######## block 1 ########
==> src/rtl/mux_nx1_rr_if.sv <==
// Handshake bundle between N valid/ready producers, the channel merger and one consumer.
interface mux_nx1_rr_if #(
    parameter int unsigned WIDTH = 8,
    parameter int unsigned N     = 4,
    parameter int unsigned SEL_W = 2
) ();
    logic [N*WIDTH-1:0] in_data;
    logic [N-1:0]       in_valid;
    logic [N-1:0]       in_ready;
    logic               mode;
    logic [SEL_W-1:0]   select;
    logic [WIDTH-1:0]   out_data;
    logic               out_valid;
    logic [SEL_W-1:0]   out_chan;
    logic               out_ready;

    modport master (
        output in_data, in_valid, mode, select, out_ready,
        input  in_ready, out_data, out_valid, out_chan
    );

    modport slave (
        input  in_data, in_valid, mode, select, out_ready,
        output in_ready, out_data, out_valid, out_chan
    );
endinterface

==> src/rtl/mux_nx1_rr.sv <==
// N-to-1 channel merger with manual-select or round-robin grant and a one-entry
// registered output stage that holds its word under back-pressure.
module mux_nx1_rr #(
    parameter int unsigned WIDTH = 8,
    parameter int unsigned N     = 4,
    parameter int unsigned SEL_W = 2
) (
    input  logic         clk,
    input  logic         rst,
    mux_nx1_rr_if.slave  bus
);
    logic [WIDTH-1:0] out_data_q, out_data_d;
    logic             out_valid_q, out_valid_d;
    logic [SEL_W-1:0] out_chan_q, out_chan_d;
    logic [SEL_W-1:0] ptr_q, ptr_d;

    logic             load_en;
    logic             grant_vld;
    logic [SEL_W-1:0] grant_idx;
    logic [WIDTH-1:0] grant_data;
    logic             transfer;
    logic [N-1:0]     in_ready_c;

    assign load_en = !out_valid_q || bus.out_ready;

    // Grant: manual picks a valid selected channel; round-robin scans ptr..N-1 then 0..ptr-1.
    always_comb begin
        grant_vld = 1'b0;
        grant_idx = '0;
        if (!bus.mode) begin
            for (int unsigned k = 0; k < N; k++) begin
                if (bus.select == SEL_W'(k) && bus.in_valid[k]) begin
                    grant_vld = 1'b1;
                    grant_idx = SEL_W'(k);
                end
            end
        end else begin
            for (int unsigned k = 0; k < N; k++) begin
                if (!grant_vld && bus.in_valid[k] && ptr_q <= SEL_W'(k)) begin
                    grant_vld = 1'b1;
                    grant_idx = SEL_W'(k);
                end
            end
            for (int unsigned k = 0; k < N; k++) begin
                if (!grant_vld && bus.in_valid[k] && ptr_q > SEL_W'(k)) begin
                    grant_vld = 1'b1;
                    grant_idx = SEL_W'(k);
                end
            end
        end
    end

    // Ready is offered only when the output register can load; out-of-range select matches no k.
    always_comb begin
        in_ready_c = '0;
        grant_data = '0;
        for (int unsigned k = 0; k < N; k++) begin
            if (bus.mode) begin
                in_ready_c[k] = !rst && load_en && grant_vld && (grant_idx == SEL_W'(k));
            end else begin
                in_ready_c[k] = !rst && load_en && (bus.select == SEL_W'(k));
            end
            if (grant_idx == SEL_W'(k)) begin
                grant_data = bus.in_data[k*WIDTH +: WIDTH];
            end
        end
    end

    assign transfer = !rst && load_en && grant_vld;

    always_comb begin
        out_data_d  = out_data_q;
        out_valid_d = out_valid_q;
        out_chan_d  = out_chan_q;
        ptr_d       = ptr_q;
        if (load_en) begin
            out_valid_d = transfer;
            if (transfer) begin
                out_data_d = grant_data;
                out_chan_d = grant_idx;
                ptr_d      = (grant_idx == SEL_W'(N - 1)) ? '0 : grant_idx + SEL_W'(1);
            end
        end
    end

    always_ff @(posedge clk) begin
        if (rst) begin
            out_data_q  <= '0;
            out_valid_q <= 1'b0;
            out_chan_q  <= '0;
            ptr_q       <= '0;
        end else begin
            out_data_q  <= out_data_d;
            out_valid_q <= out_valid_d;
            out_chan_q  <= out_chan_d;
            ptr_q       <= ptr_d;
        end
    end

    assign bus.in_ready  = in_ready_c;
    assign bus.out_data  = out_data_q;
    assign bus.out_valid = out_valid_q;
    assign bus.out_chan  = out_chan_q;
endmodule

==> src/flat_wrapper.sv <==
// flat-port wrapper written by rule: the top's interface ports become plain ports
module mux_nx1_rr_flat 
#(
    parameter int unsigned WIDTH = 8,
    parameter int unsigned N     = 4,
    parameter int unsigned SEL_W = 2
)
  (clk, rst, bus_in_data, bus_in_valid, bus_mode, bus_select, bus_out_ready, bus_in_ready, bus_out_data, bus_out_valid, bus_out_chan);
  mux_nx1_rr_if #(.WIDTH(WIDTH), .N(N), .SEL_W(SEL_W)) bus_i ();
  input  logic clk;
  input  logic rst;
  input wire logic [$bits(bus_i.in_data)-1:0] bus_in_data;
  input wire logic [$bits(bus_i.in_valid)-1:0] bus_in_valid;
  input wire logic [$bits(bus_i.mode)-1:0] bus_mode;
  input wire logic [$bits(bus_i.select)-1:0] bus_select;
  input wire logic [$bits(bus_i.out_ready)-1:0] bus_out_ready;
  output wire logic [$bits(bus_i.in_ready)-1:0] bus_in_ready;
  output wire logic [$bits(bus_i.out_data)-1:0] bus_out_data;
  output wire logic [$bits(bus_i.out_valid)-1:0] bus_out_valid;
  output wire logic [$bits(bus_i.out_chan)-1:0] bus_out_chan;
  assign bus_i.in_data = bus_in_data;
  assign bus_i.in_valid = bus_in_valid;
  assign bus_i.mode = bus_mode;
  assign bus_i.select = bus_select;
  assign bus_i.out_ready = bus_out_ready;
  assign bus_in_ready = bus_i.in_ready;
  assign bus_out_data = bus_i.out_data;
  assign bus_out_valid = bus_i.out_valid;
  assign bus_out_chan = bus_i.out_chan;
  mux_nx1_rr #(.WIDTH(WIDTH), .N(N), .SEL_W(SEL_W)) u_core (.clk(clk), .rst(rst), .bus(bus_i));
endmodule
==> config.mk <==
export PLATFORM = sky130hd
export DESIGN_NAME = mux_nx1_rr_flat
export DESIGN_NICKNAME = d
export VERILOG_FILES = /design/src/rtl/mux_nx1_rr_if.sv /design/src/rtl/mux_nx1_rr.sv /design/src/flat_wrapper.sv
export SDC_FILE = /design/constraint.sdc
export NUM_CORES = 1
export LEC_CHECK = 0
export ABC_AREA = 1
export CAP_MARGIN = 20
export CORE_MARGIN = 5
export CORE_UTILIZATION = 35
export CTS_CLUSTER_SIZE = 25
export DETAILED_ROUTE_END_ITERATION = 16
export PLACE_DENSITY_LB_ADDON = 0.15
export RECOVER_POWER = 50
export SLEW_MARGIN = 20
export SYNTH_ARGS = -nofsm -noshare
export SYNTH_HDL_FRONTEND = slang
export SYNTH_SLANG_ARGS = --single-unit
==> constraint.sdc <==
create_clock -name clk -period 2.1 [get_ports clk]
set_clock_uncertainty 0.05 [all_clocks]
set_input_delay 0.21 -clock clk [delete_from_list [all_inputs] [get_ports clk]]
set_output_delay 0.21 -clock clk [all_outputs]
set_load 0.05 [all_outputs]
######## block 2 ########
### config.mk
export PLATFORM = sky130hd
export DESIGN_NAME = alarm_match_gen_flat
export DESIGN_NICKNAME = d
export VERILOG_FILES = /design/src/rtl/alarm_pkg.sv /design/src/rtl/alarm_match_gen_if.sv /design/src/rtl/bcd2_inc.sv /design/src/rtl/alarm_match_gen.sv /design/src/flat_wrapper.sv
export SDC_FILE = /design/constraint.sdc
export NUM_CORES = 1
export LEC_CHECK = 0
export CAP_MARGIN = 20
export CORE_MARGIN = 2
export CORE_UTILIZATION = 49
export DETAILED_ROUTE_END_ITERATION = 10
export PLACE_DENSITY = 0.8
export SLEW_MARGIN = 5
export SYNTH_ARGS = -nofsm -noshare
export SYNTH_HDL_FRONTEND = slang
export SYNTH_HIERARCHICAL = 1
export SYNTH_SLANG_ARGS = --single-unit
### constraint.sdc
create_clock -name clk -period 4.65 [get_ports clk]
set_input_delay 0.93 -clock clk [delete_from_list [all_inputs] [get_ports clk]]
set_output_delay 0.93 -clock clk [all_outputs]
set_load 0.05 [all_outputs]
### src/rtl/alarm_pkg.sv
// Shared types and BCD constants for the alarm match/strobe generator.
package alarm_pkg;

    // Edit-mode state, cycled by rising edges of the set button
    typedef enum logic [1:0] {
        S_RUN     = 2'd0,
        S_SET_HR  = 2'd1,
        S_SET_MIN = 2'd2
    } state_t;

    // Largest legal BCD values of the editable alarm fields
    localparam logic [7:0] HR_MAX   = 8'h23;
    localparam logic [7:0] MIN_MAX  = 8'h59;
    localparam logic [7:0] BCD_ZERO = 8'h00;

endpackage

### src/rtl/alarm_match_gen_if.sv
// Panel/time-of-day bus of the alarm match generator.
// The master side supplies the current time and the buttons; the slave side
// returns the stored alarm time, the edit hints and the bing strobe.
interface alarm_match_gen_if;

    logic [7:0] cur_hr;
    logic [7:0] cur_min;
    logic [7:0] cur_sec;
    logic       set_btn;
    logic       inc_btn;
    logic       alarm_en;
    logic [7:0] alm_hr;
    logic [7:0] alm_min;
    logic       edit_hr;
    logic       edit_min;
    logic       bing;

    modport master (
        output cur_hr, cur_min, cur_sec, set_btn, inc_btn, alarm_en,
        input  alm_hr, alm_min, edit_hr, edit_min, bing
    );

    modport slave (
        input  cur_hr, cur_min, cur_sec, set_btn, inc_btn, alarm_en,
        output alm_hr, alm_min, edit_hr, edit_min, bing
    );

endinterface

### src/rtl/bcd2_inc.sv
// Two-digit BCD incrementer that wraps to 00 after MAX.
// Passes the value through unchanged when en is low.
module bcd2_inc
    import alarm_pkg::*;
#(
    parameter logic [7:0] MAX = HR_MAX
) (
    input  logic       en,
    input  logic [7:0] val,
    output logic [7:0] nxt
);

    // Next BCD value: wrap at MAX, carry a low digit of 9 into the high digit
    always_comb begin
        nxt = val;
        if (en) begin
            if (val == MAX) begin
                nxt = BCD_ZERO;
            end else if (val[3:0] == 4'd9) begin
                nxt = {val[7:4] + 4'd1, 4'd0};
            end else begin
                nxt = {val[7:4], val[3:0] + 4'd1};
            end
        end
    end

endmodule

### src/rtl/alarm_match_gen.sv
// Alarm time store, edit-mode FSM and match strobe generator.
// Produces one fixed-width bing pulse per rising edge of the time match
// while armed and in run mode.
module alarm_match_gen
    import alarm_pkg::*;
#(
    parameter logic [7:0]  ALM_HR_RST  = 8'h07,
    parameter logic [7:0]  ALM_MIN_RST = 8'h00,
    parameter int unsigned BING_CYCLES = 4
) (
    input  logic              clk,
    input  logic              CLR_n,
    alarm_match_gen_if.slave  bus
);

    state_t     state;
    state_t     state_nxt;
    logic       set_q;
    logic       inc_q;
    logic       set_rise;
    logic       inc_rise;
    logic [7:0] alm_hr_r;
    logic [7:0] alm_min_r;
    logic [7:0] hr_nxt;
    logic [7:0] min_nxt;
    logic       edit_hr_r;
    logic       edit_min_r;
    logic       match;
    logic       match_q;
    logic [7:0] bing_cnt;
    logic       bing_r;

    assign set_rise = bus.set_btn & ~set_q;
    assign inc_rise = bus.inc_btn & ~inc_q;

    bcd2_inc #(.MAX(HR_MAX)) u_hr_inc (
        .en  (inc_rise && (state == S_SET_HR)),
        .val (alm_hr_r),
        .nxt (hr_nxt)
    );

    bcd2_inc #(.MAX(MIN_MAX)) u_min_inc (
        .en  (inc_rise && (state == S_SET_MIN)),
        .val (alm_min_r),
        .nxt (min_nxt)
    );

    // Edit-mode sequencing: each set press advances run -> hour -> minute -> run
    always_comb begin
        state_nxt = state;
        if (set_rise) begin
            case (state)
                S_RUN:     state_nxt = S_SET_HR;
                S_SET_HR:  state_nxt = S_SET_MIN;
                S_SET_MIN: state_nxt = S_RUN;
                default:   state_nxt = S_RUN;
            endcase
        end
    end

    // Raw time match; only armed and in run mode can it fire
    always_comb begin
        match = (bus.cur_hr == alm_hr_r) && (bus.cur_min == alm_min_r) &&
                (bus.cur_sec == BCD_ZERO) && bus.alarm_en && (state == S_RUN);
    end

    // Button edge registers, alarm fields, FSM state and edit hints
    always_ff @(posedge clk or posedge CLR_n) begin
        if (CLR_n) begin
            set_q      <= 1'b0;
            inc_q      <= 1'b0;
            state      <= S_RUN;
            alm_hr_r   <= ALM_HR_RST;
            alm_min_r  <= ALM_MIN_RST;
            edit_hr_r  <= 1'b0;
            edit_min_r <= 1'b0;
        end else begin
            set_q      <= bus.set_btn;
            inc_q      <= bus.inc_btn;
            state      <= state_nxt;
            alm_hr_r   <= hr_nxt;
            alm_min_r  <= min_nxt;
            edit_hr_r  <= (state_nxt == S_SET_HR);
            edit_min_r <= (state_nxt == S_SET_MIN);
        end
    end

    // Bing pulse: start on a match rising edge when idle, run BING_CYCLES clks
    always_ff @(posedge clk or posedge CLR_n) begin
        if (CLR_n) begin
            match_q  <= 1'b0;
            bing_cnt <= 8'd0;
            bing_r   <= 1'b0;
        end else begin
            match_q <= match;
            if (bing_cnt != 8'd0) begin
                bing_cnt <= bing_cnt - 8'd1;
                bing_r   <= (bing_cnt > 8'd1);
            end else if (match && !match_q) begin
                bing_cnt <= 8'(BING_CYCLES);
                bing_r   <= 1'b1;
            end else begin
                bing_r   <= 1'b0;
            end
        end
    end

    assign bus.alm_hr   = alm_hr_r;
    assign bus.alm_min  = alm_min_r;
    assign bus.edit_hr  = edit_hr_r;
    assign bus.edit_min = edit_min_r;
    assign bus.bing     = bing_r;

endmodule

### src/flat_wrapper.sv
// flat-port wrapper written by rule: the top's interface ports become plain ports
module alarm_match_gen_flat import alarm_pkg::*;
#(
    parameter logic [7:0]  ALM_HR_RST  = 8'h07,
    parameter logic [7:0]  ALM_MIN_RST = 8'h00,
    parameter int unsigned BING_CYCLES = 4
)
  (clk, CLR_n, bus_cur_hr, bus_cur_min, bus_cur_sec, bus_set_btn, bus_inc_btn, bus_alarm_en, bus_alm_hr, bus_alm_min, bus_edit_hr, bus_edit_min, bus_bing);
  alarm_match_gen_if bus_i ();
  input  logic clk;
  input  logic CLR_n;
  input wire logic [$bits(bus_i.cur_hr)-1:0] bus_cur_hr;
  input wire logic [$bits(bus_i.cur_min)-1:0] bus_cur_min;
  input wire logic [$bits(bus_i.cur_sec)-1:0] bus_cur_sec;
  input wire logic [$bits(bus_i.set_btn)-1:0] bus_set_btn;
  input wire logic [$bits(bus_i.inc_btn)-1:0] bus_inc_btn;
  input wire logic [$bits(bus_i.alarm_en)-1:0] bus_alarm_en;
  output wire logic [$bits(bus_i.alm_hr)-1:0] bus_alm_hr;
  output wire logic [$bits(bus_i.alm_min)-1:0] bus_alm_min;
  output wire logic [$bits(bus_i.edit_hr)-1:0] bus_edit_hr;
  output wire logic [$bits(bus_i.edit_min)-1:0] bus_edit_min;
  output wire logic [$bits(bus_i.bing)-1:0] bus_bing;
  assign bus_i.cur_hr = bus_cur_hr;
  assign bus_i.cur_min = bus_cur_min;
  assign bus_i.cur_sec = bus_cur_sec;
  assign bus_i.set_btn = bus_set_btn;
  assign bus_i.inc_btn = bus_inc_btn;
  assign bus_i.alarm_en = bus_alarm_en;
  assign bus_alm_hr = bus_i.alm_hr;
  assign bus_alm_min = bus_i.alm_min;
  assign bus_edit_hr = bus_i.edit_hr;
  assign bus_edit_min = bus_i.edit_min;
  assign bus_bing = bus_i.bing;
  alarm_match_gen #(.ALM_HR_RST(ALM_HR_RST), .ALM_MIN_RST(ALM_MIN_RST), .BING_CYCLES(BING_CYCLES)) u_core (.clk(clk), .CLR_n(CLR_n), .bus(bus_i));
endmodule
######## block 3 ########
<file path="src/rtl/ctrl_pkg.sv">
// Shared definitions for the multi-cycle TSC control FSM: state encoding,
// datapath mux encodings, ISA opcode/func constants, the control-strobe
// bundle and an instruction classifier used by the FSM decode.
package ctrl_pkg;

  typedef enum logic [3:0] {
    S_IF   = 4'd0,
    S_ID   = 4'd1,
    S_EX   = 4'd2,
    S_MEM  = 4'd3,
    S_WB   = 4'd4,
    S_HALT = 4'd5
  } state_e;

  typedef enum logic [1:0] {
    PC_SRC_SEQ    = 2'd0,  // ALU result (PC+1)
    PC_SRC_BRANCH = 2'd1,  // alu_out (branch target computed in ID)
    PC_SRC_JUMP   = 2'd2,  // jump target field
    PC_SRC_REG    = 2'd3   // rs register
  } pc_src_e;

  typedef enum logic [1:0] {
    ALU_B_RT  = 2'd0,
    ALU_B_ONE = 2'd1,
    ALU_B_IMM = 2'd2
  } alu_b_e;

  localparam logic [3:0] OP_BNE = 4'd0;
  localparam logic [3:0] OP_BEQ = 4'd1;
  localparam logic [3:0] OP_BGZ = 4'd2;
  localparam logic [3:0] OP_BLZ = 4'd3;
  localparam logic [3:0] OP_ADI = 4'd4;
  localparam logic [3:0] OP_ORI = 4'd5;
  localparam logic [3:0] OP_LHI = 4'd6;
  localparam logic [3:0] OP_LWD = 4'd7;
  localparam logic [3:0] OP_SWD = 4'd8;
  localparam logic [3:0] OP_JMP = 4'd9;
  localparam logic [3:0] OP_JAL = 4'd10;
  localparam logic [3:0] OP_ALU = 4'd15;

  // ALU funcs ADD..SHR occupy 0..7; everything above that is special.
  localparam logic [5:0] FN_SHR = 6'd7;
  localparam logic [5:0] FN_JPR = 6'd25;
  localparam logic [5:0] FN_JRL = 6'd26;
  localparam logic [5:0] FN_WWD = 6'd28;
  localparam logic [5:0] FN_HLT = 6'd29;

  typedef enum logic [3:0] {
    C_RTYPE, C_ALU_IMM, C_LOAD, C_STORE, C_BRANCH, C_JMP,
    C_JAL, C_JPR, C_JRL, C_WWD, C_HLT, C_ILLEGAL
  } inst_class_e;

  typedef struct packed {
    logic    i_or_d;
    logic    mem_read;
    logic    mem_write;
    logic    ir_write;
    logic    mem_to_reg;
    logic    reg_write;
    logic    pc_write;
    logic    pc_write_cond;
    pc_src_e pc_src;
    logic    pc_to_reg;
    logic    alu_src_a;
    alu_b_e  alu_src_b;
    logic    alu_op;
    logic    halt;
    logic    wwd;
    logic    illegal_inst;
  } ctrl_t;

  function automatic inst_class_e decode_inst(input logic [3:0] opcode,
                                              input logic [5:0] func_code);
    inst_class_e cls;
    cls = C_ILLEGAL;
    case (opcode)
      OP_BNE, OP_BEQ, OP_BGZ, OP_BLZ: cls = C_BRANCH;
      OP_ADI, OP_ORI, OP_LHI:         cls = C_ALU_IMM;
      OP_LWD:                         cls = C_LOAD;
      OP_SWD:                         cls = C_STORE;
      OP_JMP:                         cls = C_JMP;
      OP_JAL:                         cls = C_JAL;
      OP_ALU: begin
        case (func_code)
          FN_JPR:  cls = C_JPR;
          FN_JRL:  cls = C_JRL;
          FN_WWD:  cls = C_WWD;
          FN_HLT:  cls = C_HLT;
          default: cls = (func_code <= FN_SHR) ? C_RTYPE : C_ILLEGAL;
        endcase
      end
      default: cls = C_ILLEGAL;
    endcase
    return cls;
  endfunction

endpackage

</file>
<file path="src/rtl/mem_wait_timer.sv">
// Memory-access wait timer for the control FSM.
//   clk, reset   : clock, synchronous active-high reset
//   active_i     : FSM is in a memory-access state (IF or MEM)
//   mem_ready_i  : memory done strobe, honoured only when USE_READY=1
//   done_o       : this cycle completes the current access
// wcnt counts cycles spent in the current access and returns to zero
// whenever no access is in progress or the access completes, so it is
// always zero on entry to IF or MEM (including MEM -> IF back-to-back).
module mem_wait_timer #(
  parameter int unsigned MEM_LATENCY = 2,
  parameter int unsigned USE_READY   = 0
) (
  input  logic clk,
  input  logic reset,
  input  logic active_i,
  input  logic mem_ready_i,
  output logic done_o
);

  localparam logic [3:0] LAST = 4'(MEM_LATENCY - 1);

  logic [3:0] wcnt_q, wcnt_d;

  assign done_o = active_i && ((USE_READY != 0) ? mem_ready_i : (wcnt_q == LAST));

  // NOTE: every variable written in always_comb gets a value before any
  // branch, so no path can leave it holding state and infer a latch.
  always_comb begin
    wcnt_d = wcnt_q;
    if (!active_i || done_o) begin
      wcnt_d = 4'd0;
    end else if (wcnt_q != 4'hF) begin
      // Saturates so an unbounded ready wait cannot wrap the counter.
      wcnt_d = wcnt_q + 4'd1;
    end
  end

  // NOTE: state registers use non-blocking assignments so all flops
  // update together at the edge, independent of block ordering.
  always_ff @(posedge clk) begin
    if (reset) wcnt_q <= 4'd0;
    else       wcnt_q <= wcnt_d;
  end

endmodule

</file>
<file path="src/rtl/mc_ctrl_fsm_param.sv">
// Multi-cycle control FSM for the 16-bit TSC CPU with parametrised memory
// latency / ready handshake, sticky halt, illegal-instruction flagging and
// a retired-instruction counter.
//   clk, reset                 : clock, synchronous active-high reset
//   opcode, func_code          : IR[15:12], IR[5:0]
//   bcond                      : branch condition (gates PC load in the datapath)
//   mem_ready                  : memory done, used only when USE_READY=1
//   i_or_d .. alu_op           : datapath control strobes
//   halt, wwd, new_inst,
//   illegal_inst               : status flags / pulses
//   state_o                    : current state (debug)
//   inst_count                 : retired instructions, wraps mod 2^COUNT_W
// All outputs are forced to zero while reset is high.
module mc_ctrl_fsm_param
  import ctrl_pkg::*;
#(
  parameter int unsigned MEM_LATENCY = 2,
  parameter int unsigned USE_READY   = 0,
  parameter int unsigned COUNT_W     = 16
) (
  input  logic               clk,
  input  logic               reset,
  input  logic [3:0]         opcode,
  input  logic [5:0]         func_code,
  input  logic               bcond,
  input  logic               mem_ready,
  output logic               i_or_d,
  output logic               mem_read,
  output logic               mem_write,
  output logic               ir_write,
  output logic               mem_to_reg,
  output logic               reg_write,
  output logic               pc_write,
  output logic               pc_write_cond,
  output logic [1:0]         pc_src,
  output logic               pc_to_reg,
  output logic               alu_src_A,
  output logic [1:0]         alu_src_B,
  output logic               alu_op,
  output logic               halt,
  output logic               wwd,
  output logic               new_inst,
  output logic               illegal_inst,
  output logic [3:0]         state_o,
  output logic [COUNT_W-1:0] inst_count
);

  state_e               state_q, state_d;
  logic                 first_q;
  logic [COUNT_W-1:0]   cnt_q;
  logic                 mem_done;
  logic                 enter_if, enter_halt;
  inst_class_e          cls;
  ctrl_t                ctrl, ctrl_out;

  mem_wait_timer #(
    .MEM_LATENCY(MEM_LATENCY),
    .USE_READY  (USE_READY)
  ) u_timer (
    .clk        (clk),
    .reset      (reset),
    .active_i   ((state_q == S_IF) || (state_q == S_MEM)),
    .mem_ready_i(mem_ready),
    .done_o     (mem_done)
  );

  // bcond is consumed by the datapath (pc_write_cond AND bcond), not here.
  assign cls = decode_inst(opcode, func_code);

  always_comb begin
    state_d = state_q;
    ctrl    = '0;
    case (state_q)
      S_IF: begin
        ctrl.mem_read  = 1'b1;
        ctrl.alu_src_b = ALU_B_ONE;
        if (mem_done) begin
          ctrl.ir_write = 1'b1;
          ctrl.pc_write = 1'b1;
          state_d       = S_ID;
        end
      end
      S_ID: begin
        state_d = S_IF;
        case (cls)
          C_JMP, C_JAL: begin
            ctrl.pc_write  = 1'b1;
            ctrl.pc_src    = PC_SRC_JUMP;
            ctrl.reg_write = (cls == C_JAL);
            ctrl.pc_to_reg = (cls == C_JAL);
          end
          C_JPR, C_JRL: begin
            ctrl.pc_write  = 1'b1;
            ctrl.pc_src    = PC_SRC_REG;
            ctrl.reg_write = (cls == C_JRL);
            ctrl.pc_to_reg = (cls == C_JRL);
          end
          C_WWD:     ctrl.wwd = 1'b1;
          C_HLT:     state_d = S_HALT;
          C_ILLEGAL: ctrl.illegal_inst = 1'b1;
          C_BRANCH: begin
            // Branch target PC+imm is latched into alu_out for use in EX.
            ctrl.alu_src_b = ALU_B_IMM;
            state_d        = S_EX;
          end
          default:   state_d = S_EX;
        endcase
      end
      S_EX: begin
        state_d = S_WB;
        case (cls)
          C_RTYPE: begin
            ctrl.alu_src_a = 1'b1;
            ctrl.alu_op    = 1'b1;
          end
          C_ALU_IMM: begin
            ctrl.alu_src_b = ALU_B_IMM;
            ctrl.alu_op    = 1'b1;
          end
          C_LOAD, C_STORE: begin
            ctrl.alu_src_a = 1'b1;
            ctrl.alu_src_b = ALU_B_IMM;
            state_d        = S_MEM;
          end
          default: begin
            ctrl.alu_op        = 1'b1;
            ctrl.pc_write_cond = 1'b1;
            ctrl.pc_src        = PC_SRC_BRANCH;
            state_d            = S_IF;
          end
        endcase
      end
      S_MEM: begin
        ctrl.i_or_d    = 1'b1;
        ctrl.mem_read  = (cls == C_LOAD);
        ctrl.mem_write = (cls == C_STORE);
        if (mem_done) state_d = (cls == C_LOAD) ? S_WB : S_IF;
      end
      S_WB: begin
        ctrl.reg_write  = 1'b1;
        ctrl.mem_to_reg = (cls == C_LOAD);
        state_d         = S_IF;
      end
      S_HALT:  ctrl.halt = 1'b1;
      default: state_d = S_IF;
    endcase
  end

  assign enter_if   = (state_d == S_IF)   && (state_q != S_IF);
  assign enter_halt = (state_d == S_HALT) && (state_q != S_HALT);

  always_ff @(posedge clk) begin
    if (reset) begin
      state_q <= S_IF;
      first_q <= 1'b1;
      cnt_q   <= '0;
    end else begin
      state_q <= state_d;
      first_q <= enter_if;
      if (enter_if || enter_halt) cnt_q <= cnt_q + COUNT_W'(1);
    end
  end

  // Reset gates the outputs combinationally so a store in flight stops in
  // the same cycle reset is seen, not one edge later.
  assign ctrl_out      = reset ? '0 : ctrl;
  assign i_or_d        = ctrl_out.i_or_d;
  assign mem_read      = ctrl_out.mem_read;
  assign mem_write     = ctrl_out.mem_write;
  assign ir_write      = ctrl_out.ir_write;
  assign mem_to_reg    = ctrl_out.mem_to_reg;
  assign reg_write     = ctrl_out.reg_write;
  assign pc_write      = ctrl_out.pc_write;
  assign pc_write_cond = ctrl_out.pc_write_cond;
  assign pc_src        = ctrl_out.pc_src;
  assign pc_to_reg     = ctrl_out.pc_to_reg;
  assign alu_src_A     = ctrl_out.alu_src_a;
  assign alu_src_B     = ctrl_out.alu_src_b;
  assign alu_op        = ctrl_out.alu_op;
  assign halt          = ctrl_out.halt;
  assign wwd           = ctrl_out.wwd;
  assign illegal_inst  = ctrl_out.illegal_inst;
  assign new_inst      = !reset && first_q && (state_q == S_IF);
  assign state_o       = reset ? 4'd0 : state_q;
  assign inst_count    = reset ? '0 : cnt_q;

endmodule

</file>
<file path="config.mk">
export PLATFORM = sky130hd
export DESIGN_NAME = mc_ctrl_fsm_param
export DESIGN_NICKNAME = d
export VERILOG_FILES = /design/src/rtl/ctrl_pkg.sv /design/src/rtl/mem_wait_timer.sv /design/src/rtl/mc_ctrl_fsm_param.sv
export SDC_FILE = /design/constraint.sdc
export NUM_CORES = 1
export LEC_CHECK = 0
export CAP_MARGIN = 20
export CORE_ASPECT_RATIO = 0.9
export CORE_UTILIZATION = 40
export DETAILED_ROUTE_END_ITERATION = 12
export GPL_ROUTABILITY_DRIVEN = 1
export PLACE_DENSITY = 0.71
export SETUP_SLACK_MARGIN = 0.05
export SYNTH_ARGS = -nofsm -noshare
export SYNTH_HDL_FRONTEND = slang
export SYNTH_SLANG_ARGS = --single-unit
export TNS_END_PERCENT = 20
</file>
<file path="constraint.sdc">
create_clock -name clk -period 5.35 [get_ports clk]
set_clock_uncertainty 0.2 [all_clocks]
set_input_delay 0.535 -clock clk [delete_from_list [all_inputs] [get_ports clk]]
set_output_delay 0.535 -clock clk [all_outputs]
set_load 0.03 [all_outputs]
</file>
Fig. 1: block 1, routing congestion
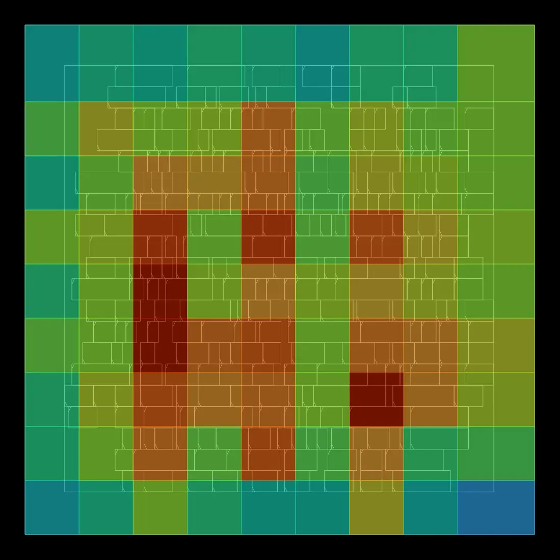
GR Util met3: 3.986%
drt wl/cell: 14.22 um
total track usage: 17.90%
M1 GR Usage: 21.47%
fin util: 76.22%

Fig. 2: block 1, clock distribution
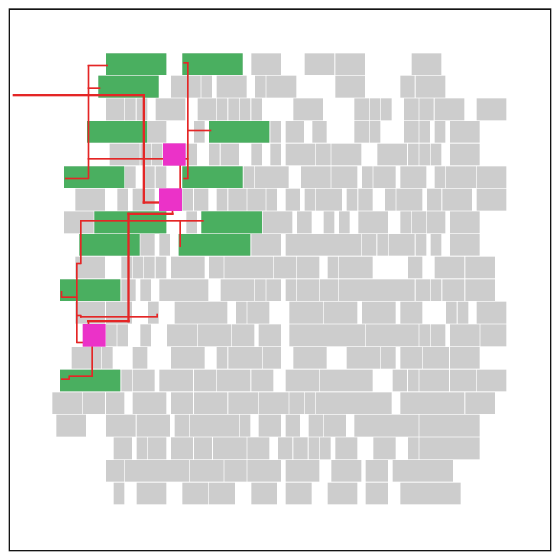
- magenta: clock drivers (count 3)
- green: flip-flops (count 13)
- red: clock wires (length 169 um)
- routed clock nets: 4

==> impl_metrics.ini, block 1 <==
; synthesis and place-and-route metrics
[worst_hold_path]
min_path_type = reg -> reg
min_path_cells = 2

[power]
p_int_mw = 0.6586
power.share.clock_pct = 13.7
clock_net_power_mw = 0.153
maxPowerGroup = combinational cells
p_sw_share_pct = 41.03
p_leak_nw = 0.9998
max-vdd-ir-drop_v = 0.0003913
p_switching_mw = 0.4582

[floorplanning]
die_area_um2 = 4224
dieHeight_um = 65.00
fp-row-count = 20

[clock_tree]
cts_buffer_depth = 2
cts_setup_buffers = 8
clock_latency_ps = 270
cts_tree = yes

[synth]
numSynthFlops = 13
synth-edff-count = 0
syn-num-nets = 219

[drt]
wirelength_mm = 4.223
drc = 0
dr.pass1.iters = 4

[cells_and_area]
clock_cell_area_share_pct = 1.158
num-nonclk-buffers = 93
drive_gt1_share_pct = 37.50
largest_register_ffs = 8

[worst_setup_path]
arrival_ps = 2020
cpMostUsedCell = nand3_1
critPathBufInv = 4
critPathMaxStageDelay_ps = 410

[timing]
setup_viol = 12
tns_ps = -1207
setup_slack_ps = -178.5

[outcome]
violations = negative setup slack
status = finished with violations

[global_routing]
top_usage_layer = met2

[place]
io_buffers = 56
==> block 1: through the flow <==
| stage | std cells | cell area [um^2] | power [mW] | util (%) | setup slack (ps) |
|---|---|---|---|---|---|
| floorplan | 173 | 1059 | 0.5868 | - | -117.8 |
| global placement | 281 | 1847 | 0.8142 | 62.02 | -486.4 |
| detailed placement | 281 | 1847 | 0.8186 | 62.02 | -586.2 |
| CTS | 293 | 2067 | 1.034 | 69.41 | -126.4 |
| global route | 297 | 2270 | 1.198 | 76.22 | -299.4 |
| finish | 297 | 2270 | 1.117 | 76.22 | -178.5 |
==> block 1: cell families after synthesis <==
group / Yosys count / share of synthesized area, %
and+or+nand+nor: 98 / 41.49
AOI/OAI and AO/OA: 38 / 20.33
buffers and inverters: 20 / 8.864
DFF: 13 / 24.59
adders and majority gates: 4 / 4.728
==> block 1: worst register-to-register path: stages (launching register included) <==
cell	delay [ps]
dfxtp_4	410
inv_4	60
a21oi_4	170
nand3_2	130
o21ai_4	200
nand2_4	100
ha_4	190
clkbuf_2	160
a21oi_1	150
nand2_1	80
o21ai_2	70
nand2_1	80
o21ai_2	80
nand2_1	70
nand2_1	70
nor2_1	40
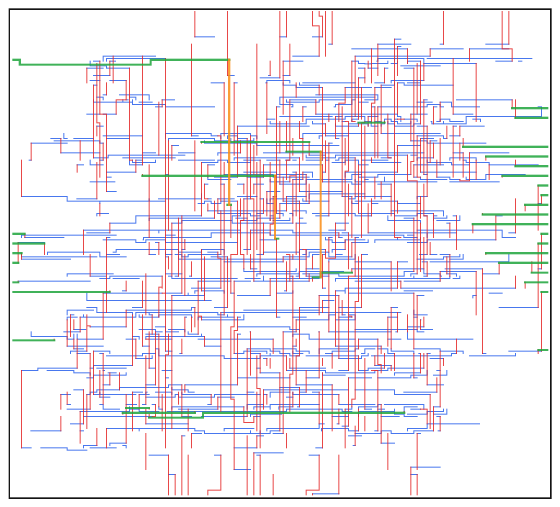
Fig. 3. Routed metal, one color a layer (block 3).
- orange: metal 4 (wire length 46.9 um)
- green: metal 3 (wire length 248 um)
- red: metal 2 (wire length 2080 um)
- blue: metal 1 (wire length 2610 um)

==> impl_metrics.ini, block 3 <==
; synthesis and place-and-route metrics
[drt]
dr.pass1.iters = 4
vias_per_cell = 5.523

[worst_setup_path]
arrival_ps = 3670
crit_required_ps = 4620
crit_slowest_cell = clkdlybuf4s50_1
cp_num_cells = 7
cp-end-kind = output port
ff2ff_setup_slack_ps = 2390
worstPathMaxFanout = 13

[synth]
synth-edff-count = 0
synthTopCellsByArea = dfxtp_1 (25%), nor2_1 (6.9%), nor2b_1 (6.0%)
ys_seq_share_pct = 25.43
synth_area_per_cell_um2 = 7.399
common_cells = nor2_1 (36), dfxtp_1 (25), nor2b_1 (19), a21oi_1 (18), nand2_1 (13)
synth-main-ff-cell = dfxtp_1
ys_cells = 266

[global_routing]
antenna_found_initial = 0
use_met3_pct = 4.342
track_usage_pct = 19.83
grt_pass1_wl_mm = 8.273

[power]
finalPower_mw = 0.3927
power_density_nw_per_um2 = 155.7

[floorplanning]
nWellTaps = 62
dieHeight_um = 68.55

[timing]
whs_ps = 287.1
tns_ps = 0
tightest_slew_ps = 789.1
setup_slack_ps = 950.0

[cells_and_area]
largestClassByArea = logic gates
area_delta_synth_final_pct = 28.16
final_net_count = 325
nClkBuffers = 3
lay_top_count = clkdlybuf4s50_1
drive_gt1_share_pct = 6.515
num_antenna_cells = 0
logic_gates = 216
fillers = 428
instances_no_fill = 369
ff_count = 25
postLayoutCoreUtil_pct = 55.13

[place]
pre_cts_ws_ps = 937.0

[clock_tree]
clkSinkCount = 25
clkTransAtPathRegs_ps = 90
cts_tree = yes
cts_inserted_buffers = 3
cts_buffer_depth = 2
h-tree-depth = 1
clock_latency_ps = 270

[worst_hold_path]
min_path_type = reg -> reg

[outcome]
status = finished clean
==> block 3: power by group through the flow <==
| stage | sequential (mW) | clock [mW] | combinational, mW |
|---|---|---|---|
| 6_report | 0.196 | 0.115 | 0.0822 |
| 5_1_grt | 0.197 | 0.129 | 0.0914 |
| 4_1_cts | 0.196 | 0.119 | 0.0823 |
| 3_5_place_dp | 0.200 | 0 | 0.0818 |
| 3_3_place_gp | 0.200 | 0 | 0.0810 |
| 2_1_floorplan | 0.198 | 0 | 0.0574 |
==> block 3: registers in the layout, indices dropped and copies added, names as in the netlist <==
register        flops
cnt_q              16
u_timer.wcnt_q      4
first_q             1
state_q             4
==> block 3: routing by layer <==
metal | part of all wire [%] | up-vias
met3 | 5.0 | 6
met1 | 52 | 920
li1 | - | 1069
met4 | 0.92 | 0
met5 | 0 | -
met2 | 42 | 43
==> block 3: cells by family after synthesis <==
family / count (synthesis) / share of synthesized area [%]
other cells: 1 / 0.1905
compound gates: 60 / 20.66
simple gates: 143 / 40.81
flops: 25 / 25.43
buf+inv: 25 / 6.421
mux: 5 / 2.797
fa+ha+maj: 3 / 1.907
xor+xnor: 4 / 1.780
Fig. 4: block 2, routed metal, one color a layer
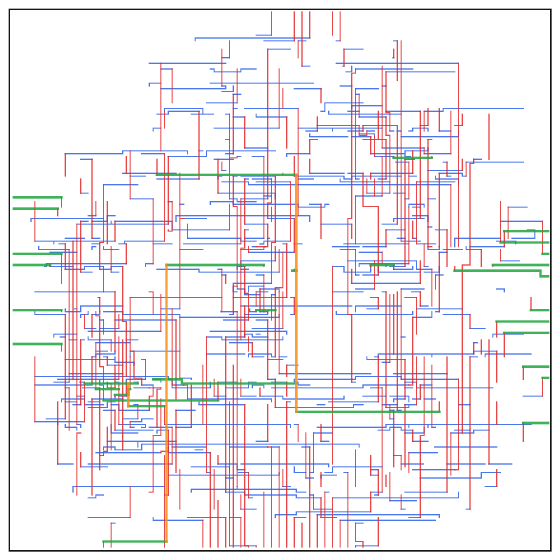
- blue: metal 1 (wire length 1740 um)
- green: metal 3 (wire length 194 um)
- orange: metal 4 (wire length 64.6 um)
- red: metal 2 (wire length 1770 um)

==> impl_metrics.ini, block 2 <==
; synthesis and place-and-route metrics
[job]
log.warning_count = 31

[worst_setup_path]
ff2ff_setup_slack_ps = 2840
r2r-end = u_core/bing_cnt[0]
arrival_ps = 1760
rr_startpoint = u_core/bus.alm_hr[1]
cp_top_family = buffers and inverters

[power]
comb_power_mw = 0.496
maxPowerGroup = combinational cells
p_sw_share_pct = 40.66

[drt]
ant_nets = 0

[worst_hold_path]
holdPathEnd = u_core/bing_cnt[6]

[outcome]
status = finished clean

[floorplanning]
die_area_um2 = 4235
fp-row-count = 22
nWellTaps = 48
dieHeight_um = 65.08
die_x_um = 65.08

[cells_and_area]
final_cell_mix = clkdlybuf4s50_1 (47), dfrtp_1 (29), xnor2_1 (21), nor2_1 (10)
comb_area_share_pct = 39.61
drive_gt1_share_pct = 10.57
num_antenna_cells = 0
seq_share_pct = 32.57
nClkBuffers = 6

[clock_tree]
cts_buffer_depth = 2
clkSinkCount = 32
cts_tree = yes
clock_latency_ps = 280
cts_inserted_buffers = 5
root_buffer = clkbuf_8

[synth]
ys_seq_share_pct = 44.01
xor_share_pct = 11.98
largest_area_cell = dfrtp_1
synth_area_um2 = 1828
synth_top_area_share_pct = 39.70
yosysUniqueCellTypes = 50
ys_cells = 172
ys_sh_adder_pct = 6.160
synth-edff-count = 0
synth_area_per_cell_um2 = 10.63

[timing]
finalHoldViolCount = 0
period_used_pct = 57.75
slew_viol_final = 0
tns_ps = 0
setup_slack_ps = 1964
fmax_mhz = 372.4
tightest_slew_ps = 756.5

[global_routing]
overflow = 0
grt_pass1_wl_mm = 6.210
grt_pass1_vias = 1323
antenna_found_initial = 0

[place]
io_buffers = 47
pre_cts_ws_ps = 1797
block 2: sequential cells by signal, summed over array words and instances, names as in the netlist, 2 cells and up:
signal              flops
u_core/bus.alm_min      8
u_core/bing_cnt         8
u_core/bus.alm_hr       8
u_core/state            2
block 2: stage by stage:
step	area (um^2)	power (mW)	util, %	instances
floorplan	1828	0.7740	-	172
global placement	2362	0.9459	65.01	267
detailed placement	2362	0.9542	65.01	267
CTS	2470	1.217	67.98	275
global route	2470	1.271	67.98	275
finish	2470	1.210	67.98	275
block 2: worst max path at each step:
stage / start / end / slack [ps]
after global placement: bus_inc_btn / u_core/bus.alm_min[7] / 1850
final: u_core/bus.alm_hr[2] / bus_alm_hr[2] / 1960
after global routing: u_core/bus.alm_hr[0] / bus_alm_hr[0] / 1910
after floorplan: bus_inc_btn / u_core/bus.alm_min[7] / 2130
after CTS: u_core/bus.alm_hr[2] / bus_alm_hr[2] / 1950
after detailed placement: bus_inc_btn / u_core/bus.alm_min[7] / 1800
block 2: routing by layer:
metal | part of all wire (%) | global-route usage [%]
met1 | 46 | 25.59
met4 | 1.7 | 6.250
met5 | 0 | 0
met3 | 5.1 | 5.382
met2 | 47 | 31.06

## Gallery

PDN straps and rails.
The bar under the picture is 20 um long. Pins as bars on the die edge. Tap cells in gray.
(a)
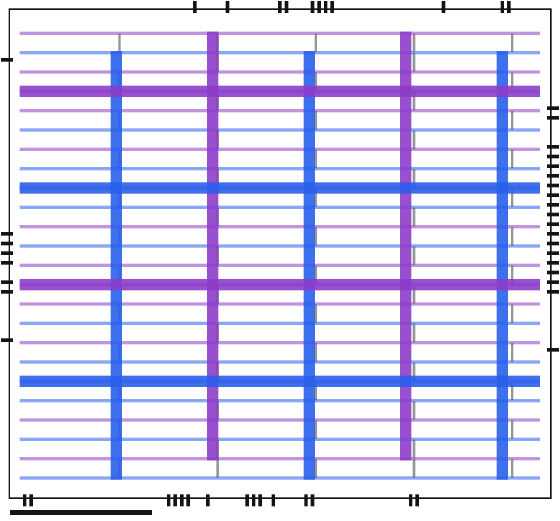
(b)
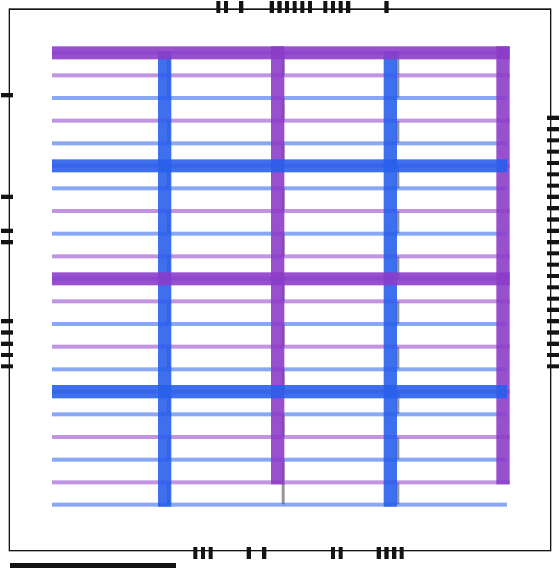
(c)
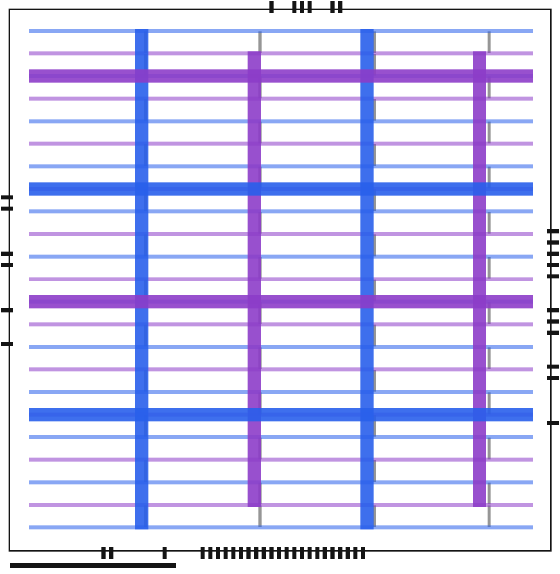
(c) is block 2.
(a) is block 3.
(b) is block 1.
- largest die: (a)


######## block 4 ########
Fig. 5: block 4, cell classes on the final placement
The bar under the picture is 20 um long.
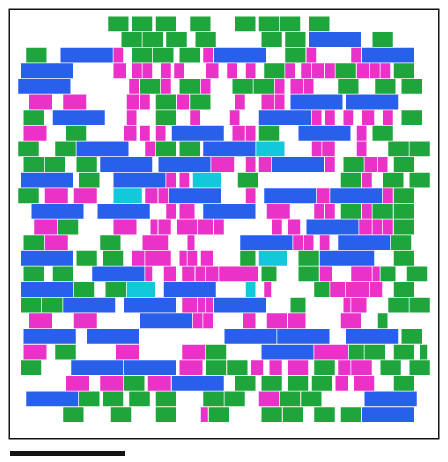

<file path="config.mk">
export PLATFORM = sky130hd
export DESIGN_NAME = div_array_sched
export DESIGN_NICKNAME = d
export VERILOG_FILES = /design/src/rtl/div_array_sched.sv
export SDC_FILE = /design/constraint.sdc
export NUM_CORES = 1
export LEC_CHECK = 0
export CORE_UTILIZATION = 43
export CTS_CLUSTER_SIZE = 40
export DETAILED_ROUTE_END_ITERATION = 7
export PLACE_DENSITY_LB_ADDON = 0.12
export RECOVER_POWER = 50
export SLEW_MARGIN = 10
export SYNTH_ARGS = -nofsm -noshare
export SYNTH_HDL_FRONTEND = slang
export SYNTH_SLANG_ARGS = --single-unit
</file>
<file path="constraint.sdc">
create_clock -name clk -period 3.2 [get_ports clk]
set_input_delay 0.64 -clock clk [delete_from_list [all_inputs] [get_ports clk]]
set_output_delay 0.64 -clock clk [all_outputs]
set_load 0.005 [all_outputs]
</file>
<file path="src/rtl/div_array_sched.sv">
// Round-robin sequencer sharing one 16/8 combinational array divider between two requesters.
// Optional build macro DIV_OVF_CHECK_EN: flags overflow / divide-by-zero at accept and skips settling.
module div_array_sched #(
  parameter int unsigned SETTLE_CYCLES = 2
) (
  input  logic        clk,
  input  logic        rst_n,
  input  logic        req0_valid,
  output logic        req0_ready,
  input  logic [15:0] req0_n,
  input  logic [7:0]  req0_d,
  input  logic        req1_valid,
  output logic        req1_ready,
  input  logic [15:0] req1_n,
  input  logic [7:0]  req1_d,
  output logic [15:0] div_n,
  output logic [7:0]  div_d,
  input  logic [7:0]  div_q,
  input  logic [7:0]  div_r,
  output logic        rsp_valid,
  input  logic        rsp_ready,
  output logic [7:0]  rsp_q,
  output logic [7:0]  rsp_r,
  output logic        rsp_id,
  output logic        rsp_err,
  output logic        busy
);

  typedef enum logic [1:0] {
    IDLE   = 2'd0,
    SETTLE = 2'd1,
    DONE   = 2'd2
  } state_t;

  localparam logic [3:0] CNT_INIT = 4'(SETTLE_CYCLES - 1);

  state_t      state_q, state_d;
  logic [3:0]  cnt_q, cnt_d;
  logic        last_id_q, last_id_d;
  logic [15:0] div_n_q, div_n_d;
  logic [7:0]  div_d_q, div_d_d;
  logic        rsp_valid_q, rsp_valid_d;
  logic [7:0]  rsp_q_q, rsp_q_d;
  logic [7:0]  rsp_r_q, rsp_r_d;
  logic        rsp_id_q, rsp_id_d;
  logic        rsp_err_q, rsp_err_d;

  logic        grant_valid;
  logic        grant;
  logic        accept;
  logic [15:0] sel_n;
  logic [7:0]  sel_d;
  logic        ovf;

  // Round-robin: on a tie the port that was not served last wins.
  always_comb begin
    grant_valid = 1'b0;
    grant       = 1'b0;
    if (state_q == IDLE && rst_n) begin
      if (req0_valid && req1_valid) begin
        grant_valid = 1'b1;
        grant       = ~last_id_q;
      end else if (req0_valid) begin
        grant_valid = 1'b1;
        grant       = 1'b0;
      end else if (req1_valid) begin
        grant_valid = 1'b1;
        grant       = 1'b1;
      end
    end
  end

  assign req0_ready = grant_valid && !grant;
  assign req1_ready = grant_valid && grant;
  assign accept     = grant_valid;
  assign sel_n      = grant ? req1_n : req0_n;
  assign sel_d      = grant ? req1_d : req0_d;

`ifdef DIV_OVF_CHECK_EN
  // Quotient cannot fit in 8 bits when the upper dividend byte reaches the divisor.
  assign ovf = (sel_d == 8'd0) || (sel_n[15:8] >= sel_d);
`else
  assign ovf = 1'b0;
`endif

  always_comb begin
    state_d     = state_q;
    cnt_d       = cnt_q;
    last_id_d   = last_id_q;
    div_n_d     = div_n_q;
    div_d_d     = div_d_q;
    rsp_valid_d = rsp_valid_q;
    rsp_q_d     = rsp_q_q;
    rsp_r_d     = rsp_r_q;
    rsp_id_d    = rsp_id_q;
    rsp_err_d   = rsp_err_q;
    case (state_q)
      IDLE: begin
        if (accept) begin
          div_n_d   = sel_n;
          div_d_d   = sel_d;
          rsp_id_d  = grant;
          last_id_d = grant;
          cnt_d     = CNT_INIT;
          if (ovf) begin
            rsp_q_d     = 8'hFF;
            rsp_r_d     = 8'hFF;
            rsp_err_d   = 1'b1;
            rsp_valid_d = 1'b1;
            state_d     = DONE;
          end else begin
            state_d = SETTLE;
          end
        end
      end
      SETTLE: begin
        if (cnt_q != 4'd0) begin
          cnt_d = cnt_q - 4'd1;
        end else begin
          rsp_q_d     = div_q;
          rsp_r_d     = div_r;
          rsp_err_d   = 1'b0;
          rsp_valid_d = 1'b1;
          state_d     = DONE;
        end
      end
      DONE: begin
        if (rsp_valid_q && rsp_ready) begin
          rsp_valid_d = 1'b0;
          state_d     = IDLE;
        end
      end
      default: begin
        state_d     = IDLE;
        rsp_valid_d = 1'b0;
      end
    endcase
  end

  always_ff @(posedge clk or negedge rst_n) begin
    if (!rst_n) begin
      state_q     <= IDLE;
      cnt_q       <= 4'd0;
      last_id_q   <= 1'b1;
      div_n_q     <= 16'd0;
      div_d_q     <= 8'd0;
      rsp_valid_q <= 1'b0;
      rsp_q_q     <= 8'd0;
      rsp_r_q     <= 8'd0;
      rsp_id_q    <= 1'b0;
      rsp_err_q   <= 1'b0;
    end else begin
      state_q     <= state_d;
      cnt_q       <= cnt_d;
      last_id_q   <= last_id_d;
      div_n_q     <= div_n_d;
      div_d_q     <= div_d_d;
      rsp_valid_q <= rsp_valid_d;
      rsp_q_q     <= rsp_q_d;
      rsp_r_q     <= rsp_r_d;
      rsp_id_q    <= rsp_id_d;
      rsp_err_q   <= rsp_err_d;
    end
  end

  assign div_n     = div_n_q;
  assign div_d     = div_d_q;
  assign rsp_valid = rsp_valid_q;
  assign rsp_q     = rsp_q_q;
  assign rsp_r     = rsp_r_q;
  assign rsp_id    = rsp_id_q;
  assign rsp_err   = rsp_err_q;
  assign busy      = (state_q != IDLE);

`ifndef SYNTHESIS
  a_ready_exclusive: assert property (@(posedge clk) disable iff (!rst_n)
    !(req0_ready && req1_ready));
  a_div_stable: assert property (@(posedge clk) disable iff (!rst_n)
    (state_q != IDLE) |=> (state_q == IDLE || $stable(div_n_q) && $stable(div_d_q)));
`endif

endmodule
</file>
######## block 5 ########
File: src/rtl/mux_sync_launcher_if.sv
// Word-in / serial-launch handshake bundle for mux_sync_launcher.
// master offers words; slave launches them as EN-qualified serial bits.
interface mux_sync_launcher_if #(
  parameter int WIDTH = 8
);
  logic             in_valid;
  logic [WIDTH-1:0] in_data;
  logic             in_ready;
  logic             EN;
  logic             data_out;
  logic             busy;
  logic             done;

  modport master (
    output in_valid,
    output in_data,
    input  in_ready,
    input  EN,
    input  data_out,
    input  busy,
    input  done
  );

  modport slave (
    input  in_valid,
    input  in_data,
    output in_ready,
    output EN,
    output data_out,
    output busy,
    output done
  );
endinterface

File: src/rtl/mux_sync_launcher.sv
// Serial mux-sync launcher: shifts a word out LSB first, each bit
// framed by SETUP cycles, a one-cycle EN strobe and HOLD cycles.
module mux_sync_launcher #(
  parameter int WIDTH = 8,
  parameter int SETUP = 1,
  parameter int HOLD  = 4
) (
  input  logic               clk1,
  input  logic               rst_clk1,
  mux_sync_launcher_if.slave bus
);

  localparam int MAXC   = (SETUP > HOLD) ? SETUP : HOLD;
  localparam int CW     = (MAXC > 1) ? $clog2(MAXC) : 1;
  localparam int BW     = $clog2(WIDTH);
  localparam int HEND_N = HOLD - 1;
  // The done/IDLE cycle doubles as the last bit's final hold cycle
  localparam int HEND_L = (HOLD > 1) ? HOLD - 2 : 0;

  typedef enum logic [1:0] {
    S_IDLE,
    S_SETUP,
    S_PULSE,
    S_HOLD
  } state_t;

  state_t           r_state;
  state_t           w_nxt;
  logic [CW-1:0]    r_cnt;
  logic [BW-1:0]    r_bit;
  logic [WIDTH-2:0] r_sh;
  logic             r_en;
  logic             r_dout;
  logic             r_done;

  logic w_accept;
  logic w_last;
  logic w_hold_end;
  logic w_adv;
  logic w_en_nxt;
  logic w_done_nxt;
  logic w_dout_nxt;

  assign w_accept   = bus.in_valid && (r_state == S_IDLE);
  assign w_last     = (r_bit == BW'(WIDTH - 1));
  assign w_hold_end = w_last ? (r_cnt == CW'(HEND_L))
                             : (r_cnt == CW'(HEND_N));

  always_ff @(posedge clk1 or negedge rst_clk1) begin
    if (!rst_clk1) begin
      r_state <= S_IDLE;
      r_cnt   <= '0;
      r_bit   <= '0;
      r_sh    <= '0;
      r_en    <= 1'b0;
      r_dout  <= 1'b0;
      r_done  <= 1'b0;
    end else begin
      r_state <= w_nxt;
      r_en    <= w_en_nxt;
      r_done  <= w_done_nxt;
      r_dout  <= w_dout_nxt;
      if (w_nxt != r_state || r_state == S_IDLE)
        r_cnt <= '0;
      else
        r_cnt <= r_cnt + CW'(1);
      if (w_accept) begin
        r_bit <= '0;
        r_sh  <= bus.in_data[WIDTH-1:1];
      end else if (w_adv) begin
        r_bit <= r_bit + BW'(1);
        r_sh  <= r_sh >> 1;
      end
    end
  end

  always_comb begin
    w_nxt = r_state;
    unique case (r_state)
      S_IDLE:  if (bus.in_valid) w_nxt = S_SETUP;
      S_SETUP: if (r_cnt == CW'(SETUP - 1)) w_nxt = S_PULSE;
      S_PULSE: w_nxt = (w_last && HOLD == 1) ? S_IDLE : S_HOLD;
      S_HOLD:  if (w_hold_end) w_nxt = w_last ? S_IDLE : S_SETUP;
      default: w_nxt = S_IDLE;
    endcase
  end

  always_comb begin
    w_adv      = (r_state == S_HOLD) && (w_nxt == S_SETUP);
    w_en_nxt   = (w_nxt == S_PULSE);
    w_done_nxt = (r_state != S_IDLE) && (w_nxt == S_IDLE);
    w_dout_nxt = r_dout;
    if (w_accept)
      w_dout_nxt = bus.in_data[0];
    else if (w_adv)
      w_dout_nxt = r_sh[0];
  end

  assign bus.in_ready = (r_state == S_IDLE);
  assign bus.busy     = (r_state != S_IDLE);
  assign bus.EN       = r_en;
  assign bus.data_out = r_dout;
  assign bus.done     = r_done;

endmodule

File: src/flat_wrapper.sv
// flat-port wrapper written by rule: the top's interface ports become plain ports
module mux_sync_launcher_flat 
#(
  parameter int WIDTH = 8,
  parameter int SETUP = 1,
  parameter int HOLD  = 4
)
  (clk1, rst_clk1, bus_in_valid, bus_in_data, bus_in_ready, bus_EN, bus_data_out, bus_busy, bus_done);
  mux_sync_launcher_if #(.WIDTH(WIDTH)) bus_i ();
  input  logic clk1;
  input  logic rst_clk1;
  input wire logic [$bits(bus_i.in_valid)-1:0] bus_in_valid;
  input wire logic [$bits(bus_i.in_data)-1:0] bus_in_data;
  output wire logic [$bits(bus_i.in_ready)-1:0] bus_in_ready;
  output wire logic [$bits(bus_i.EN)-1:0] bus_EN;
  output wire logic [$bits(bus_i.data_out)-1:0] bus_data_out;
  output wire logic [$bits(bus_i.busy)-1:0] bus_busy;
  output wire logic [$bits(bus_i.done)-1:0] bus_done;
  assign bus_i.in_valid = bus_in_valid;
  assign bus_i.in_data = bus_in_data;
  assign bus_in_ready = bus_i.in_ready;
  assign bus_EN = bus_i.EN;
  assign bus_data_out = bus_i.data_out;
  assign bus_busy = bus_i.busy;
  assign bus_done = bus_i.done;
  mux_sync_launcher #(.WIDTH(WIDTH), .SETUP(SETUP), .HOLD(HOLD)) u_core (.clk1(clk1), .rst_clk1(rst_clk1), .bus(bus_i));
endmodule
File: config.mk
export PLATFORM = sky130hd
export DESIGN_NAME = mux_sync_launcher_flat
export DESIGN_NICKNAME = d
export VERILOG_FILES = /design/src/rtl/mux_sync_launcher_if.sv /design/src/rtl/mux_sync_launcher.sv /design/src/flat_wrapper.sv
export SDC_FILE = /design/constraint.sdc
export NUM_CORES = 1
export LEC_CHECK = 0
export CAP_MARGIN = 20
export CORE_MARGIN = 4
export CORE_UTILIZATION = 44
export DETAILED_ROUTE_END_ITERATION = 8
export PLACE_DENSITY = 0.8
export RECOVER_POWER = 50
export SLEW_MARGIN = 0
export SYNTH_ARGS = -nofsm -noshare
export SYNTH_HDL_FRONTEND = slang
export SYNTH_SLANG_ARGS = --single-unit
File: constraint.sdc
create_clock -name clk1 -period 1.6 [get_ports clk1]
set_input_delay 0.32 -clock clk1 [delete_from_list [all_inputs] [get_ports clk1]]
set_output_delay 0.32 -clock clk1 [all_outputs]
set_load 0.005 [all_outputs]
Fig. 6: block 4, routing congestion
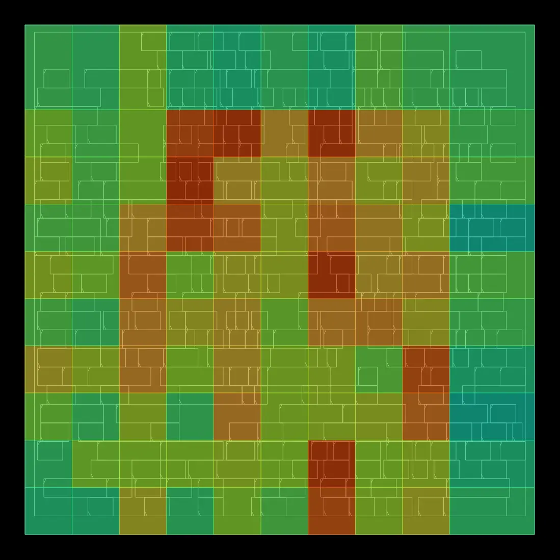
M1 GR Usage: 29.28%
total track usage: 21.35%
GRT Max-Usage Layer: met2

Fig. 7: block 4, clock distribution
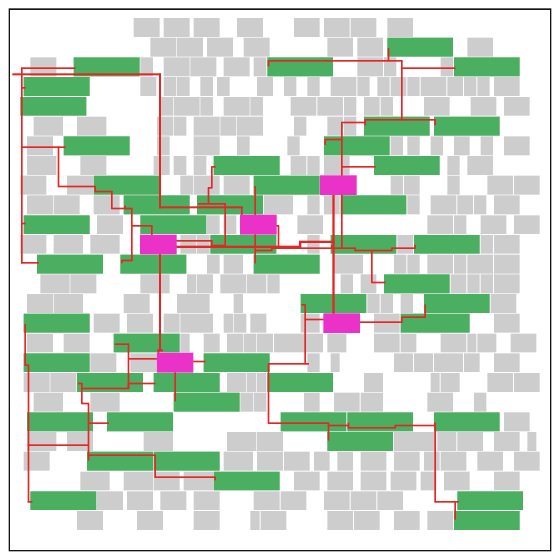
- red: clock wires (length 533 um)
- magenta: clock drivers (count 5)
- green: flip-flops (count 49)
- flops lie: spread over the die
- routed clock nets: 6

## Picture notes: Fig. 5
- cyan: clock drivers and dummy loads (cells 6; share of their area 2.2%)
- green: remaining buffers and delay cells (cells 120; share of their area 34%)
- magenta: combinational and other logic (cells 140; share of their area 28%)
- blue: sequential cells (cells 49; share of their area 36%)

==> impl_metrics.ini, block 4 <==
; synthesis and place-and-route metrics
[power]
finalPower_mw = 2.861
max-vdd-ir-drop_v = 0.0005070
power_density_nw_per_um2 = 814.7

[floorplanning]
die_x_um = 74.49
dieHeight_um = 74.49
core_um2 = 5075
die_area_um2 = 5549

[place]
postPlaceCellArea_um2 = 3450
dp_hpwl_mm = 4.146

[cells_and_area]
largestClassByArea = sequential cells
postLayoutCoreUtil_pct = 69.21
logic_gates = 138
final_cell_mix = clkdlybuf4s50_1 (95), dfrtp_1 (48), a21oi_1 (21), o21ai_0 (19), nand3_1 (19)
num_antenna_cells = 0
area_delta_synth_final_pct = 55.43
fillers = 412
comb_area_share_pct = 26.79
final_net_count = 387
stdcell_area_um2 = 3512
comb_area_um2 = 940.9
lay_top_count = clkdlybuf4s50_1

[timing]
tightest_slew_ps = 1292
slew_viol_final = 0
fmax_mhz = 348.6
setup_viol = 0

[global_routing]
grt_pass1_wl_mm = 9.149
grt_util_met2_pct = 34.13

[clock_tree]
cts_tree = yes
clkSinkCount = 49
clock_latency_ps = 300
cts_buffer_depth = 2
clkTransAtPathRegs_ps = 80
root_buffer = clkbuf_8

[synth]
topCombFamilyByArea = AND-OR/OR-AND gates
synth-main-ff-cell = dfrtp_1
synth_area_per_cell_um2 = 11.08
numSynthFlops = 49

[drt]
vias = 2074
wirelength_mm = 5.837
first_iter_violations = 106

[worst_setup_path]
critPathLaunchType = flop

[outcome]
status = finished clean

[job]
cap_viol_max_count = 0
[block 4: kinds of logic after synthesis]
logic type | count (synthesis)
AND/OR/NAND/NOR | 44
other | 1
buffers and inverters | 17
multiplexers | 18
flip-flops | 49
AND-OR/OR-AND | 73
adder cells (fa/ha/maj) | 2
[block 4: path summary, 6_finish.rpt]
kind / startpoint / to / slack, ps / cells after the start
hold / removal: rsp_r[3] / rsp_r[3] / 500 / 1
min in group asynchronous: rst_n / div_n[13] / 740 / 2
setup reg to reg: cnt_q[0] / rsp_r[5] / 610 / 5
setup / recovery: state_q[1] / req1_ready / 330 / 4
hold reg to reg: rsp_r[3] / rsp_r[3] / 500 / 1
max in group asynchronous: rst_n / rsp_id / 1740 / 2
[block 4: critical path: stages (launching register included)]
cell	delay (ps)
dfrtp_1	470
or3b_1	460
buf_4	240
nor2_1	220
clkdlybuf4s50_1	540
[block 4: power breakdown]
group	switching, mW	total, mW	internal (mW)	leakage [nW]
Combinational	0.562	1.42	0.855	0.822
Sequential	0.181	1.11	0.930	0.571
Clock	0.189	0.333	0.144	0.0399
Total	0.931	2.86	1.93	1.43
Fig. 8: block 5, clock distribution
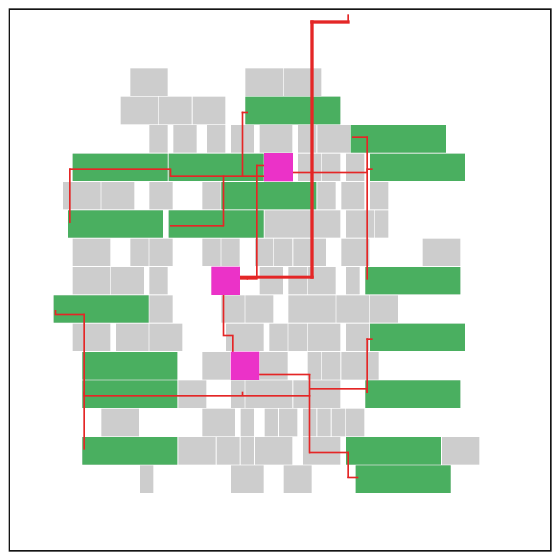
- magenta: clock drivers (count 3)
- red: clock wires (length 196 um)
- green: flip-flops (count 17)
- routed clock nets: 4

==> impl_metrics.ini, block 5 <==
; synthesis and place-and-route metrics
[outcome]
status = finished clean

[synth]
ys_sh_mux_pct = 0
yosysMostFrequentCell = dfrtp_1
xor_share_pct = 1.037
yosysUniqueCellTypes = 26
synth-main-ff-cell = dfrtp_1
largest_area_cell = dfrtp_1

[power]
p_switching_mw = 0.6682
max-vdd-ir-drop_v = 0.001027

[timing]
whs_ps = 541.6
setup_slack_ps = 44.21

[worst_setup_path]
critPathLaunchType = flop
crit_required_ps = 1810

[cells_and_area]
final_net_count = 120

[place]
io_buffers = 15
pre_cts_ws_ps = 50.02
dp_cells = 124

[clock_tree]
h-tree-depth = 1
clkSinkCount = 17
block 5: worst max-delay path, cell delays in order, from the launching register on:
cell and delay [ps]:
dfrtp_1 390, ha_1 200, ha_1 190, or2b_1 260
or3_1 320, a21oi_1 130
block 5: worst paths after layout:
path,from,end,slack (ps),depth (start not counted)
setup / recovery,u_core.r_bit[0],u_core.r_bit[0],40,5
hold reg to reg,u_core.bus.data_out,u_core.bus.data_out,540,2
max in group asynchronous,rst_clk1,u_core.r_bit[2],410,2
setup reg to reg,u_core.r_bit[0],u_core.r_bit[0],40,5
hold / removal,u_core.bus.data_out,u_core.bus.data_out,540,2
min in group asynchronous,rst_clk1,u_core.bus.EN,660,2
block 5: registers in the layout, indices dropped and copies added (netlist names):
register and cells:
u_core.r_sh 7, u_core.r_bit 3, u_core.r_cnt 2, u_core.r_state 2, u_core.bus.EN 1, u_core.bus.data_out 1, u_core.bus.done 1
block 5: routing by layer:
| metal | vias to the layer above | part of all wire (%) | global-route usage (%) |
|---|---|---|---|
| met4 | 0 | 2.0 | 7.860 |
| met5 | - | 0 | 0 |
| li1 | 350 | - | - |
| met3 | 4 | 4.1 | 2.579 |
| met1 | 348 | 48 | 19.34 |
| met2 | 24 | 46 | 22.46 |

######## block 6 ########
Fig. 9: block 6, routed metal, one color a layer
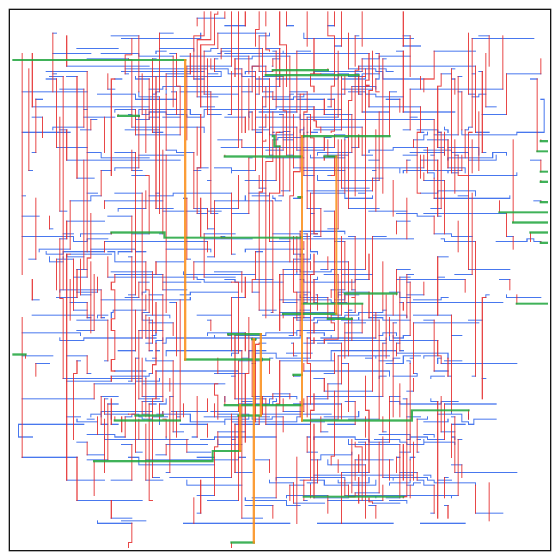

==> src/rtl/ps2_keycode.sv <==
// PS/2 keyboard receiver and scan-code decoder.
// Receives 11-bit PS/2 frames, validates start/parity/stop, and tracks the
// currently held key (with E0 extension flag) plus a count of distinct presses.
//
// Decoder states:
//   state   | meaning
//   IDLE    | no prefix pending; next plain byte is a make code
//   EXT     | E0 received; next plain byte is an extended make
//   BRK     | F0 received; next plain byte is a break
//   EXT_BRK | E0 F0 received; next plain byte is an extended break
module ps2_keycode #(
   parameter int TIMEOUT = 50000
) (
   input  logic       clk,
   input  logic       rst,
   input  logic       ps2_clk,
   input  logic       ps2_data,
   output logic [7:0] key_code,
   output logic       key_ext,
   output logic [7:0] key_count,
   output logic       byte_valid,
   output logic [7:0] rx_byte,
   output logic       frame_err
);

   localparam int CW = $clog2(TIMEOUT + 1);

   typedef enum logic [1:0] {IDLE, EXT, BRK, EXT_BRK} state_t;

   logic          clk_s1_q, clk_s2_q, clk_s3_q;
   logic          dat_s1_q, dat_s2_q;
   logic [9:0]    shift_q, shift_d;
   logic [3:0]    bit_idx_q, bit_idx_d;
   logic [CW-1:0] idle_cnt_q, idle_cnt_d;
   logic          byte_valid_q, byte_valid_d;
   logic          frame_err_q, frame_err_d;
   logic [7:0]    rx_byte_q, rx_byte_d;
   state_t        state_q, state_d;
   logic [7:0]    key_code_q, key_code_d;
   logic          key_ext_q, key_ext_d;
   logic [7:0]    key_count_q, key_count_d;

   logic          ps2_fall;
   logic [10:0]   frame;

   // Synchronizers idle high so reset release never looks like a falling edge.
   always_ff @(posedge clk or posedge rst) begin
      if (rst) begin
         clk_s1_q <= 1'b1;
         clk_s2_q <= 1'b1;
         clk_s3_q <= 1'b1;
         dat_s1_q <= 1'b1;
         dat_s2_q <= 1'b1;
      end else begin
         clk_s1_q <= ps2_clk;
         clk_s2_q <= clk_s1_q;
         clk_s3_q <= clk_s2_q;
         dat_s1_q <= ps2_data;
         dat_s2_q <= dat_s1_q;
      end
   end

   assign ps2_fall = clk_s3_q & ~clk_s2_q;
   // Bit 10 (stop) is taken live on the last edge; bits 0..9 are already shifted in.
   assign frame    = {dat_s2_q, shift_q};

   // Frame receiver: shift on falling edges, validate on the 11th, abandon on idle timeout.
   always_comb begin
      shift_d      = shift_q;
      bit_idx_d    = bit_idx_q;
      idle_cnt_d   = idle_cnt_q;
      rx_byte_d    = rx_byte_q;
      byte_valid_d = 1'b0;
      frame_err_d  = 1'b0;
      if (ps2_fall) begin
         idle_cnt_d = '0;
         if (bit_idx_q == 4'd10) begin
            bit_idx_d = 4'd0;
            if (!frame[0] && frame[10] && (^frame[9:1])) begin
               byte_valid_d = 1'b1;
               rx_byte_d    = frame[8:1];
            end else begin
               frame_err_d = 1'b1;
            end
         end else begin
            shift_d   = {dat_s2_q, shift_q[9:1]};
            bit_idx_d = bit_idx_q + 4'd1;
         end
      end else if (bit_idx_q != 4'd0) begin
         if (idle_cnt_q == CW'(TIMEOUT)) begin
            bit_idx_d   = 4'd0;
            idle_cnt_d  = '0;
            frame_err_d = 1'b1;
         end else begin
            idle_cnt_d = idle_cnt_q + CW'(1);
         end
      end
   end

   // Receiver registers.
   always_ff @(posedge clk or posedge rst) begin
      if (rst) begin
         shift_q      <= '0;
         bit_idx_q    <= 4'd0;
         idle_cnt_q   <= '0;
         rx_byte_q    <= 8'h00;
         byte_valid_q <= 1'b0;
         frame_err_q  <= 1'b0;
      end else begin
         shift_q      <= shift_d;
         bit_idx_q    <= bit_idx_d;
         idle_cnt_q   <= idle_cnt_d;
         rx_byte_q    <= rx_byte_d;
         byte_valid_q <= byte_valid_d;
         frame_err_q  <= frame_err_d;
      end
   end

   // Decoder: prefix tracking and held-key bookkeeping, advancing only on good bytes.
   always_comb begin
      logic is_ext;
      logic is_brk;
      logic match;
      state_d     = state_q;
      key_code_d  = key_code_q;
      key_ext_d   = key_ext_q;
      key_count_d = key_count_q;
      is_ext      = (state_q == EXT) || (state_q == EXT_BRK);
      is_brk      = (state_q == BRK) || (state_q == EXT_BRK);
      match       = (rx_byte_q == key_code_q) && (is_ext == key_ext_q);
      if (byte_valid_q) begin
         if (rx_byte_q == 8'hE0) begin
            state_d = EXT;
         end else if (rx_byte_q == 8'hF0) begin
            state_d = (state_q == EXT) ? EXT_BRK : BRK;
         end else begin
            state_d = IDLE;
            if (is_brk) begin
               if (match) begin
                  key_code_d = 8'h00;
                  key_ext_d  = 1'b0;
               end
            end else if ((rx_byte_q != 8'h00) && !match) begin
               key_code_d  = rx_byte_q;
               key_ext_d   = is_ext;
               key_count_d = key_count_q + 8'd1;
            end
         end
      end
   end

   // Decoder registers.
   always_ff @(posedge clk or posedge rst) begin
      if (rst) begin
         state_q     <= IDLE;
         key_code_q  <= 8'h00;
         key_ext_q   <= 1'b0;
         key_count_q <= 8'h00;
      end else begin
         state_q     <= state_d;
         key_code_q  <= key_code_d;
         key_ext_q   <= key_ext_d;
         key_count_q <= key_count_d;
      end
   end

   assign key_code   = key_code_q;
   assign key_ext    = key_ext_q;
   assign key_count  = key_count_q;
   assign byte_valid = byte_valid_q;
   assign rx_byte    = rx_byte_q;
   assign frame_err  = frame_err_q;

endmodule

==> config.mk <==
export PLATFORM = sky130hd
export DESIGN_NAME = ps2_keycode
export DESIGN_NICKNAME = d
export VERILOG_FILES = /design/src/rtl/ps2_keycode.sv
export SDC_FILE = /design/constraint.sdc
export NUM_CORES = 1
export LEC_CHECK = 0
export CAP_MARGIN = 20
export CORE_UTILIZATION = 61
export DETAILED_ROUTE_END_ITERATION = 6
export GPL_TIMING_DRIVEN = 1
export PLACE_DENSITY = 0.85
export SLEW_MARGIN = 20
export SYNTH_ARGS = -nofsm -noshare
export SYNTH_HDL_FRONTEND = slang
export SYNTH_SLANG_ARGS = --single-unit
==> constraint.sdc <==
create_clock -name clk -period 3.3 [get_ports clk]
set_input_delay 0.99 -clock clk [delete_from_list [all_inputs] [get_ports clk]]
set_output_delay 0.99 -clock clk [all_outputs]
set_load 0.02 [all_outputs]
######## block 7 ########
`config.mk`:
```
export PLATFORM = sky130hd
export DESIGN_NAME = const_loader_flat
export DESIGN_NICKNAME = d
export VERILOG_FILES = /design/src/rtl/const_loader_if.sv /design/src/rtl/const_loader.sv /design/src/flat_wrapper.sv
export SDC_FILE = /design/constraint.sdc
export NUM_CORES = 2
export LEC_CHECK = 0
export CAP_MARGIN = 10
export CORE_AREA = 2 2 497 499
export CTS_BUF_LIST = sky130_fd_sc_hd__clkbuf_16
export CTS_CLUSTER_DIAMETER = 200
export DETAILED_ROUTE_END_ITERATION = 6
export DIE_AREA = 0 0 499 501
export HOLD_SLACK_MARGIN = 0.03
export PLACE_DENSITY = 0.39
export SYNTH_ARGS = -nofsm -noshare
export SYNTH_HDL_FRONTEND = slang
export SYNTH_SLANG_ARGS = --single-unit
```
`constraint.sdc`:
```
create_clock -name clk -period 4.7 [get_ports clk]
set_input_delay 0.94 -clock clk [delete_from_list [all_inputs] [get_ports clk]]
set_output_delay 0.94 -clock clk [all_outputs]
set_load 0.01 [all_outputs]
```
`src/rtl/const_loader_if.sv`:
```
// Bus bundle between the microcode controller / constant ROM (master side)
// and the constant loader (slave side).
interface const_loader_if #(
    parameter int WIDTH  = 1188,
    parameter int CHUNK  = 64,
    parameter int ADDR_W = 10
);
    logic              req;
    logic [2:0]        const_sel;
    logic [ADDR_W-1:0] dst;
    logic              busy;
    logic              done;
    logic              err;
    logic [5:0]        rom_addr;
    logic [WIDTH-1:0]  rom_out;
    logic              rom_eff;
    logic              mem_we;
    logic [ADDR_W-1:0] mem_addr;
    logic [CHUNK-1:0]  mem_wdata;

    modport master (
        output req, const_sel, dst, rom_out, rom_eff,
        input  busy, done, err, rom_addr, mem_we, mem_addr, mem_wdata
    );

    modport slave (
        input  req, const_sel, dst, rom_out, rom_eff,
        output busy, done, err, rom_addr, mem_we, mem_addr, mem_wdata
    );
endinterface

```
`src/rtl/const_loader.sv`:
```
// Fetches one GF(3^M) constant from the constant ROM and streams it into the
// data RAM as CHUNK-bit words, least significant chunk first.
module const_loader #(
    parameter int WIDTH  = 1188,
    parameter int CHUNK  = 64,
    parameter int ADDR_W = 10
) (
    input  logic          clk,
    input  logic          reset_n,
    const_loader_if.slave bus
);
    localparam int NCH   = (WIDTH + CHUNK - 1) / CHUNK;
    localparam int PADW  = NCH * CHUNK;
    localparam int CNT_W = $clog2(NCH);

    typedef enum logic [2:0] {
        S_IDLE,
        S_FETCH,
        S_CAPTURE,
        S_WRITE,
        S_DONE
    } state_e;

    state_e            state_q, state_d;
    logic              busy_q, busy_d;
    logic              done_q, done_d;
    logic              err_q, err_d;
    logic [5:0]        rom_addr_q, rom_addr_d;
    logic              we_q, we_d;
    logic [ADDR_W-1:0] maddr_q, maddr_d;
    logic [CHUNK-1:0]  wdata_q, wdata_d;
    logic [ADDR_W-1:0] dst_q, dst_d;
    logic [CNT_W-1:0]  cnt_q, cnt_d;
    logic [PADW-1:0]   cap_q, cap_d;
    logic [PADW-1:0]   padded;

    // NOTE: every _d gets its default before the case so no path can infer a latch.
    always_comb begin
        state_d    = state_q;
        rom_addr_d = rom_addr_q;
        we_d       = 1'b0;
        maddr_d    = maddr_q;
        wdata_d    = wdata_q;
        dst_d      = dst_q;
        cnt_d      = cnt_q;
        cap_d      = cap_q;
        done_d     = 1'b0;
        err_d      = 1'b0;
        padded             = '0;
        padded[WIDTH-1:0]  = bus.rom_out;

        case (state_q)
            S_IDLE: begin
                if (bus.req) begin
                    state_d    = S_FETCH;
                    dst_d      = bus.dst;
                    rom_addr_d = (bus.const_sel <= 3'd4) ? (6'b1 << bus.const_sel) : 6'b0;
                end
            end
            S_FETCH: begin
                state_d = S_CAPTURE;
            end
            S_CAPTURE: begin
                rom_addr_d = 6'b0;
                // A zero ROM address means the selection was invalid; never write it.
                if (bus.rom_eff && (rom_addr_q != 6'b0)) begin
                    state_d = S_WRITE;
                    cap_d   = padded >> CHUNK;
                    wdata_d = padded[CHUNK-1:0];
                    maddr_d = dst_q;
                    cnt_d   = '0;
                    we_d    = 1'b1;
                end else begin
                    state_d = S_DONE;
                    done_d  = 1'b1;
                    err_d   = 1'b1;
                end
            end
            S_WRITE: begin
                if (cnt_q == CNT_W'(NCH - 1)) begin
                    state_d = S_DONE;
                    done_d  = 1'b1;
                end else begin
                    we_d    = 1'b1;
                    cnt_d   = cnt_q + CNT_W'(1);
                    maddr_d = maddr_q + ADDR_W'(1);
                    wdata_d = cap_q[CHUNK-1:0];
                    cap_d   = cap_q >> CHUNK;
                end
            end
            S_DONE: begin
                state_d = S_IDLE;
            end
            default: begin
                state_d = S_IDLE;
            end
        endcase

        busy_d = (state_d != S_IDLE);
    end

    // NOTE: the capture register is an ordinary flop bank, not a RAM, so it is reset like the rest.
    always_ff @(posedge clk or negedge reset_n) begin
        if (!reset_n) begin
            state_q    <= S_IDLE;
            busy_q     <= 1'b0;
            done_q     <= 1'b0;
            err_q      <= 1'b0;
            rom_addr_q <= '0;
            we_q       <= 1'b0;
            maddr_q    <= '0;
            wdata_q    <= '0;
            dst_q      <= '0;
            cnt_q      <= '0;
            cap_q      <= '0;
        end else begin
            state_q    <= state_d;
            busy_q     <= busy_d;
            done_q     <= done_d;
            err_q      <= err_d;
            rom_addr_q <= rom_addr_d;
            we_q       <= we_d;
            maddr_q    <= maddr_d;
            wdata_q    <= wdata_d;
            dst_q      <= dst_d;
            cnt_q      <= cnt_d;
            cap_q      <= cap_d;
        end
    end

    assign bus.busy      = busy_q;
    assign bus.done      = done_q;
    assign bus.err       = err_q;
    assign bus.rom_addr  = rom_addr_q;
    assign bus.mem_we    = we_q;
    assign bus.mem_addr  = maddr_q;
    assign bus.mem_wdata = wdata_q;
endmodule

```
`src/flat_wrapper.sv`:
```
// flat-port wrapper written by rule: the top's interface ports become plain ports
module const_loader_flat 
#(
    parameter int WIDTH  = 1188,
    parameter int CHUNK  = 64,
    parameter int ADDR_W = 10
)
  (clk, reset_n, bus_req, bus_const_sel, bus_dst, bus_rom_out, bus_rom_eff, bus_busy, bus_done, bus_err, bus_rom_addr, bus_mem_we, bus_mem_addr, bus_mem_wdata);
  const_loader_if #(.WIDTH(WIDTH), .CHUNK(CHUNK), .ADDR_W(ADDR_W)) bus_i ();
  input  logic clk;
  input  logic reset_n;
  input wire logic [$bits(bus_i.req)-1:0] bus_req;
  input wire logic [$bits(bus_i.const_sel)-1:0] bus_const_sel;
  input wire logic [$bits(bus_i.dst)-1:0] bus_dst;
  input wire logic [$bits(bus_i.rom_out)-1:0] bus_rom_out;
  input wire logic [$bits(bus_i.rom_eff)-1:0] bus_rom_eff;
  output wire logic [$bits(bus_i.busy)-1:0] bus_busy;
  output wire logic [$bits(bus_i.done)-1:0] bus_done;
  output wire logic [$bits(bus_i.err)-1:0] bus_err;
  output wire logic [$bits(bus_i.rom_addr)-1:0] bus_rom_addr;
  output wire logic [$bits(bus_i.mem_we)-1:0] bus_mem_we;
  output wire logic [$bits(bus_i.mem_addr)-1:0] bus_mem_addr;
  output wire logic [$bits(bus_i.mem_wdata)-1:0] bus_mem_wdata;
  assign bus_i.req = bus_req;
  assign bus_i.const_sel = bus_const_sel;
  assign bus_i.dst = bus_dst;
  assign bus_i.rom_out = bus_rom_out;
  assign bus_i.rom_eff = bus_rom_eff;
  assign bus_busy = bus_i.busy;
  assign bus_done = bus_i.done;
  assign bus_err = bus_i.err;
  assign bus_rom_addr = bus_i.rom_addr;
  assign bus_mem_we = bus_i.mem_we;
  assign bus_mem_addr = bus_i.mem_addr;
  assign bus_mem_wdata = bus_i.mem_wdata;
  const_loader #(.WIDTH(WIDTH), .CHUNK(CHUNK), .ADDR_W(ADDR_W)) u_core (.clk(clk), .reset_n(reset_n), .bus(bus_i));
endmodule
```

==> notes/layouts.md <==
Pictures saved along the way, in no particular order.

Clock distribution.
image #1
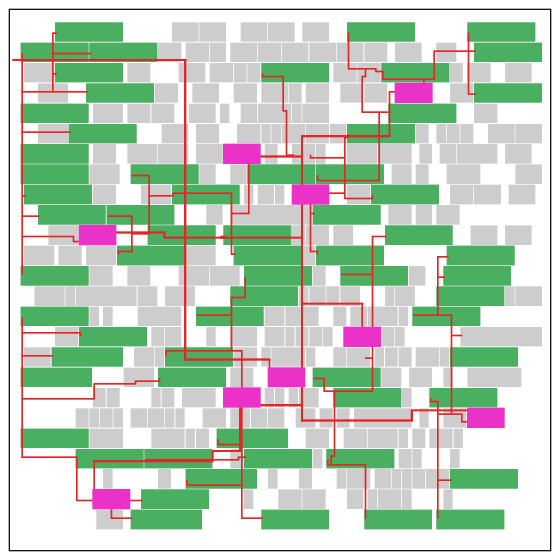
image #2
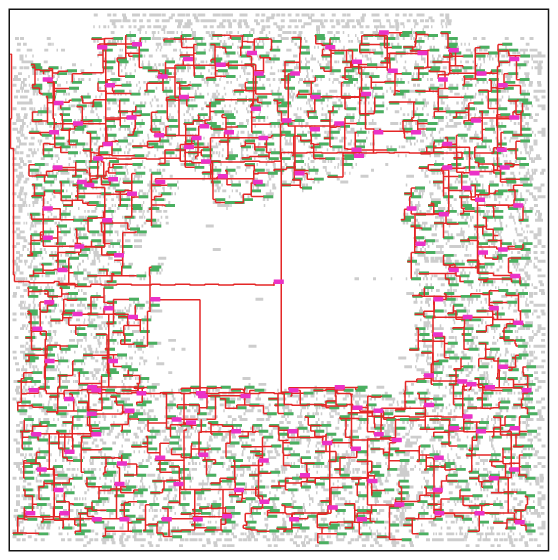
The one with the most sequential cells is image #2.
Image #2 is block 7.
Image #1 is block 6.

Key to image #1:
- green: flip-flops (count 64)
- red: clock wires (length 780 um)
- magenta: clock drivers (count 9)
- flops lie: spread over the die

Fig. 10: block 6, cell classes on the final placement
The bar under the picture is 20 um long.
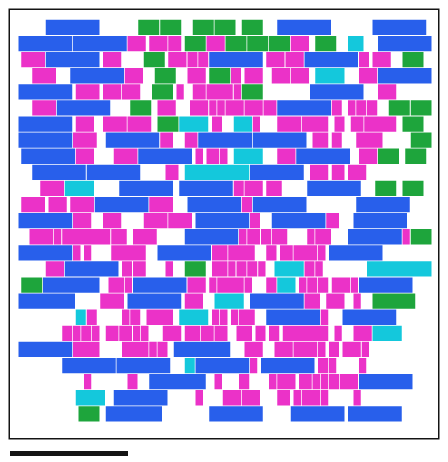
- blue: sequential cells (cells 64; share of their area 46%)
- magenta: combinational and other logic (cells 194; share of their area 39%)
- green: remaining buffers and delay cells (cells 31; share of their area 9.1%)
- cyan: clock drivers and dummy loads (cells 16; share of their area 6.2%)

Fig. 11: block 6, PDN straps and rails
The bar under the picture is 20 um long. Pins as bars on the die edge. Tap cells in gray.
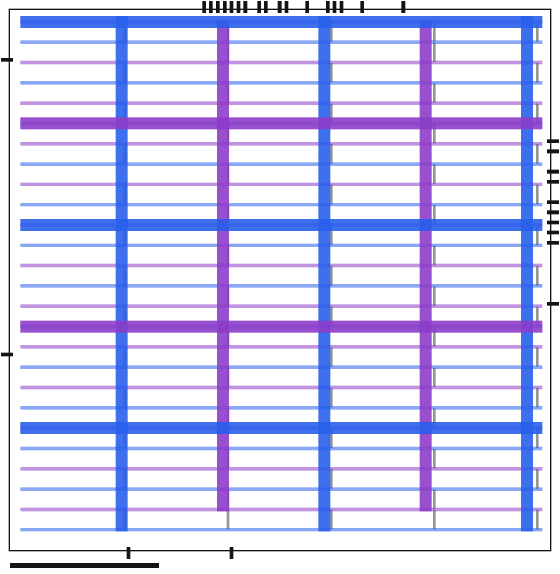
- blue: VSS
- purple: VDD
- met5 straps: 5
- tap cells: 67
- met1 rails: 26
- met4 straps: 5
- signal pins: 31

## Picture notes: Fig. 9
- blue: metal 1 (wire length 2610 um)
- green: metal 3 (wire length 251 um)
- red: metal 2 (wire length 2890 um)
- orange: metal 4 (wire length 144 um)

==> impl_metrics.ini, block 6 <==
; synthesis and place-and-route metrics
[clock_tree]
cts_inserted_buffers = 9
cts_tree = yes
clkTransAtPathRegs_ps = 70
cts_resized = 0

[global_routing]
antenna_found_initial = 0
use_met3_pct = 8.611
top_usage_layer = met2
grt_start_max_net_pins = 39

[worst_setup_path]
worstPathMaxFanout = 11
crit_slowest_cell = nor2_1
critPathLaunchType = flop
critPathMaxStageDelay_ps = 630

[floorplanning]
dieHeight_um = 72.31
fp_util_pct = 63.42

[timing]
fmax_mhz = 404.4
slew_viol_final = 0
relSlewSlack_pct = 48.08
period_used_pct = 74.93
whs_ps = 352.8
fin_crit_ps = 2473
tightest_slew_ps = 775.9

[drt]
first_iter_violations = 109
ant_nets = 0
wl_per_cell_um = 15.84

[cells_and_area]
final_cell_mix = dfrtp_1 (59), clkdlybuf4s50_1 (30), xor2_1 (26), nand2_1 (25), mux2_2 (18)
instances_no_fill = 372
largestClassByArea = sequential cells
stdcell_area_um2 = 3610
postLayoutCoreUtil_pct = 75.92
area_delta_synth_final_pct = 19.71
final_net_count = 310
num_antenna_cells = 0

[synth]
ys_cells = 263
synth-main-ff-cell = dfrtp_1
largest_area_cell = dfrtp_1
topCombFamilyByArea = simple AND/OR/NAND/NOR gates
ys_seq_share_pct = 53.32
xor_share_pct = 10.04
synth_area_um2 = 3015

[power]
pwr-share-seq_pct = 45.5
pwr-share-comb_pct = 20.2
comb_power_mw = 0.434
p_int_mw = 1.512

[place]
pre_cts_ws_ps = 866.5

[outcome]
status = finished clean

[job]
cap_viol_max_count = 0
## block 6: critical path: cells and delay by family (launching register included)
family,cells,cell delay [ps]
simple gates,3,1080
compound gates,1,420
flops,1,450
mux,1,410
## block 6: cell usage after synthesis (2+ instances only)
library cell	count
or3_1	2
dfstp_2	5
dfrtp_1	59
nor2_1	17
o31ai_1	2
nor4_1	3
nand4_1	4
buf_4	2
xor2_1	26
nor3b_1	3
and2_1	2
nor3_1	8
a22o_1	9
nand4b_1	2
o21ai_0	13
nand2b_1	2
and3_1	2
xnor2_1	6
nand3_1	10
nand3b_1	3
nand2_1	25
a211oi_1	2
ha_1	6
inv_1	8
a21oi_1	3
buf_2	2
mux2_2	18
## block 6: worst max-delay path by stage
stage | slack, ps | end | cells past startpoint
after detailed placement | 870 | key_count[1] | 5
after floorplan | 720 | bit_idx_q[0] | 1
after global routing | 700 | key_count[1] | 5
after CTS | 800 | rx_byte[4] | 1
final | 830 | key_count[1] | 5
after global placement | 960 | key_count[1] | 5
Fig. 12: block 7, routed metal, one color a layer
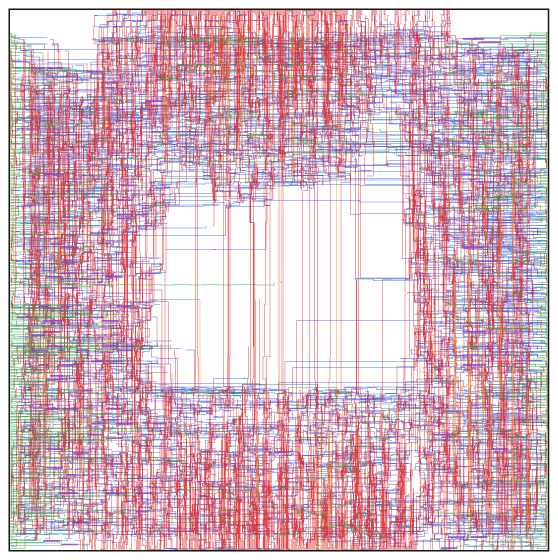
- green: metal 3 (wire length 22.0 mm)
- purple: metal 5 (wire length 996 um)
- blue: metal 1 (wire length 126 mm)
- red: metal 2 (wire length 151 mm)
- orange: metal 4 (wire length 11200 um)

==> impl_metrics.ini, block 7 <==
; synthesis and place-and-route metrics
[clock_tree]
cts_buffer_depth = 3
clock_latency_ps = 810
h-tree-depth = 4

[global_routing]
grt_pass1_wl_mm = 435.2
track_usage_pct = 24.06
grt_start_max_net_pins = 182

[synth]
synth-main-ff-cell = dfrtp_1
async_flop_share_pct = 100.0
yosysMostFrequentCell = nand2_1
xor_share_pct = 0.03114
common_cells = nand2_1 (2293), dfrtp_1 (1226), nor3_1 (1129), a31oi_1 (1127), clkbuf_1 (377)
ys_seq_share_pct = 54.54
syn_inst = 6578
largest_area_cell = dfrtp_1

[floorplanning]
fp-row-count = 182

[worst_setup_path]
crit_required_ps = 5400
arrival_ps = 3870

[drt]
first_iter_violations = 4457
vias_per_cell = 5.069
wl_met1_mm = 126.1

[power]
p_int_mw = 29.60
clock_net_power_mw = 11.5
finalPower_mw = 48.50
power.share.clock_pct = 23.7

[timing]
fin_crit_ps = 3174
setup_viol = 0

[cells_and_area]
comb_area_um2 = 22500
nClkBuffers = 157
lay_top_count = nand2_1
buffer_area_share_pct = 19.13
fillers = 26310
clock_cell_area_share_pct = 6.158
regArea_um2 = 30680

[outcome]
status = finished clean

[worst_hold_path]
min_path_type = in -> async
[block 7: worst max-delay path by stage]
stage / from / endpoint / slack, ps
after floorplan: u_core.bus.rom_addr[1] / u_core.bus.mem_wdata[10] / 2480
after global placement: bus_rom_eff / u_core.cap_q[1024] / 1340
after detailed placement: bus_rom_eff / u_core.cap_q[1031] / 1280
after CTS: u_core.state_q[2] / u_core.cap_q[1031] / 1430
after global routing: u_core.state_q[0] / u_core.cap_q[477] / 1340
final: u_core.state_q[0] / u_core.cap_q[444] / 1530
[block 7: critical path, cell delays in order (launching register included)]
cell and delay (ps):
dfrtp_1 490, nor3b_2 560, o311a_4 590, buf_12 290, buf_12 520, nor3_1 130, a31oi_1 180
[block 7: state kept, by name (all words and copies together) (netlist names)]
name                  flops
u_core.cap_q           1124
u_core.cnt_q              5
u_core.bus.err            1
u_core.state_q            3
u_core.bus.busy           1
u_core.dst_q             10
u_core.bus.mem_wdata     64
u_core.bus.rom_addr       6
u_core.bus.mem_addr      10
u_core.bus.mem_we         1
u_core.bus.done           1

######## block 8 ########
### config.mk
export PLATFORM = sky130hd
export DESIGN_NAME = adder_tree_accumulator
export DESIGN_NICKNAME = d
export VERILOG_FILES = /design/src/rtl/adder_tree_accumulator.sv
export SDC_FILE = /design/constraint.sdc
export NUM_CORES = 1
export LEC_CHECK = 0
export CAP_MARGIN = 20
export CELL_PAD_IN_SITES_DETAIL_PLACEMENT = 1
export CELL_PAD_IN_SITES_GLOBAL_PLACEMENT = 2
export CORE_UTILIZATION = 39
export CTS_BUF_LIST = sky130_fd_sc_hd__clkbuf_4 sky130_fd_sc_hd__clkbuf_8 sky130_fd_sc_hd__clkbuf_16
export CTS_CLUSTER_DIAMETER = 60
export DETAILED_ROUTE_END_ITERATION = 8
export MAX_ROUTING_LAYER = met4
export PLACE_DENSITY_LB_ADDON = 0.1
export SLEW_MARGIN = 30
export SYNTH_ARGS = -nofsm -noshare
export SYNTH_HDL_FRONTEND = slang
export SYNTH_SLANG_ARGS = --single-unit
### constraint.sdc
create_clock -name clk -period 4.6 [get_ports clk]
set_input_delay 0.92 -clock clk [delete_from_list [all_inputs] [get_ports clk]]
set_output_delay 0.92 -clock clk [all_outputs]
set_load 0.01 [all_outputs]
### src/rtl/adder_tree_accumulator.sv
// Registered binary adder tree over 2**n_stage packed 2-bit signed products, followed by
// a saturating per-frame accumulator that reports one total per frame.
module adder_tree_accumulator #(
  parameter int n_stage   = 5,
  parameter int ACC_WIDTH = 12
) (
  input  logic                          clk,
  input  logic                          rst_n,
  input  logic [2*(2**n_stage)-1:0]     mult_in,
  input  logic                          in_valid,
  input  logic                          in_last,
  output logic signed [n_stage+1:0]     sum_out,
  output logic                          sum_valid,
  output logic signed [ACC_WIDTH-1:0]   acc_out,
  output logic                          acc_valid,
  output logic                          acc_sat
);

  localparam int N = 2**n_stage;
  localparam int SW = n_stage + 2;

  genvar gi, gj;
  generate
    for (gi = 0; gi <= n_stage; gi++) begin : g_lvl
      localparam int CNT = N >> gi;
      localparam int W   = gi + 2;
      logic [CNT*W-1:0] data;
      logic             valid;
      logic             last;

      if (gi == 0) begin : g_in
        assign data  = mult_in;
        assign valid = in_valid;
        assign last  = in_valid & in_last;
      end else begin : g_reg
        localparam int PW = W - 1;
        logic [CNT*W-1:0] sum_w, data_d, data_q;
        logic             valid_d, valid_q, last_d, last_q;

        // each pair is sign-extended by one bit, so the sum can never overflow
        for (gj = 0; gj < CNT; gj++) begin : g_add
          logic [PW-1:0] a, b;
          assign a = g_lvl[gi-1].data[(2*gj)*PW +: PW];
          assign b = g_lvl[gi-1].data[(2*gj+1)*PW +: PW];
          assign sum_w[gj*W +: W] = {a[PW-1], a} + {b[PW-1], b};
        end

        always_comb begin
          data_d  = data_q;
          valid_d = g_lvl[gi-1].valid;
          last_d  = g_lvl[gi-1].last;
          if (g_lvl[gi-1].valid) data_d = sum_w;
        end

        always_ff @(posedge clk) begin
          if (!rst_n) begin
            data_q  <= '0;
            valid_q <= 1'b0;
            last_q  <= 1'b0;
          end else begin
            data_q  <= data_d;
            valid_q <= valid_d;
            last_q  <= last_d;
          end
        end

        assign data  = data_q;
        assign valid = valid_q;
        assign last  = last_q;
      end
    end
  endgenerate

  logic [SW-1:0] tree_sum;
  logic          tree_valid, tree_last;
  assign tree_sum   = g_lvl[n_stage].data;
  assign tree_valid = g_lvl[n_stage].valid;
  assign tree_last  = g_lvl[n_stage].last;

  assign sum_out   = tree_sum;
  assign sum_valid = tree_valid;

  logic [ACC_WIDTH-1:0] acc_d, acc_q, acc_out_d, acc_out_q, nxt;
  logic                 sticky_d, sticky_q, acc_sat_d, acc_sat_q, acc_valid_d, acc_valid_q;
  logic [ACC_WIDTH:0]   raw;
  logic                 pos_ovf, neg_ovf, clamp_now;

  // one guard bit: overflow shows as disagreement between the two top bits
  assign raw = {acc_q[ACC_WIDTH-1], acc_q}
             + {{(ACC_WIDTH+1-SW){tree_sum[SW-1]}}, tree_sum};
  assign pos_ovf   = ~raw[ACC_WIDTH] &  raw[ACC_WIDTH-1];
  assign neg_ovf   =  raw[ACC_WIDTH] & ~raw[ACC_WIDTH-1];
  assign clamp_now = pos_ovf | neg_ovf;

  always_comb begin
    nxt = raw[ACC_WIDTH-1:0];
    if (pos_ovf) nxt = {1'b0, {(ACC_WIDTH-1){1'b1}}};
    if (neg_ovf) nxt = {1'b1, {(ACC_WIDTH-1){1'b0}}};
  end

  always_comb begin
    acc_d       = acc_q;
    sticky_d    = sticky_q;
    acc_out_d   = acc_out_q;
    acc_sat_d   = acc_sat_q;
    acc_valid_d = 1'b0;
    if (tree_valid) begin
      if (tree_last) begin
        acc_out_d   = nxt;
        acc_sat_d   = sticky_q | clamp_now;
        acc_valid_d = 1'b1;
        acc_d       = '0;
        sticky_d    = 1'b0;
      end else begin
        acc_d    = nxt;
        sticky_d = sticky_q | clamp_now;
      end
    end
  end

  always_ff @(posedge clk) begin
    if (!rst_n) begin
      acc_q       <= '0;
      sticky_q    <= 1'b0;
      acc_out_q   <= '0;
      acc_sat_q   <= 1'b0;
      acc_valid_q <= 1'b0;
    end else begin
      acc_q       <= acc_d;
      sticky_q    <= sticky_d;
      acc_out_q   <= acc_out_d;
      acc_sat_q   <= acc_sat_d;
      acc_valid_q <= acc_valid_d;
    end
  end

  assign acc_out   = acc_out_q;
  assign acc_sat   = acc_sat_q;
  assign acc_valid = acc_valid_q;

endmodule
######## block 9 ########
<file path="config.mk">
export PLATFORM = sky130hd
export DESIGN_NAME = alu_arbiter
export DESIGN_NICKNAME = d
export VERILOG_FILES = /design/src/rtl/alu_ctrl_pkg.sv /design/src/rtl/rr_arb2.sv /design/src/rtl/alu_arbiter.sv
export SDC_FILE = /design/constraint.sdc
export NUM_CORES = 1
export LEC_CHECK = 0
export CAP_MARGIN = 15
export CORE_MARGIN = 5
export CORE_UTILIZATION = 43
export CTS_BUF_LIST = sky130_fd_sc_hd__clkbuf_4
export CTS_CLUSTER_DIAMETER = 30
export DETAILED_ROUTE_END_ITERATION = 8
export PLACE_DENSITY = 0.84
export SKIP_CTS_REPAIR_TIMING = 1
export SYNTH_ARGS = -nofsm -noshare
export SYNTH_HDL_FRONTEND = slang
export SYNTH_SLANG_ARGS = --single-unit
</file>
<file path="constraint.sdc">
create_clock -name CLK -period 4.9 [get_ports CLK]
set_clock_uncertainty 0.2 [all_clocks]
set_input_delay 0.98 -clock CLK [delete_from_list [all_inputs] [get_ports CLK]]
set_output_delay 0.98 -clock CLK [all_outputs]
set_load 0.1 [all_outputs]
</file>
<file path="src/rtl/alu_ctrl_pkg.sv">
// Shared types and constants for the two-requester shared-ALU arbiter.
package alu_ctrl_pkg;

    localparam int OPCODE_W  = 4;
    localparam int WIDTH_DEF = 16;
    localparam int NUM_REQ   = 2;
    localparam int CNT_W     = 4;

    typedef enum logic [1:0] {
        IDLE = 2'd0,
        EXEC = 2'd1,
        RESP = 2'd2
    } state_t;

    function automatic logic [NUM_REQ-1:0] onehot2(input logic id);
        return id ? 2'b10 : 2'b01;
    endfunction

endpackage

</file>
<file path="src/rtl/rr_arb2.sv">
// Two-way round-robin arbiter; pointer breaks ties and flips to the loser on every grant.
module rr_arb2
    import alu_ctrl_pkg::*;
(
    input  logic               clk,
    input  logic               rst,
    input  logic [NUM_REQ-1:0] req,
    input  logic               en,
    output logic [NUM_REQ-1:0] grant,
    output logic               win_id
);

    logic ptr;

    always_comb begin
        win_id = 1'b0;
        case (req)
            2'b01:   win_id = 1'b0;
            2'b10:   win_id = 1'b1;
            2'b11:   win_id = ptr;
            default: win_id = 1'b0;
        endcase
        grant = (en && |req) ? onehot2(win_id) : '0;
    end

    // A grant is only issued together with a valid request, so it marks the accept.
    always_ff @(posedge clk) begin
        if (rst)
            ptr <= 1'b0;
        else if (|grant)
            ptr <= ~win_id;
    end

endmodule

</file>
<file path="src/rtl/alu_arbiter.sv">
// Arbitrates two requesters onto one shared ALU, one operation in flight,
// with a fixed-latency wait and a held response until the owner consumes it.
module alu_arbiter
    import alu_ctrl_pkg::*;
#(
    parameter int WIDTH   = WIDTH_DEF,
    parameter int ALU_LAT = 1
) (
    input  logic                        CLK,
    input  logic                        RST,
    input  logic [NUM_REQ-1:0]          req_valid,
    output logic [NUM_REQ-1:0]          req_ready,
    input  logic [NUM_REQ*WIDTH-1:0]    req_A,
    input  logic [NUM_REQ*WIDTH-1:0]    req_B,
    input  logic [NUM_REQ*OPCODE_W-1:0] req_opcode,
    input  logic [NUM_REQ-1:0]          req_Cin,
    output logic [NUM_REQ-1:0]          rsp_valid,
    input  logic [NUM_REQ-1:0]          rsp_ready,
    output logic [WIDTH-1:0]            rsp_Y,
    output logic                        rsp_Cout,
    output logic [WIDTH-1:0]            alu_A,
    output logic [WIDTH-1:0]            alu_B,
    output logic [OPCODE_W-1:0]         alu_opcode,
    output logic                        alu_Cin,
    input  logic [WIDTH-1:0]            alu_Y,
    input  logic                        alu_Cout,
    output logic                        busy,
    output logic                        grant_id
);

    state_t                            state;
    logic [CNT_W-1:0]                  cnt;
    logic [NUM_REQ-1:0]                grant;
    logic                              win_id;
    logic                              accept;
    logic [NUM_REQ-1:0][WIDTH-1:0]     a_v;
    logic [NUM_REQ-1:0][WIDTH-1:0]     b_v;
    logic [NUM_REQ-1:0][OPCODE_W-1:0]  op_v;

    for (genvar n = 0; n < NUM_REQ; n++) begin : g_unpack
        assign a_v[n]  = req_A[n*WIDTH +: WIDTH];
        assign b_v[n]  = req_B[n*WIDTH +: WIDTH];
        assign op_v[n] = req_opcode[n*OPCODE_W +: OPCODE_W];
    end

    rr_arb2 u_arb (
        .clk    (CLK),
        .rst    (RST),
        .req    (req_valid),
        .en     (state == IDLE && !RST),
        .grant  (grant),
        .win_id (win_id)
    );

    assign req_ready = grant;
    assign accept    = |grant;
    assign busy      = (state != IDLE);

    always_ff @(posedge CLK) begin
        if (RST) begin
            state      <= IDLE;
            cnt        <= '0;
            grant_id   <= 1'b0;
            rsp_valid  <= '0;
            rsp_Y      <= '0;
            rsp_Cout   <= 1'b0;
            alu_A      <= '0;
            alu_B      <= '0;
            alu_opcode <= '0;
            alu_Cin    <= 1'b0;
        end else begin
            case (state)
                IDLE: begin
                    if (accept) begin
                        alu_A      <= a_v[win_id];
                        alu_B      <= b_v[win_id];
                        alu_opcode <= op_v[win_id];
                        alu_Cin    <= req_Cin[win_id];
                        grant_id   <= win_id;
                        cnt        <= CNT_W'(ALU_LAT);
                        state      <= EXEC;
                    end
                end
                EXEC: begin
                    if (cnt != '0) begin
                        cnt <= cnt - CNT_W'(1);
                    end else begin
                        rsp_Y     <= alu_Y;
                        rsp_Cout  <= alu_Cout;
                        rsp_valid <= onehot2(grant_id);
                        state     <= RESP;
                    end
                end
                RESP: begin
                    // Only the owner's ready completes the handshake.
                    if (rsp_ready[grant_id]) begin
                        rsp_valid <= '0;
                        state     <= IDLE;
                    end
                end
                default: state <= IDLE;
            endcase
        end
    end

endmodule

</file>
######## block 10 ########
## src/rtl/p_sub_arb_pkg.sv

```systemverilog
// Shared types for the arbitrated saturating subtractor: data configs and arbiter state.
package p_sub_arb_pkg;

  typedef struct packed {
    int unsigned prec;
    logic        sgn;
  } dconf_t;

  localparam dconf_t DEF_DCONF_INT  = '{prec: 32'd8, sgn: 1'b1};
  localparam dconf_t DEF_DCONF_UINT = '{prec: 32'd8, sgn: 1'b0};

  typedef enum logic {
    StEmpty,
    StFull
  } arb_state_e;

endpackage

```

## src/rtl/p_sub_arb_if.sv

```systemverilog
// Request/response bundle between subtract requesters (master) and the arbiter (slave).
interface p_sub_arb_if #(
  parameter int unsigned REQ     = 4,
  parameter int unsigned I1_PREC = 8,
  parameter int unsigned I2_PREC = 8,
  parameter int unsigned O_PREC  = 8
);
  localparam int unsigned ID_W = $clog2(REQ);

  logic [REQ-1:0]         req_valid;
  logic [REQ-1:0]         req_ready;
  logic [REQ*I1_PREC-1:0] req_in1;
  logic [REQ*I2_PREC-1:0] req_in2;
  logic                   rsp_valid;
  logic                   rsp_ready;
  logic [ID_W-1:0]        rsp_id;
  logic [O_PREC-1:0]      rsp_out;
  logic                   rsp_ovf;

  modport master (
    output req_valid, req_in1, req_in2, rsp_ready,
    input  req_ready, rsp_valid, rsp_id, rsp_out, rsp_ovf
  );

  modport slave (
    input  req_valid, req_in1, req_in2, rsp_ready,
    output req_ready, rsp_valid, rsp_id, rsp_out, rsp_ovf
  );

endinterface

```

## src/rtl/p_int_sub.sv

```systemverilog
// Saturating subtract in1 - in2 with independently signed operands and result.
module p_int_sub #(
  parameter int unsigned I1_PREC = 8,
  parameter bit          I1_SGN  = 1'b1,
  parameter int unsigned I2_PREC = 8,
  parameter bit          I2_SGN  = 1'b1,
  parameter int unsigned O_PREC  = 8,
  parameter bit          O_SGN   = 1'b1
) (
  input  logic [I1_PREC-1:0] in1,
  input  logic [I2_PREC-1:0] in2,
  output logic [O_PREC-1:0]  out,
  output logic               ovf
);

  localparam int unsigned MAXI = (I1_PREC > I2_PREC) ? I1_PREC : I2_PREC;
  localparam int unsigned MAXP = (MAXI > O_PREC) ? MAXI : O_PREC;
  localparam int unsigned W    = MAXP + 2;

  localparam logic signed [W-1:0] OMAX = O_SGN ? ((W'(1) << (O_PREC - 1)) - W'(1))
                                               : ((W'(1) << O_PREC) - W'(1));
  localparam logic signed [W-1:0] OMIN = O_SGN ? -(W'(1) << (O_PREC - 1)) : W'(0);

  logic signed [W-1:0] a, b, d;

  assign a = $signed({{(W - I1_PREC){I1_SGN & in1[I1_PREC-1]}}, in1});
  assign b = $signed({{(W - I2_PREC){I2_SGN & in2[I2_PREC-1]}}, in2});
  assign d = a - b;

  // Exact difference at full width, then clamp into the result range.
  always_comb begin
    out = d[O_PREC-1:0];
    ovf = 1'b0;
    if (d > OMAX) begin
      out = OMAX[O_PREC-1:0];
      ovf = 1'b1;
    end else if (d < OMIN) begin
      out = OMIN[O_PREC-1:0];
      ovf = 1'b1;
    end
  end

endmodule

```

## src/rtl/p_rr_arb.sv

```systemverilog
// Round-robin grant: first requester at or after ptr, wrapping, as one-hot plus index.
module p_rr_arb #(
  parameter int unsigned REQ  = 4,
  parameter int unsigned ID_W = $clog2(REQ)
) (
  input  logic [REQ-1:0]  req,
  input  logic [ID_W-1:0] ptr,
  output logic [REQ-1:0]  gnt,
  output logic [ID_W-1:0] idx,
  output logic            any
);

  int unsigned    pos;
  logic [REQ-1:0] req_sh;

  always_comb begin
    gnt    = '0;
    idx    = '0;
    any    = |req;
    pos    = 0;
    req_sh = '0;
    // Walk from the farthest offset back so the nearest requester overwrites last.
    for (int off = REQ - 1; off >= 0; off--) begin
      pos    = (32'(ptr) + 32'(off)) % REQ;
      req_sh = req >> pos;
      if (req_sh[0]) begin
        gnt = REQ'(1) << pos;
        idx = ID_W'(pos);
      end
    end
  end

endmodule

```

## src/rtl/p_sub_arb.sv

```systemverilog
// Round-robin share of one saturating subtractor with a one-deep tagged response register.
module p_sub_arb
  import p_sub_arb_pkg::*;
#(
  parameter int unsigned REQ     = 4,
  parameter dconf_t      I1_CONF = DEF_DCONF_INT,
  parameter dconf_t      I2_CONF = DEF_DCONF_INT,
  parameter dconf_t      O_CONF  = DEF_DCONF_INT,
  parameter int unsigned CNT_W   = 16
) (
  input  logic             clk,
  input  logic             reset_,
  p_sub_arb_if.slave       bus,
  input  logic             cnt_clr,
  output logic [CNT_W-1:0] ovf_cnt,
  output logic             busy
);

  localparam int unsigned I1_PREC = I1_CONF.prec;
  localparam int unsigned I2_PREC = I2_CONF.prec;
  localparam int unsigned O_PREC  = O_CONF.prec;
  localparam int unsigned ID_W    = $clog2(REQ);

  arb_state_e        state;
  logic [ID_W-1:0]   ptr;
  logic [ID_W-1:0]   g_idx;
  logic [REQ-1:0]    g_onehot;
  logic              any_valid, can_acc, accept;
  logic [I1_PREC-1:0] op1;
  logic [I2_PREC-1:0] op2;
  logic [O_PREC-1:0] sub_out;
  logic              sub_ovf;

  p_rr_arb #(
    .REQ (REQ),
    .ID_W(ID_W)
  ) u_arb (
    .req(bus.req_valid),
    .ptr(ptr),
    .gnt(g_onehot),
    .idx(g_idx),
    .any(any_valid)
  );

  // Grant depends only on req_valid, state and rsp_ready; operands never feed back.
  assign can_acc       = (state == StEmpty) || bus.rsp_ready;
  assign accept        = can_acc && any_valid;
  assign bus.req_ready = accept ? g_onehot : '0;
  assign busy          = bus.rsp_valid;

  assign op1 = I1_PREC'(bus.req_in1 >> (32'(g_idx) * I1_PREC));
  assign op2 = I2_PREC'(bus.req_in2 >> (32'(g_idx) * I2_PREC));

  p_int_sub #(
    .I1_PREC(I1_PREC),
    .I1_SGN (I1_CONF.sgn),
    .I2_PREC(I2_PREC),
    .I2_SGN (I2_CONF.sgn),
    .O_PREC (O_PREC),
    .O_SGN  (O_CONF.sgn)
  ) u_sub (
    .in1(op1),
    .in2(op2),
    .out(sub_out),
    .ovf(sub_ovf)
  );

  always_ff @(posedge clk or negedge reset_) begin
    if (!reset_) begin
      state         <= StEmpty;
      ptr           <= '0;
      bus.rsp_valid <= 1'b0;
      bus.rsp_id    <= '0;
      bus.rsp_out   <= '0;
      bus.rsp_ovf   <= 1'b0;
    end else if (accept) begin
      state         <= StFull;
      bus.rsp_valid <= 1'b1;
      bus.rsp_id    <= g_idx;
      bus.rsp_out   <= sub_out;
      bus.rsp_ovf   <= sub_ovf;
      ptr           <= (g_idx == ID_W'(REQ - 1)) ? '0 : g_idx + 1'b1;
    end else if (bus.rsp_ready) begin
      state         <= StEmpty;
      bus.rsp_valid <= 1'b0;
    end
  end

  always_ff @(posedge clk or negedge reset_) begin
    if (!reset_) begin
      ovf_cnt <= '0;
    end else if (cnt_clr) begin
      ovf_cnt <= '0;
    end else if (accept && sub_ovf && !(&ovf_cnt)) begin
      ovf_cnt <= ovf_cnt + 1'b1;
    end
  end

endmodule

```

## src/flat_wrapper.sv

```systemverilog
// flat-port wrapper written by rule: the top's interface ports become plain ports
module p_sub_arb_flat import p_sub_arb_pkg::*;
#(
  parameter int unsigned REQ     = 4,
  parameter dconf_t      I1_CONF = DEF_DCONF_INT,
  parameter dconf_t      I2_CONF = DEF_DCONF_INT,
  parameter dconf_t      O_CONF  = DEF_DCONF_INT,
  parameter int unsigned CNT_W   = 16
)
  (clk, reset_, cnt_clr, ovf_cnt, busy, bus_req_valid, bus_req_in1, bus_req_in2, bus_rsp_ready, bus_req_ready, bus_rsp_valid, bus_rsp_id, bus_rsp_out, bus_rsp_ovf);
  p_sub_arb_if #(.REQ(REQ), .I1_PREC(8), .I2_PREC(8), .O_PREC(8)) bus_i ();
  input  logic clk;
  input  logic reset_;
  input  logic cnt_clr;
  output logic [CNT_W-1:0] ovf_cnt;
  output logic busy;
  input wire logic [$bits(bus_i.req_valid)-1:0] bus_req_valid;
  input wire logic [$bits(bus_i.req_in1)-1:0] bus_req_in1;
  input wire logic [$bits(bus_i.req_in2)-1:0] bus_req_in2;
  input wire logic [$bits(bus_i.rsp_ready)-1:0] bus_rsp_ready;
  output wire logic [$bits(bus_i.req_ready)-1:0] bus_req_ready;
  output wire logic [$bits(bus_i.rsp_valid)-1:0] bus_rsp_valid;
  output wire logic [$bits(bus_i.rsp_id)-1:0] bus_rsp_id;
  output wire logic [$bits(bus_i.rsp_out)-1:0] bus_rsp_out;
  output wire logic [$bits(bus_i.rsp_ovf)-1:0] bus_rsp_ovf;
  assign bus_i.req_valid = bus_req_valid;
  assign bus_i.req_in1 = bus_req_in1;
  assign bus_i.req_in2 = bus_req_in2;
  assign bus_i.rsp_ready = bus_rsp_ready;
  assign bus_req_ready = bus_i.req_ready;
  assign bus_rsp_valid = bus_i.rsp_valid;
  assign bus_rsp_id = bus_i.rsp_id;
  assign bus_rsp_out = bus_i.rsp_out;
  assign bus_rsp_ovf = bus_i.rsp_ovf;
  p_sub_arb #(.REQ(REQ), .I1_CONF(I1_CONF), .I2_CONF(I2_CONF), .O_CONF(O_CONF), .CNT_W(CNT_W)) u_core (.clk(clk), .reset_(reset_), .bus(bus_i), .cnt_clr(cnt_clr), .ovf_cnt(ovf_cnt), .busy(busy));
endmodule
```

## config.mk

```make
export PLATFORM = sky130hd
export DESIGN_NAME = p_sub_arb_flat
export DESIGN_NICKNAME = d
export VERILOG_FILES = /design/src/rtl/p_sub_arb_pkg.sv /design/src/rtl/p_sub_arb_if.sv /design/src/rtl/p_int_sub.sv /design/src/rtl/p_rr_arb.sv /design/src/rtl/p_sub_arb.sv /design/src/flat_wrapper.sv
export SDC_FILE = /design/constraint.sdc
export NUM_CORES = 1
export LEC_CHECK = 0
export ABC_AREA = 1
export CORE_UTILIZATION = 25
export CTS_BUF_LIST = sky130_fd_sc_hd__clkbuf_4 sky130_fd_sc_hd__clkbuf_8
export DETAILED_ROUTE_END_ITERATION = 7
export DONT_BUFFER_PORTS = 1
export GPL_ROUTABILITY_DRIVEN = 0
export GPL_TIMING_DRIVEN = 0
export PLACE_DENSITY_LB_ADDON = 0.2
export SYNTH_ARGS = -nofsm -noshare
export SYNTH_HDL_FRONTEND = slang
export SYNTH_SLANG_ARGS = --single-unit
```

## constraint.sdc

```tcl
create_clock -name clk -period 6 [get_ports clk]
set_input_delay 1.8 -clock clk [delete_from_list [all_inputs] [get_ports clk]]
set_output_delay 1.8 -clock clk [all_outputs]
set_load 0.05 [all_outputs]
```

Fig. 13: block 10, routing congestion
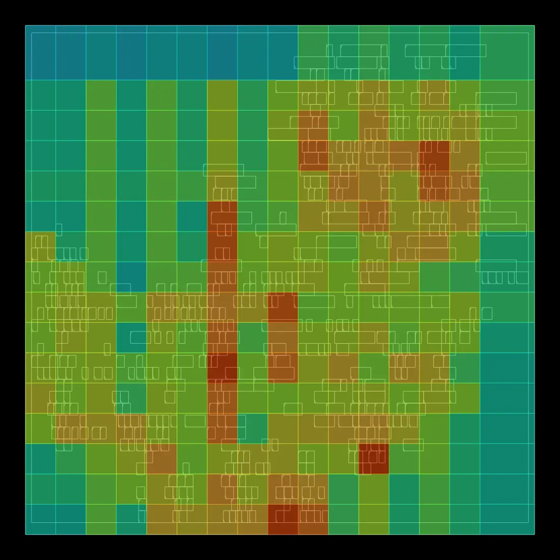
met2 Usage GRT: 25.32%
total track usage: 14.84%
M1 GR Usage: 19.10%
fin util: 28.17%
GRT Max-Usage Layer: met2

==> impl_metrics.ini, block 10 <==
; synthesis and place-and-route metrics
[timing]
setup_viol = 0
tns_ps = 0
relSlewSlack_pct = 28.12
finalHoldViolCount = 0
skew_ps = 8.841
whs_ps = 786.1

[floorplanning]
fp-row-count = 41

[global_routing]
grt_pass1_wl_mm = 15.64
grt_start_max_net_pins = 31
grt_pass1_vias = 3100
overflow = 0

[synth]
syn_inst = 516
simple_gate_area_share_pct = 43.96
synthAoiAreaFrac_pct = 7.366
synth_top_area_share_pct = 23.14
numSynthFlops = 30
yosysUniqueCellTypes = 35
ys_seq_share_pct = 23.14
xor_share_pct = 5.129

[outcome]
status = finished clean

[worst_hold_path]
holdPathEnd = u_core.ptr[1]
hold_start = u_core.ptr[1]

[drt]
first_iter_violations = 171
dr.pass1.iters = 4
vias = 3329

[worst_setup_path]
critPathLaunchType = primary input
worst-r2r-cell-count = 27
endpoint = bus_req_ready[0]
worstPathMaxFanout = 10
ff2ff_setup_slack_ps = 1310
cp-end-kind = output port
critPathKind = in -> out
r2r-end = u_core.ovf_cnt[13]

[cells_and_area]
num_antenna_cells = 0
final_cell_mix = nand2_1 (143), nand3_1 (107), inv_1 (74), dfrtp_1 (30), nor2_1 (19)
area_delta_synth_final_pct = 9.564

[clock_tree]
h-tree-depth = 2
cts_buffer_depth = 2
root_buffer = clkbuf_8
hold_buffers = 0
cts_resized = 0

[place]
postPlaceCellArea_um2 = 3460

[job]
log.warning_count = 33
==> block 10: layer usage <==
metal	GRT usage [%]	up-vias	routed length, um
met5	0	-	0
met4	2.906	0	70
met3	3.452	6	599
met2	25.32	103	4578
met1	19.10	1530	4348
li1	-	1690	-
==> block 10: synth_stat cells, drive strengths merged <==
cell	n
nand3b	1
nand4	19
o211ai	3
nand3	109
a21oi	18
nand2	151
o22a	2
xnor2	6
clkbuf	4
xor2	13
a31oi	1
nor4	1
o21a	1
o21ai	13
or2	2
fa	1
ha	17
inv	78
nor3	8
dfrtp	30
nor2	20
buf	18
==> block 10: state kept, by name, summed over array words and instances (netlist names) <==
name / flops
u_core.ovf_cnt: 16
u_core.bus.rsp_out: 8
u_core.bus.rsp_id: 2
u_core.ptr: 2
u_core.bus.rsp_ovf: 1
u_core.state: 1
==> block 10: cell type report <==
class,count,area [um^2]
tap,172,215.2
buffer,22,136.4
inverter,78,292.8
clock buffer,6,82.58
fill,1450,9065
sequential,30,750.7
multi-input combinational,386,2064
clock inverter,2,12.51
==> block 10: critical path, cell delays in order <==
cell and delay [ps]:
nor4_1 40, a21oi_1 600, clkbuf_1 460, o21ai_0 170, a21oi_1 840
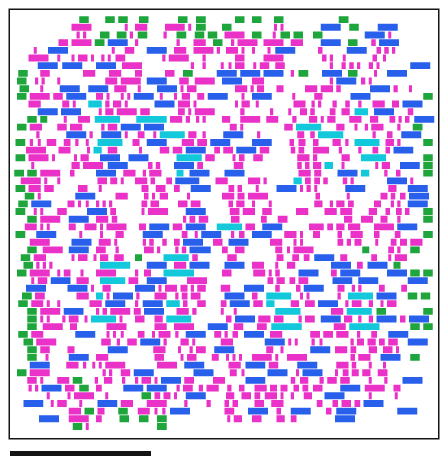
Fig. 14. Cell classes on the final placement (block 8).
The bar under the picture is 50 um long.
- cyan: clock drivers and dummy loads (cells 32; share of their area 6.6%)
- blue: sequential cells (cells 156; share of their area 31%)
- magenta: combinational and other logic (cells 706; share of their area 54%)
- green: remaining buffers and delay cells (cells 92; share of their area 8.9%)

==> impl_metrics.ini, block 8 <==
; synthesis and place-and-route metrics
[worst_setup_path]
worstPathMaxFanout = 11
crit_slowest_cell = fa_1
worst-r2r-cell-count = 11

[clock_tree]
h-tree-depth = 4
cts_tree = yes

[drt]
wl_per_cell_um = 15.56

[synth]
yosysUniqueCellTypes = 46
synth_top_area_share_pct = 35.76
ys_area_um2 = 8733
yosysMostFrequentCell = dfxtp_1
ys_warn_count = 0
synth_area_um2 = 8733
synth_area_per_cell_um2 = 9.693
synth-edff-count = 0
numSynthFlops = 156

[cells_and_area]
comb_area_um2 = 5047
area_delta_synth_final_pct = 20.56
drive_gt1_share_pct = 4.868

[timing]
skew_ps = 11.61
tightest_slew_ps = 717.8
slew_viol_final = 0
finalHoldViolCount = 0

[place]
postPlaceCellArea_um2 = 9847

[worst_hold_path]
min_path_type = reg -> reg

[global_routing]
overflow = 0
antenna_found_initial = 0
grt_start_max_net_pins = 54

[outcome]
status = finished clean

[floorplanning]
die_x_um = 151.6
core_um2 = 21890
top_level_ports = 90
==> block 8: metal layers <==
| layer | share of wire (%) | GRT usage, % | vias to the layer above |
|---|---|---|---|
| li1 | - | - | 3118 |
| met1 | 44 | 21.26 | 3066 |
| met2 | 52 | 33.57 | 88 |
| met3 | 2.5 | 3.683 | 27 |
| met4 | 1.5 | 5.396 | 0 |
| met5 | 0 | - | - |
==> block 8: cell families (layout without fill, tap and decap cells) <==
group	Yosys count	in the layout	synth area share, %
mux	77	77	8.825
simple gates	206	206	10.67
xor+xnor	34	34	3.410
compound gates	144	144	11.52
flops	156	156	35.76
buf+inv	150	235	6.490
fa+ha+maj	134	134	23.32
==> block 8: area by class of cell <==
type	instances	area share (%)
clock inverters	12	1.985
inverters	111	3.957
flip-flops and latches	156	29.71
multi-input cells	595	47.94
well taps	280	3.327
clock buffers	20	4.433
repair buffers	92	8.651
Fig. 15: block 9, PDN straps and rails
The bar under the picture is 20 um long. Pins as bars on the die edge. Tap cells in gray.
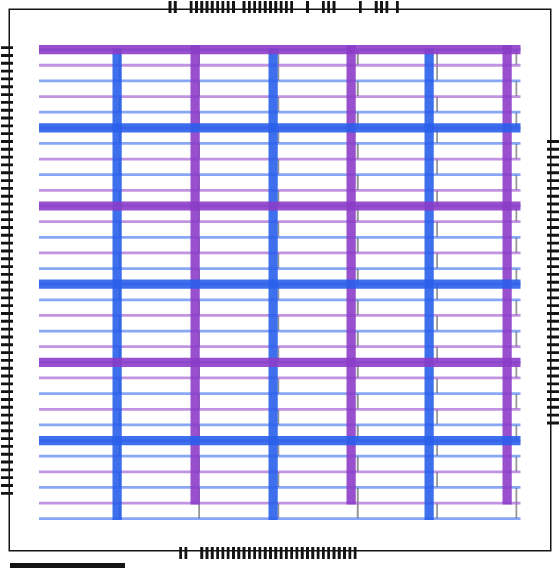
- purple: VDD
- blue: VSS
- met4 straps: 6
- tap cells: 96
- met5 straps: 6
- met1 rails: 31

==> impl_metrics.ini, block 9 <==
; synthesis and place-and-route metrics
[outcome]
status = finished clean

[floorplanning]
die_x_um = 93.93
top_level_ports = 157

[synth]
syn_inst = 355
synth_area_per_cell_um2 = 8.533
common_cells = dfxtp_1 (64), a21oi_1 (60), nand3b_1 (38), a311oi_1 (37), o21ai_0 (32)
ys_sh_adder_pct = 0.4131
ys_warn_count = 0
topCombFamilyByArea = AND-OR/OR-AND gates

[drt]
first_iter_violations = 206
vias = 3334
top_layer_used = met4

[place]
postPlaceCellArea_um2 = 4591

[clock_tree]
h-tree-depth = 3
cts_tree = yes
root_buffer = clkbuf_4
clkTransAtPathRegs_ps = 100

[timing]
relSlewSlack_pct = 32.74

[worst_setup_path]
crit_slowest_cell = clkdlybuf4s50_1
critPathMaxStageDelay_ps = 1160
ff2ff_setup_slack_ps = 2330
critPathBufInv = 3

[global_routing]
overflow = 0
antenna_found_initial = 0
grt_pass1_wl_mm = 16.08
use_met3_pct = 7.452

[cells_and_area]
stdcell_area_um2 = 4723
postLayoutCoreUtil_pct = 69.14
num-nonclk-buffers = 166
regArea_um2 = 1281
clock_cell_area_share_pct = 2.649

[job]
log.warning_count = 26
## block 9: layout by cell type, fill, tap and decap left out, drive strengths merged, types with 4 or more instances in the layout
cell | Yosys | routed
nor2 | 4 | 4
clkbuf | 20 | 10
buf | 23 | 13
inv | 7 | 7
nand3 | 17 | 17
dfxtp | 64 | 64
a21oi | 60 | 60
clkdlybuf4s50 | 0 | 153
nand3b | 38 | 38
a311oi | 37 | 37
nand2 | 4 | 4
clkinv | 0 | 5
o21ai | 58 | 58
## block 9: registers in the layout (all words and copies together), names as in the netlist
| register | cells |
|---|---|
| cnt | 4 |
| alu_opcode | 4 |
| u_arb.ptr | 1 |
| grant_id | 1 |
| rsp_Cout | 1 |
| state | 2 |
| rsp_Y | 16 |
| alu_B | 16 |
| alu_Cin | 1 |
| rsp_valid | 2 |
| alu_A | 16 |
## block 9: worst register-to-register path, stage by stage (launching register included)
cell,delay [ps]
dfxtp_1,370
nor2_2,130
buf_4,400
inv_2,150
nor2_2,650
buf_4,390
a311oi_1,150


==> layout pictures side by side <==
Cell classes on the final placement.
picture 1
The bar under the picture is 20 um long.
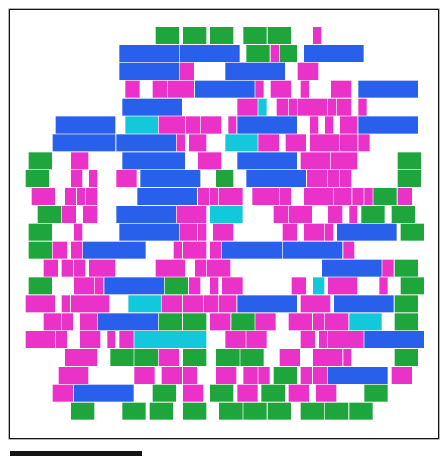
picture 2
The bar under the picture is 20 um long.
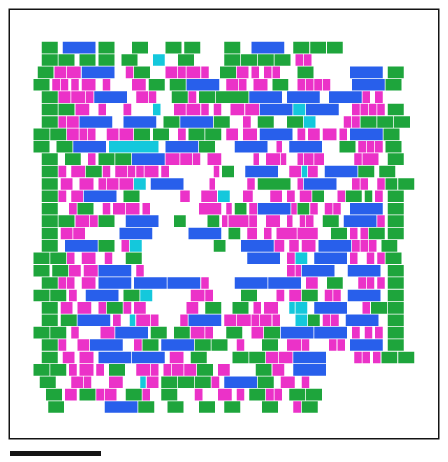
picture 3
The bar under the picture is 100 um long.
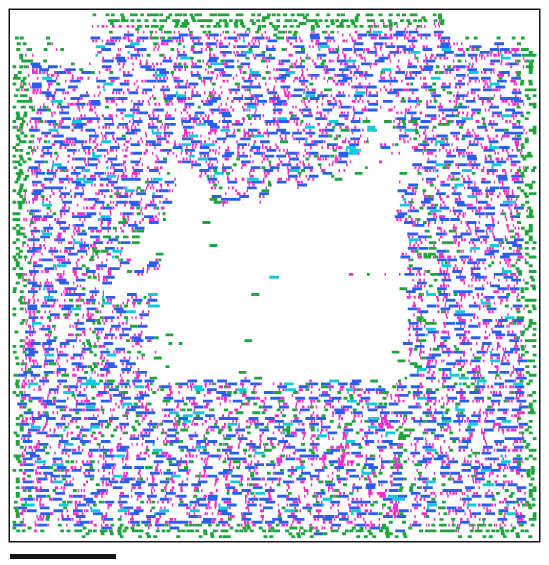
picture 4
The bar under the picture is 20 um long.
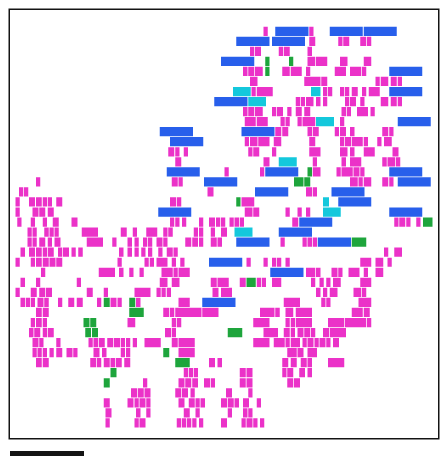
picture 5
The bar under the picture is 20 um long.
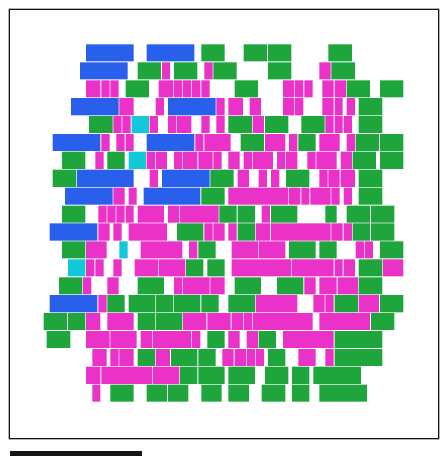
picture 6
The bar under the picture is 20 um long.
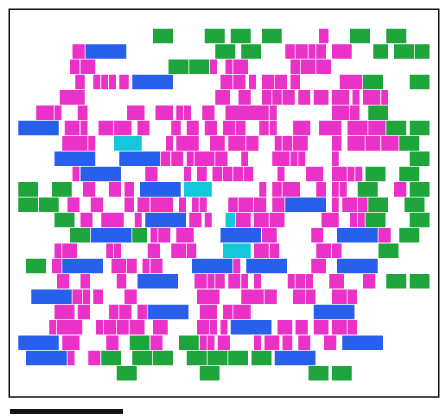
For block 9, see picture 2.
For block 10, see picture 4.
For block 2, see picture 1.
For block 3, see picture 6.
For block 1, see picture 5.
For block 7, see picture 3.


==> screenshots <==
Routed metal, one color a layer.
Plate I
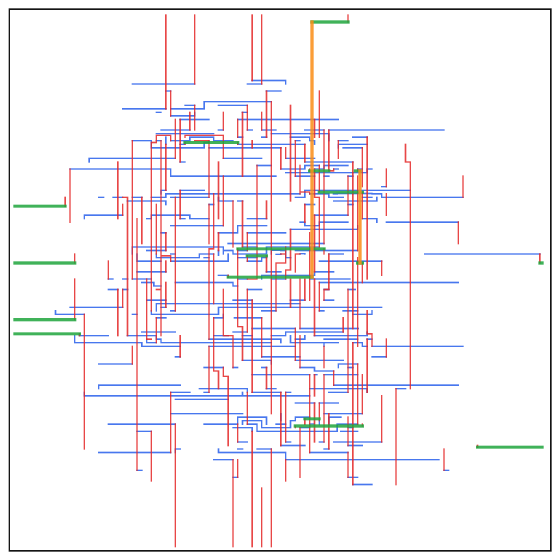
Plate II
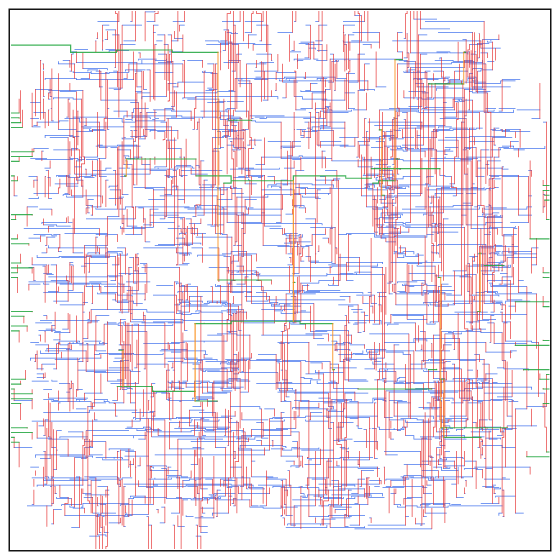
Plate III
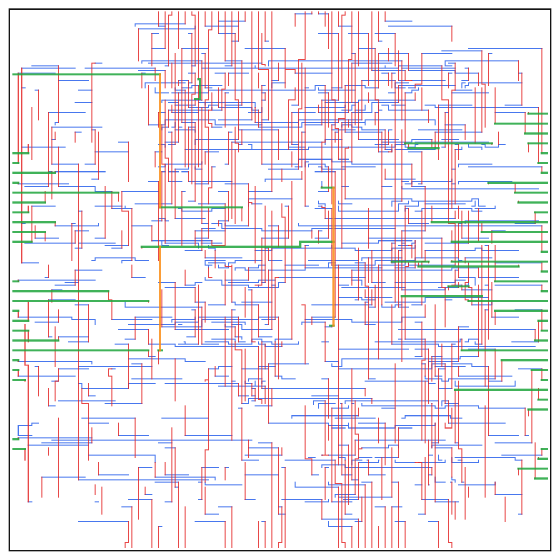
Plate IV
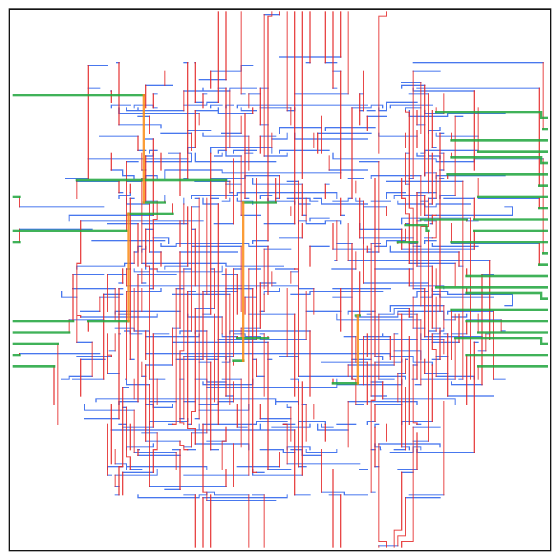
Plate V
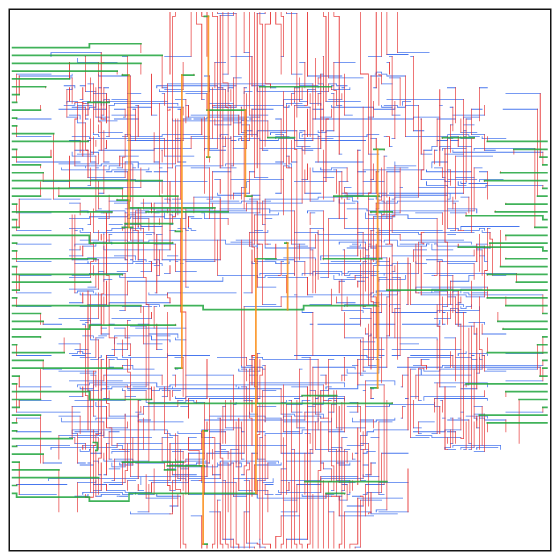
Plate VI
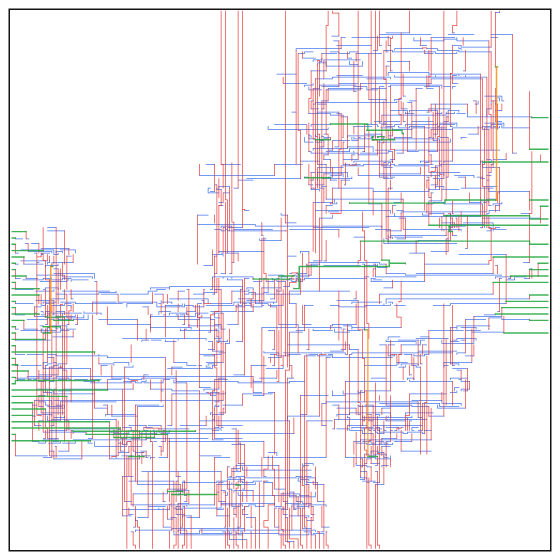
Of these, most wire: Plate II
Of these, least wire: Plate I
Plate I is block 5.
Plate VI is block 10.
Plate III is block 4.
Plate V is block 9.
Plate IV is block 1.
Plate II is block 8.

Key to Plate I:
- green: metal 3 (wire length 69.9 um)
- orange: metal 4 (wire length 33.3 um)
- blue: metal 1 (wire length 800 um)
- red: metal 2 (wire length 777 um)

Power is estimated from default activity; no workload was simulated.
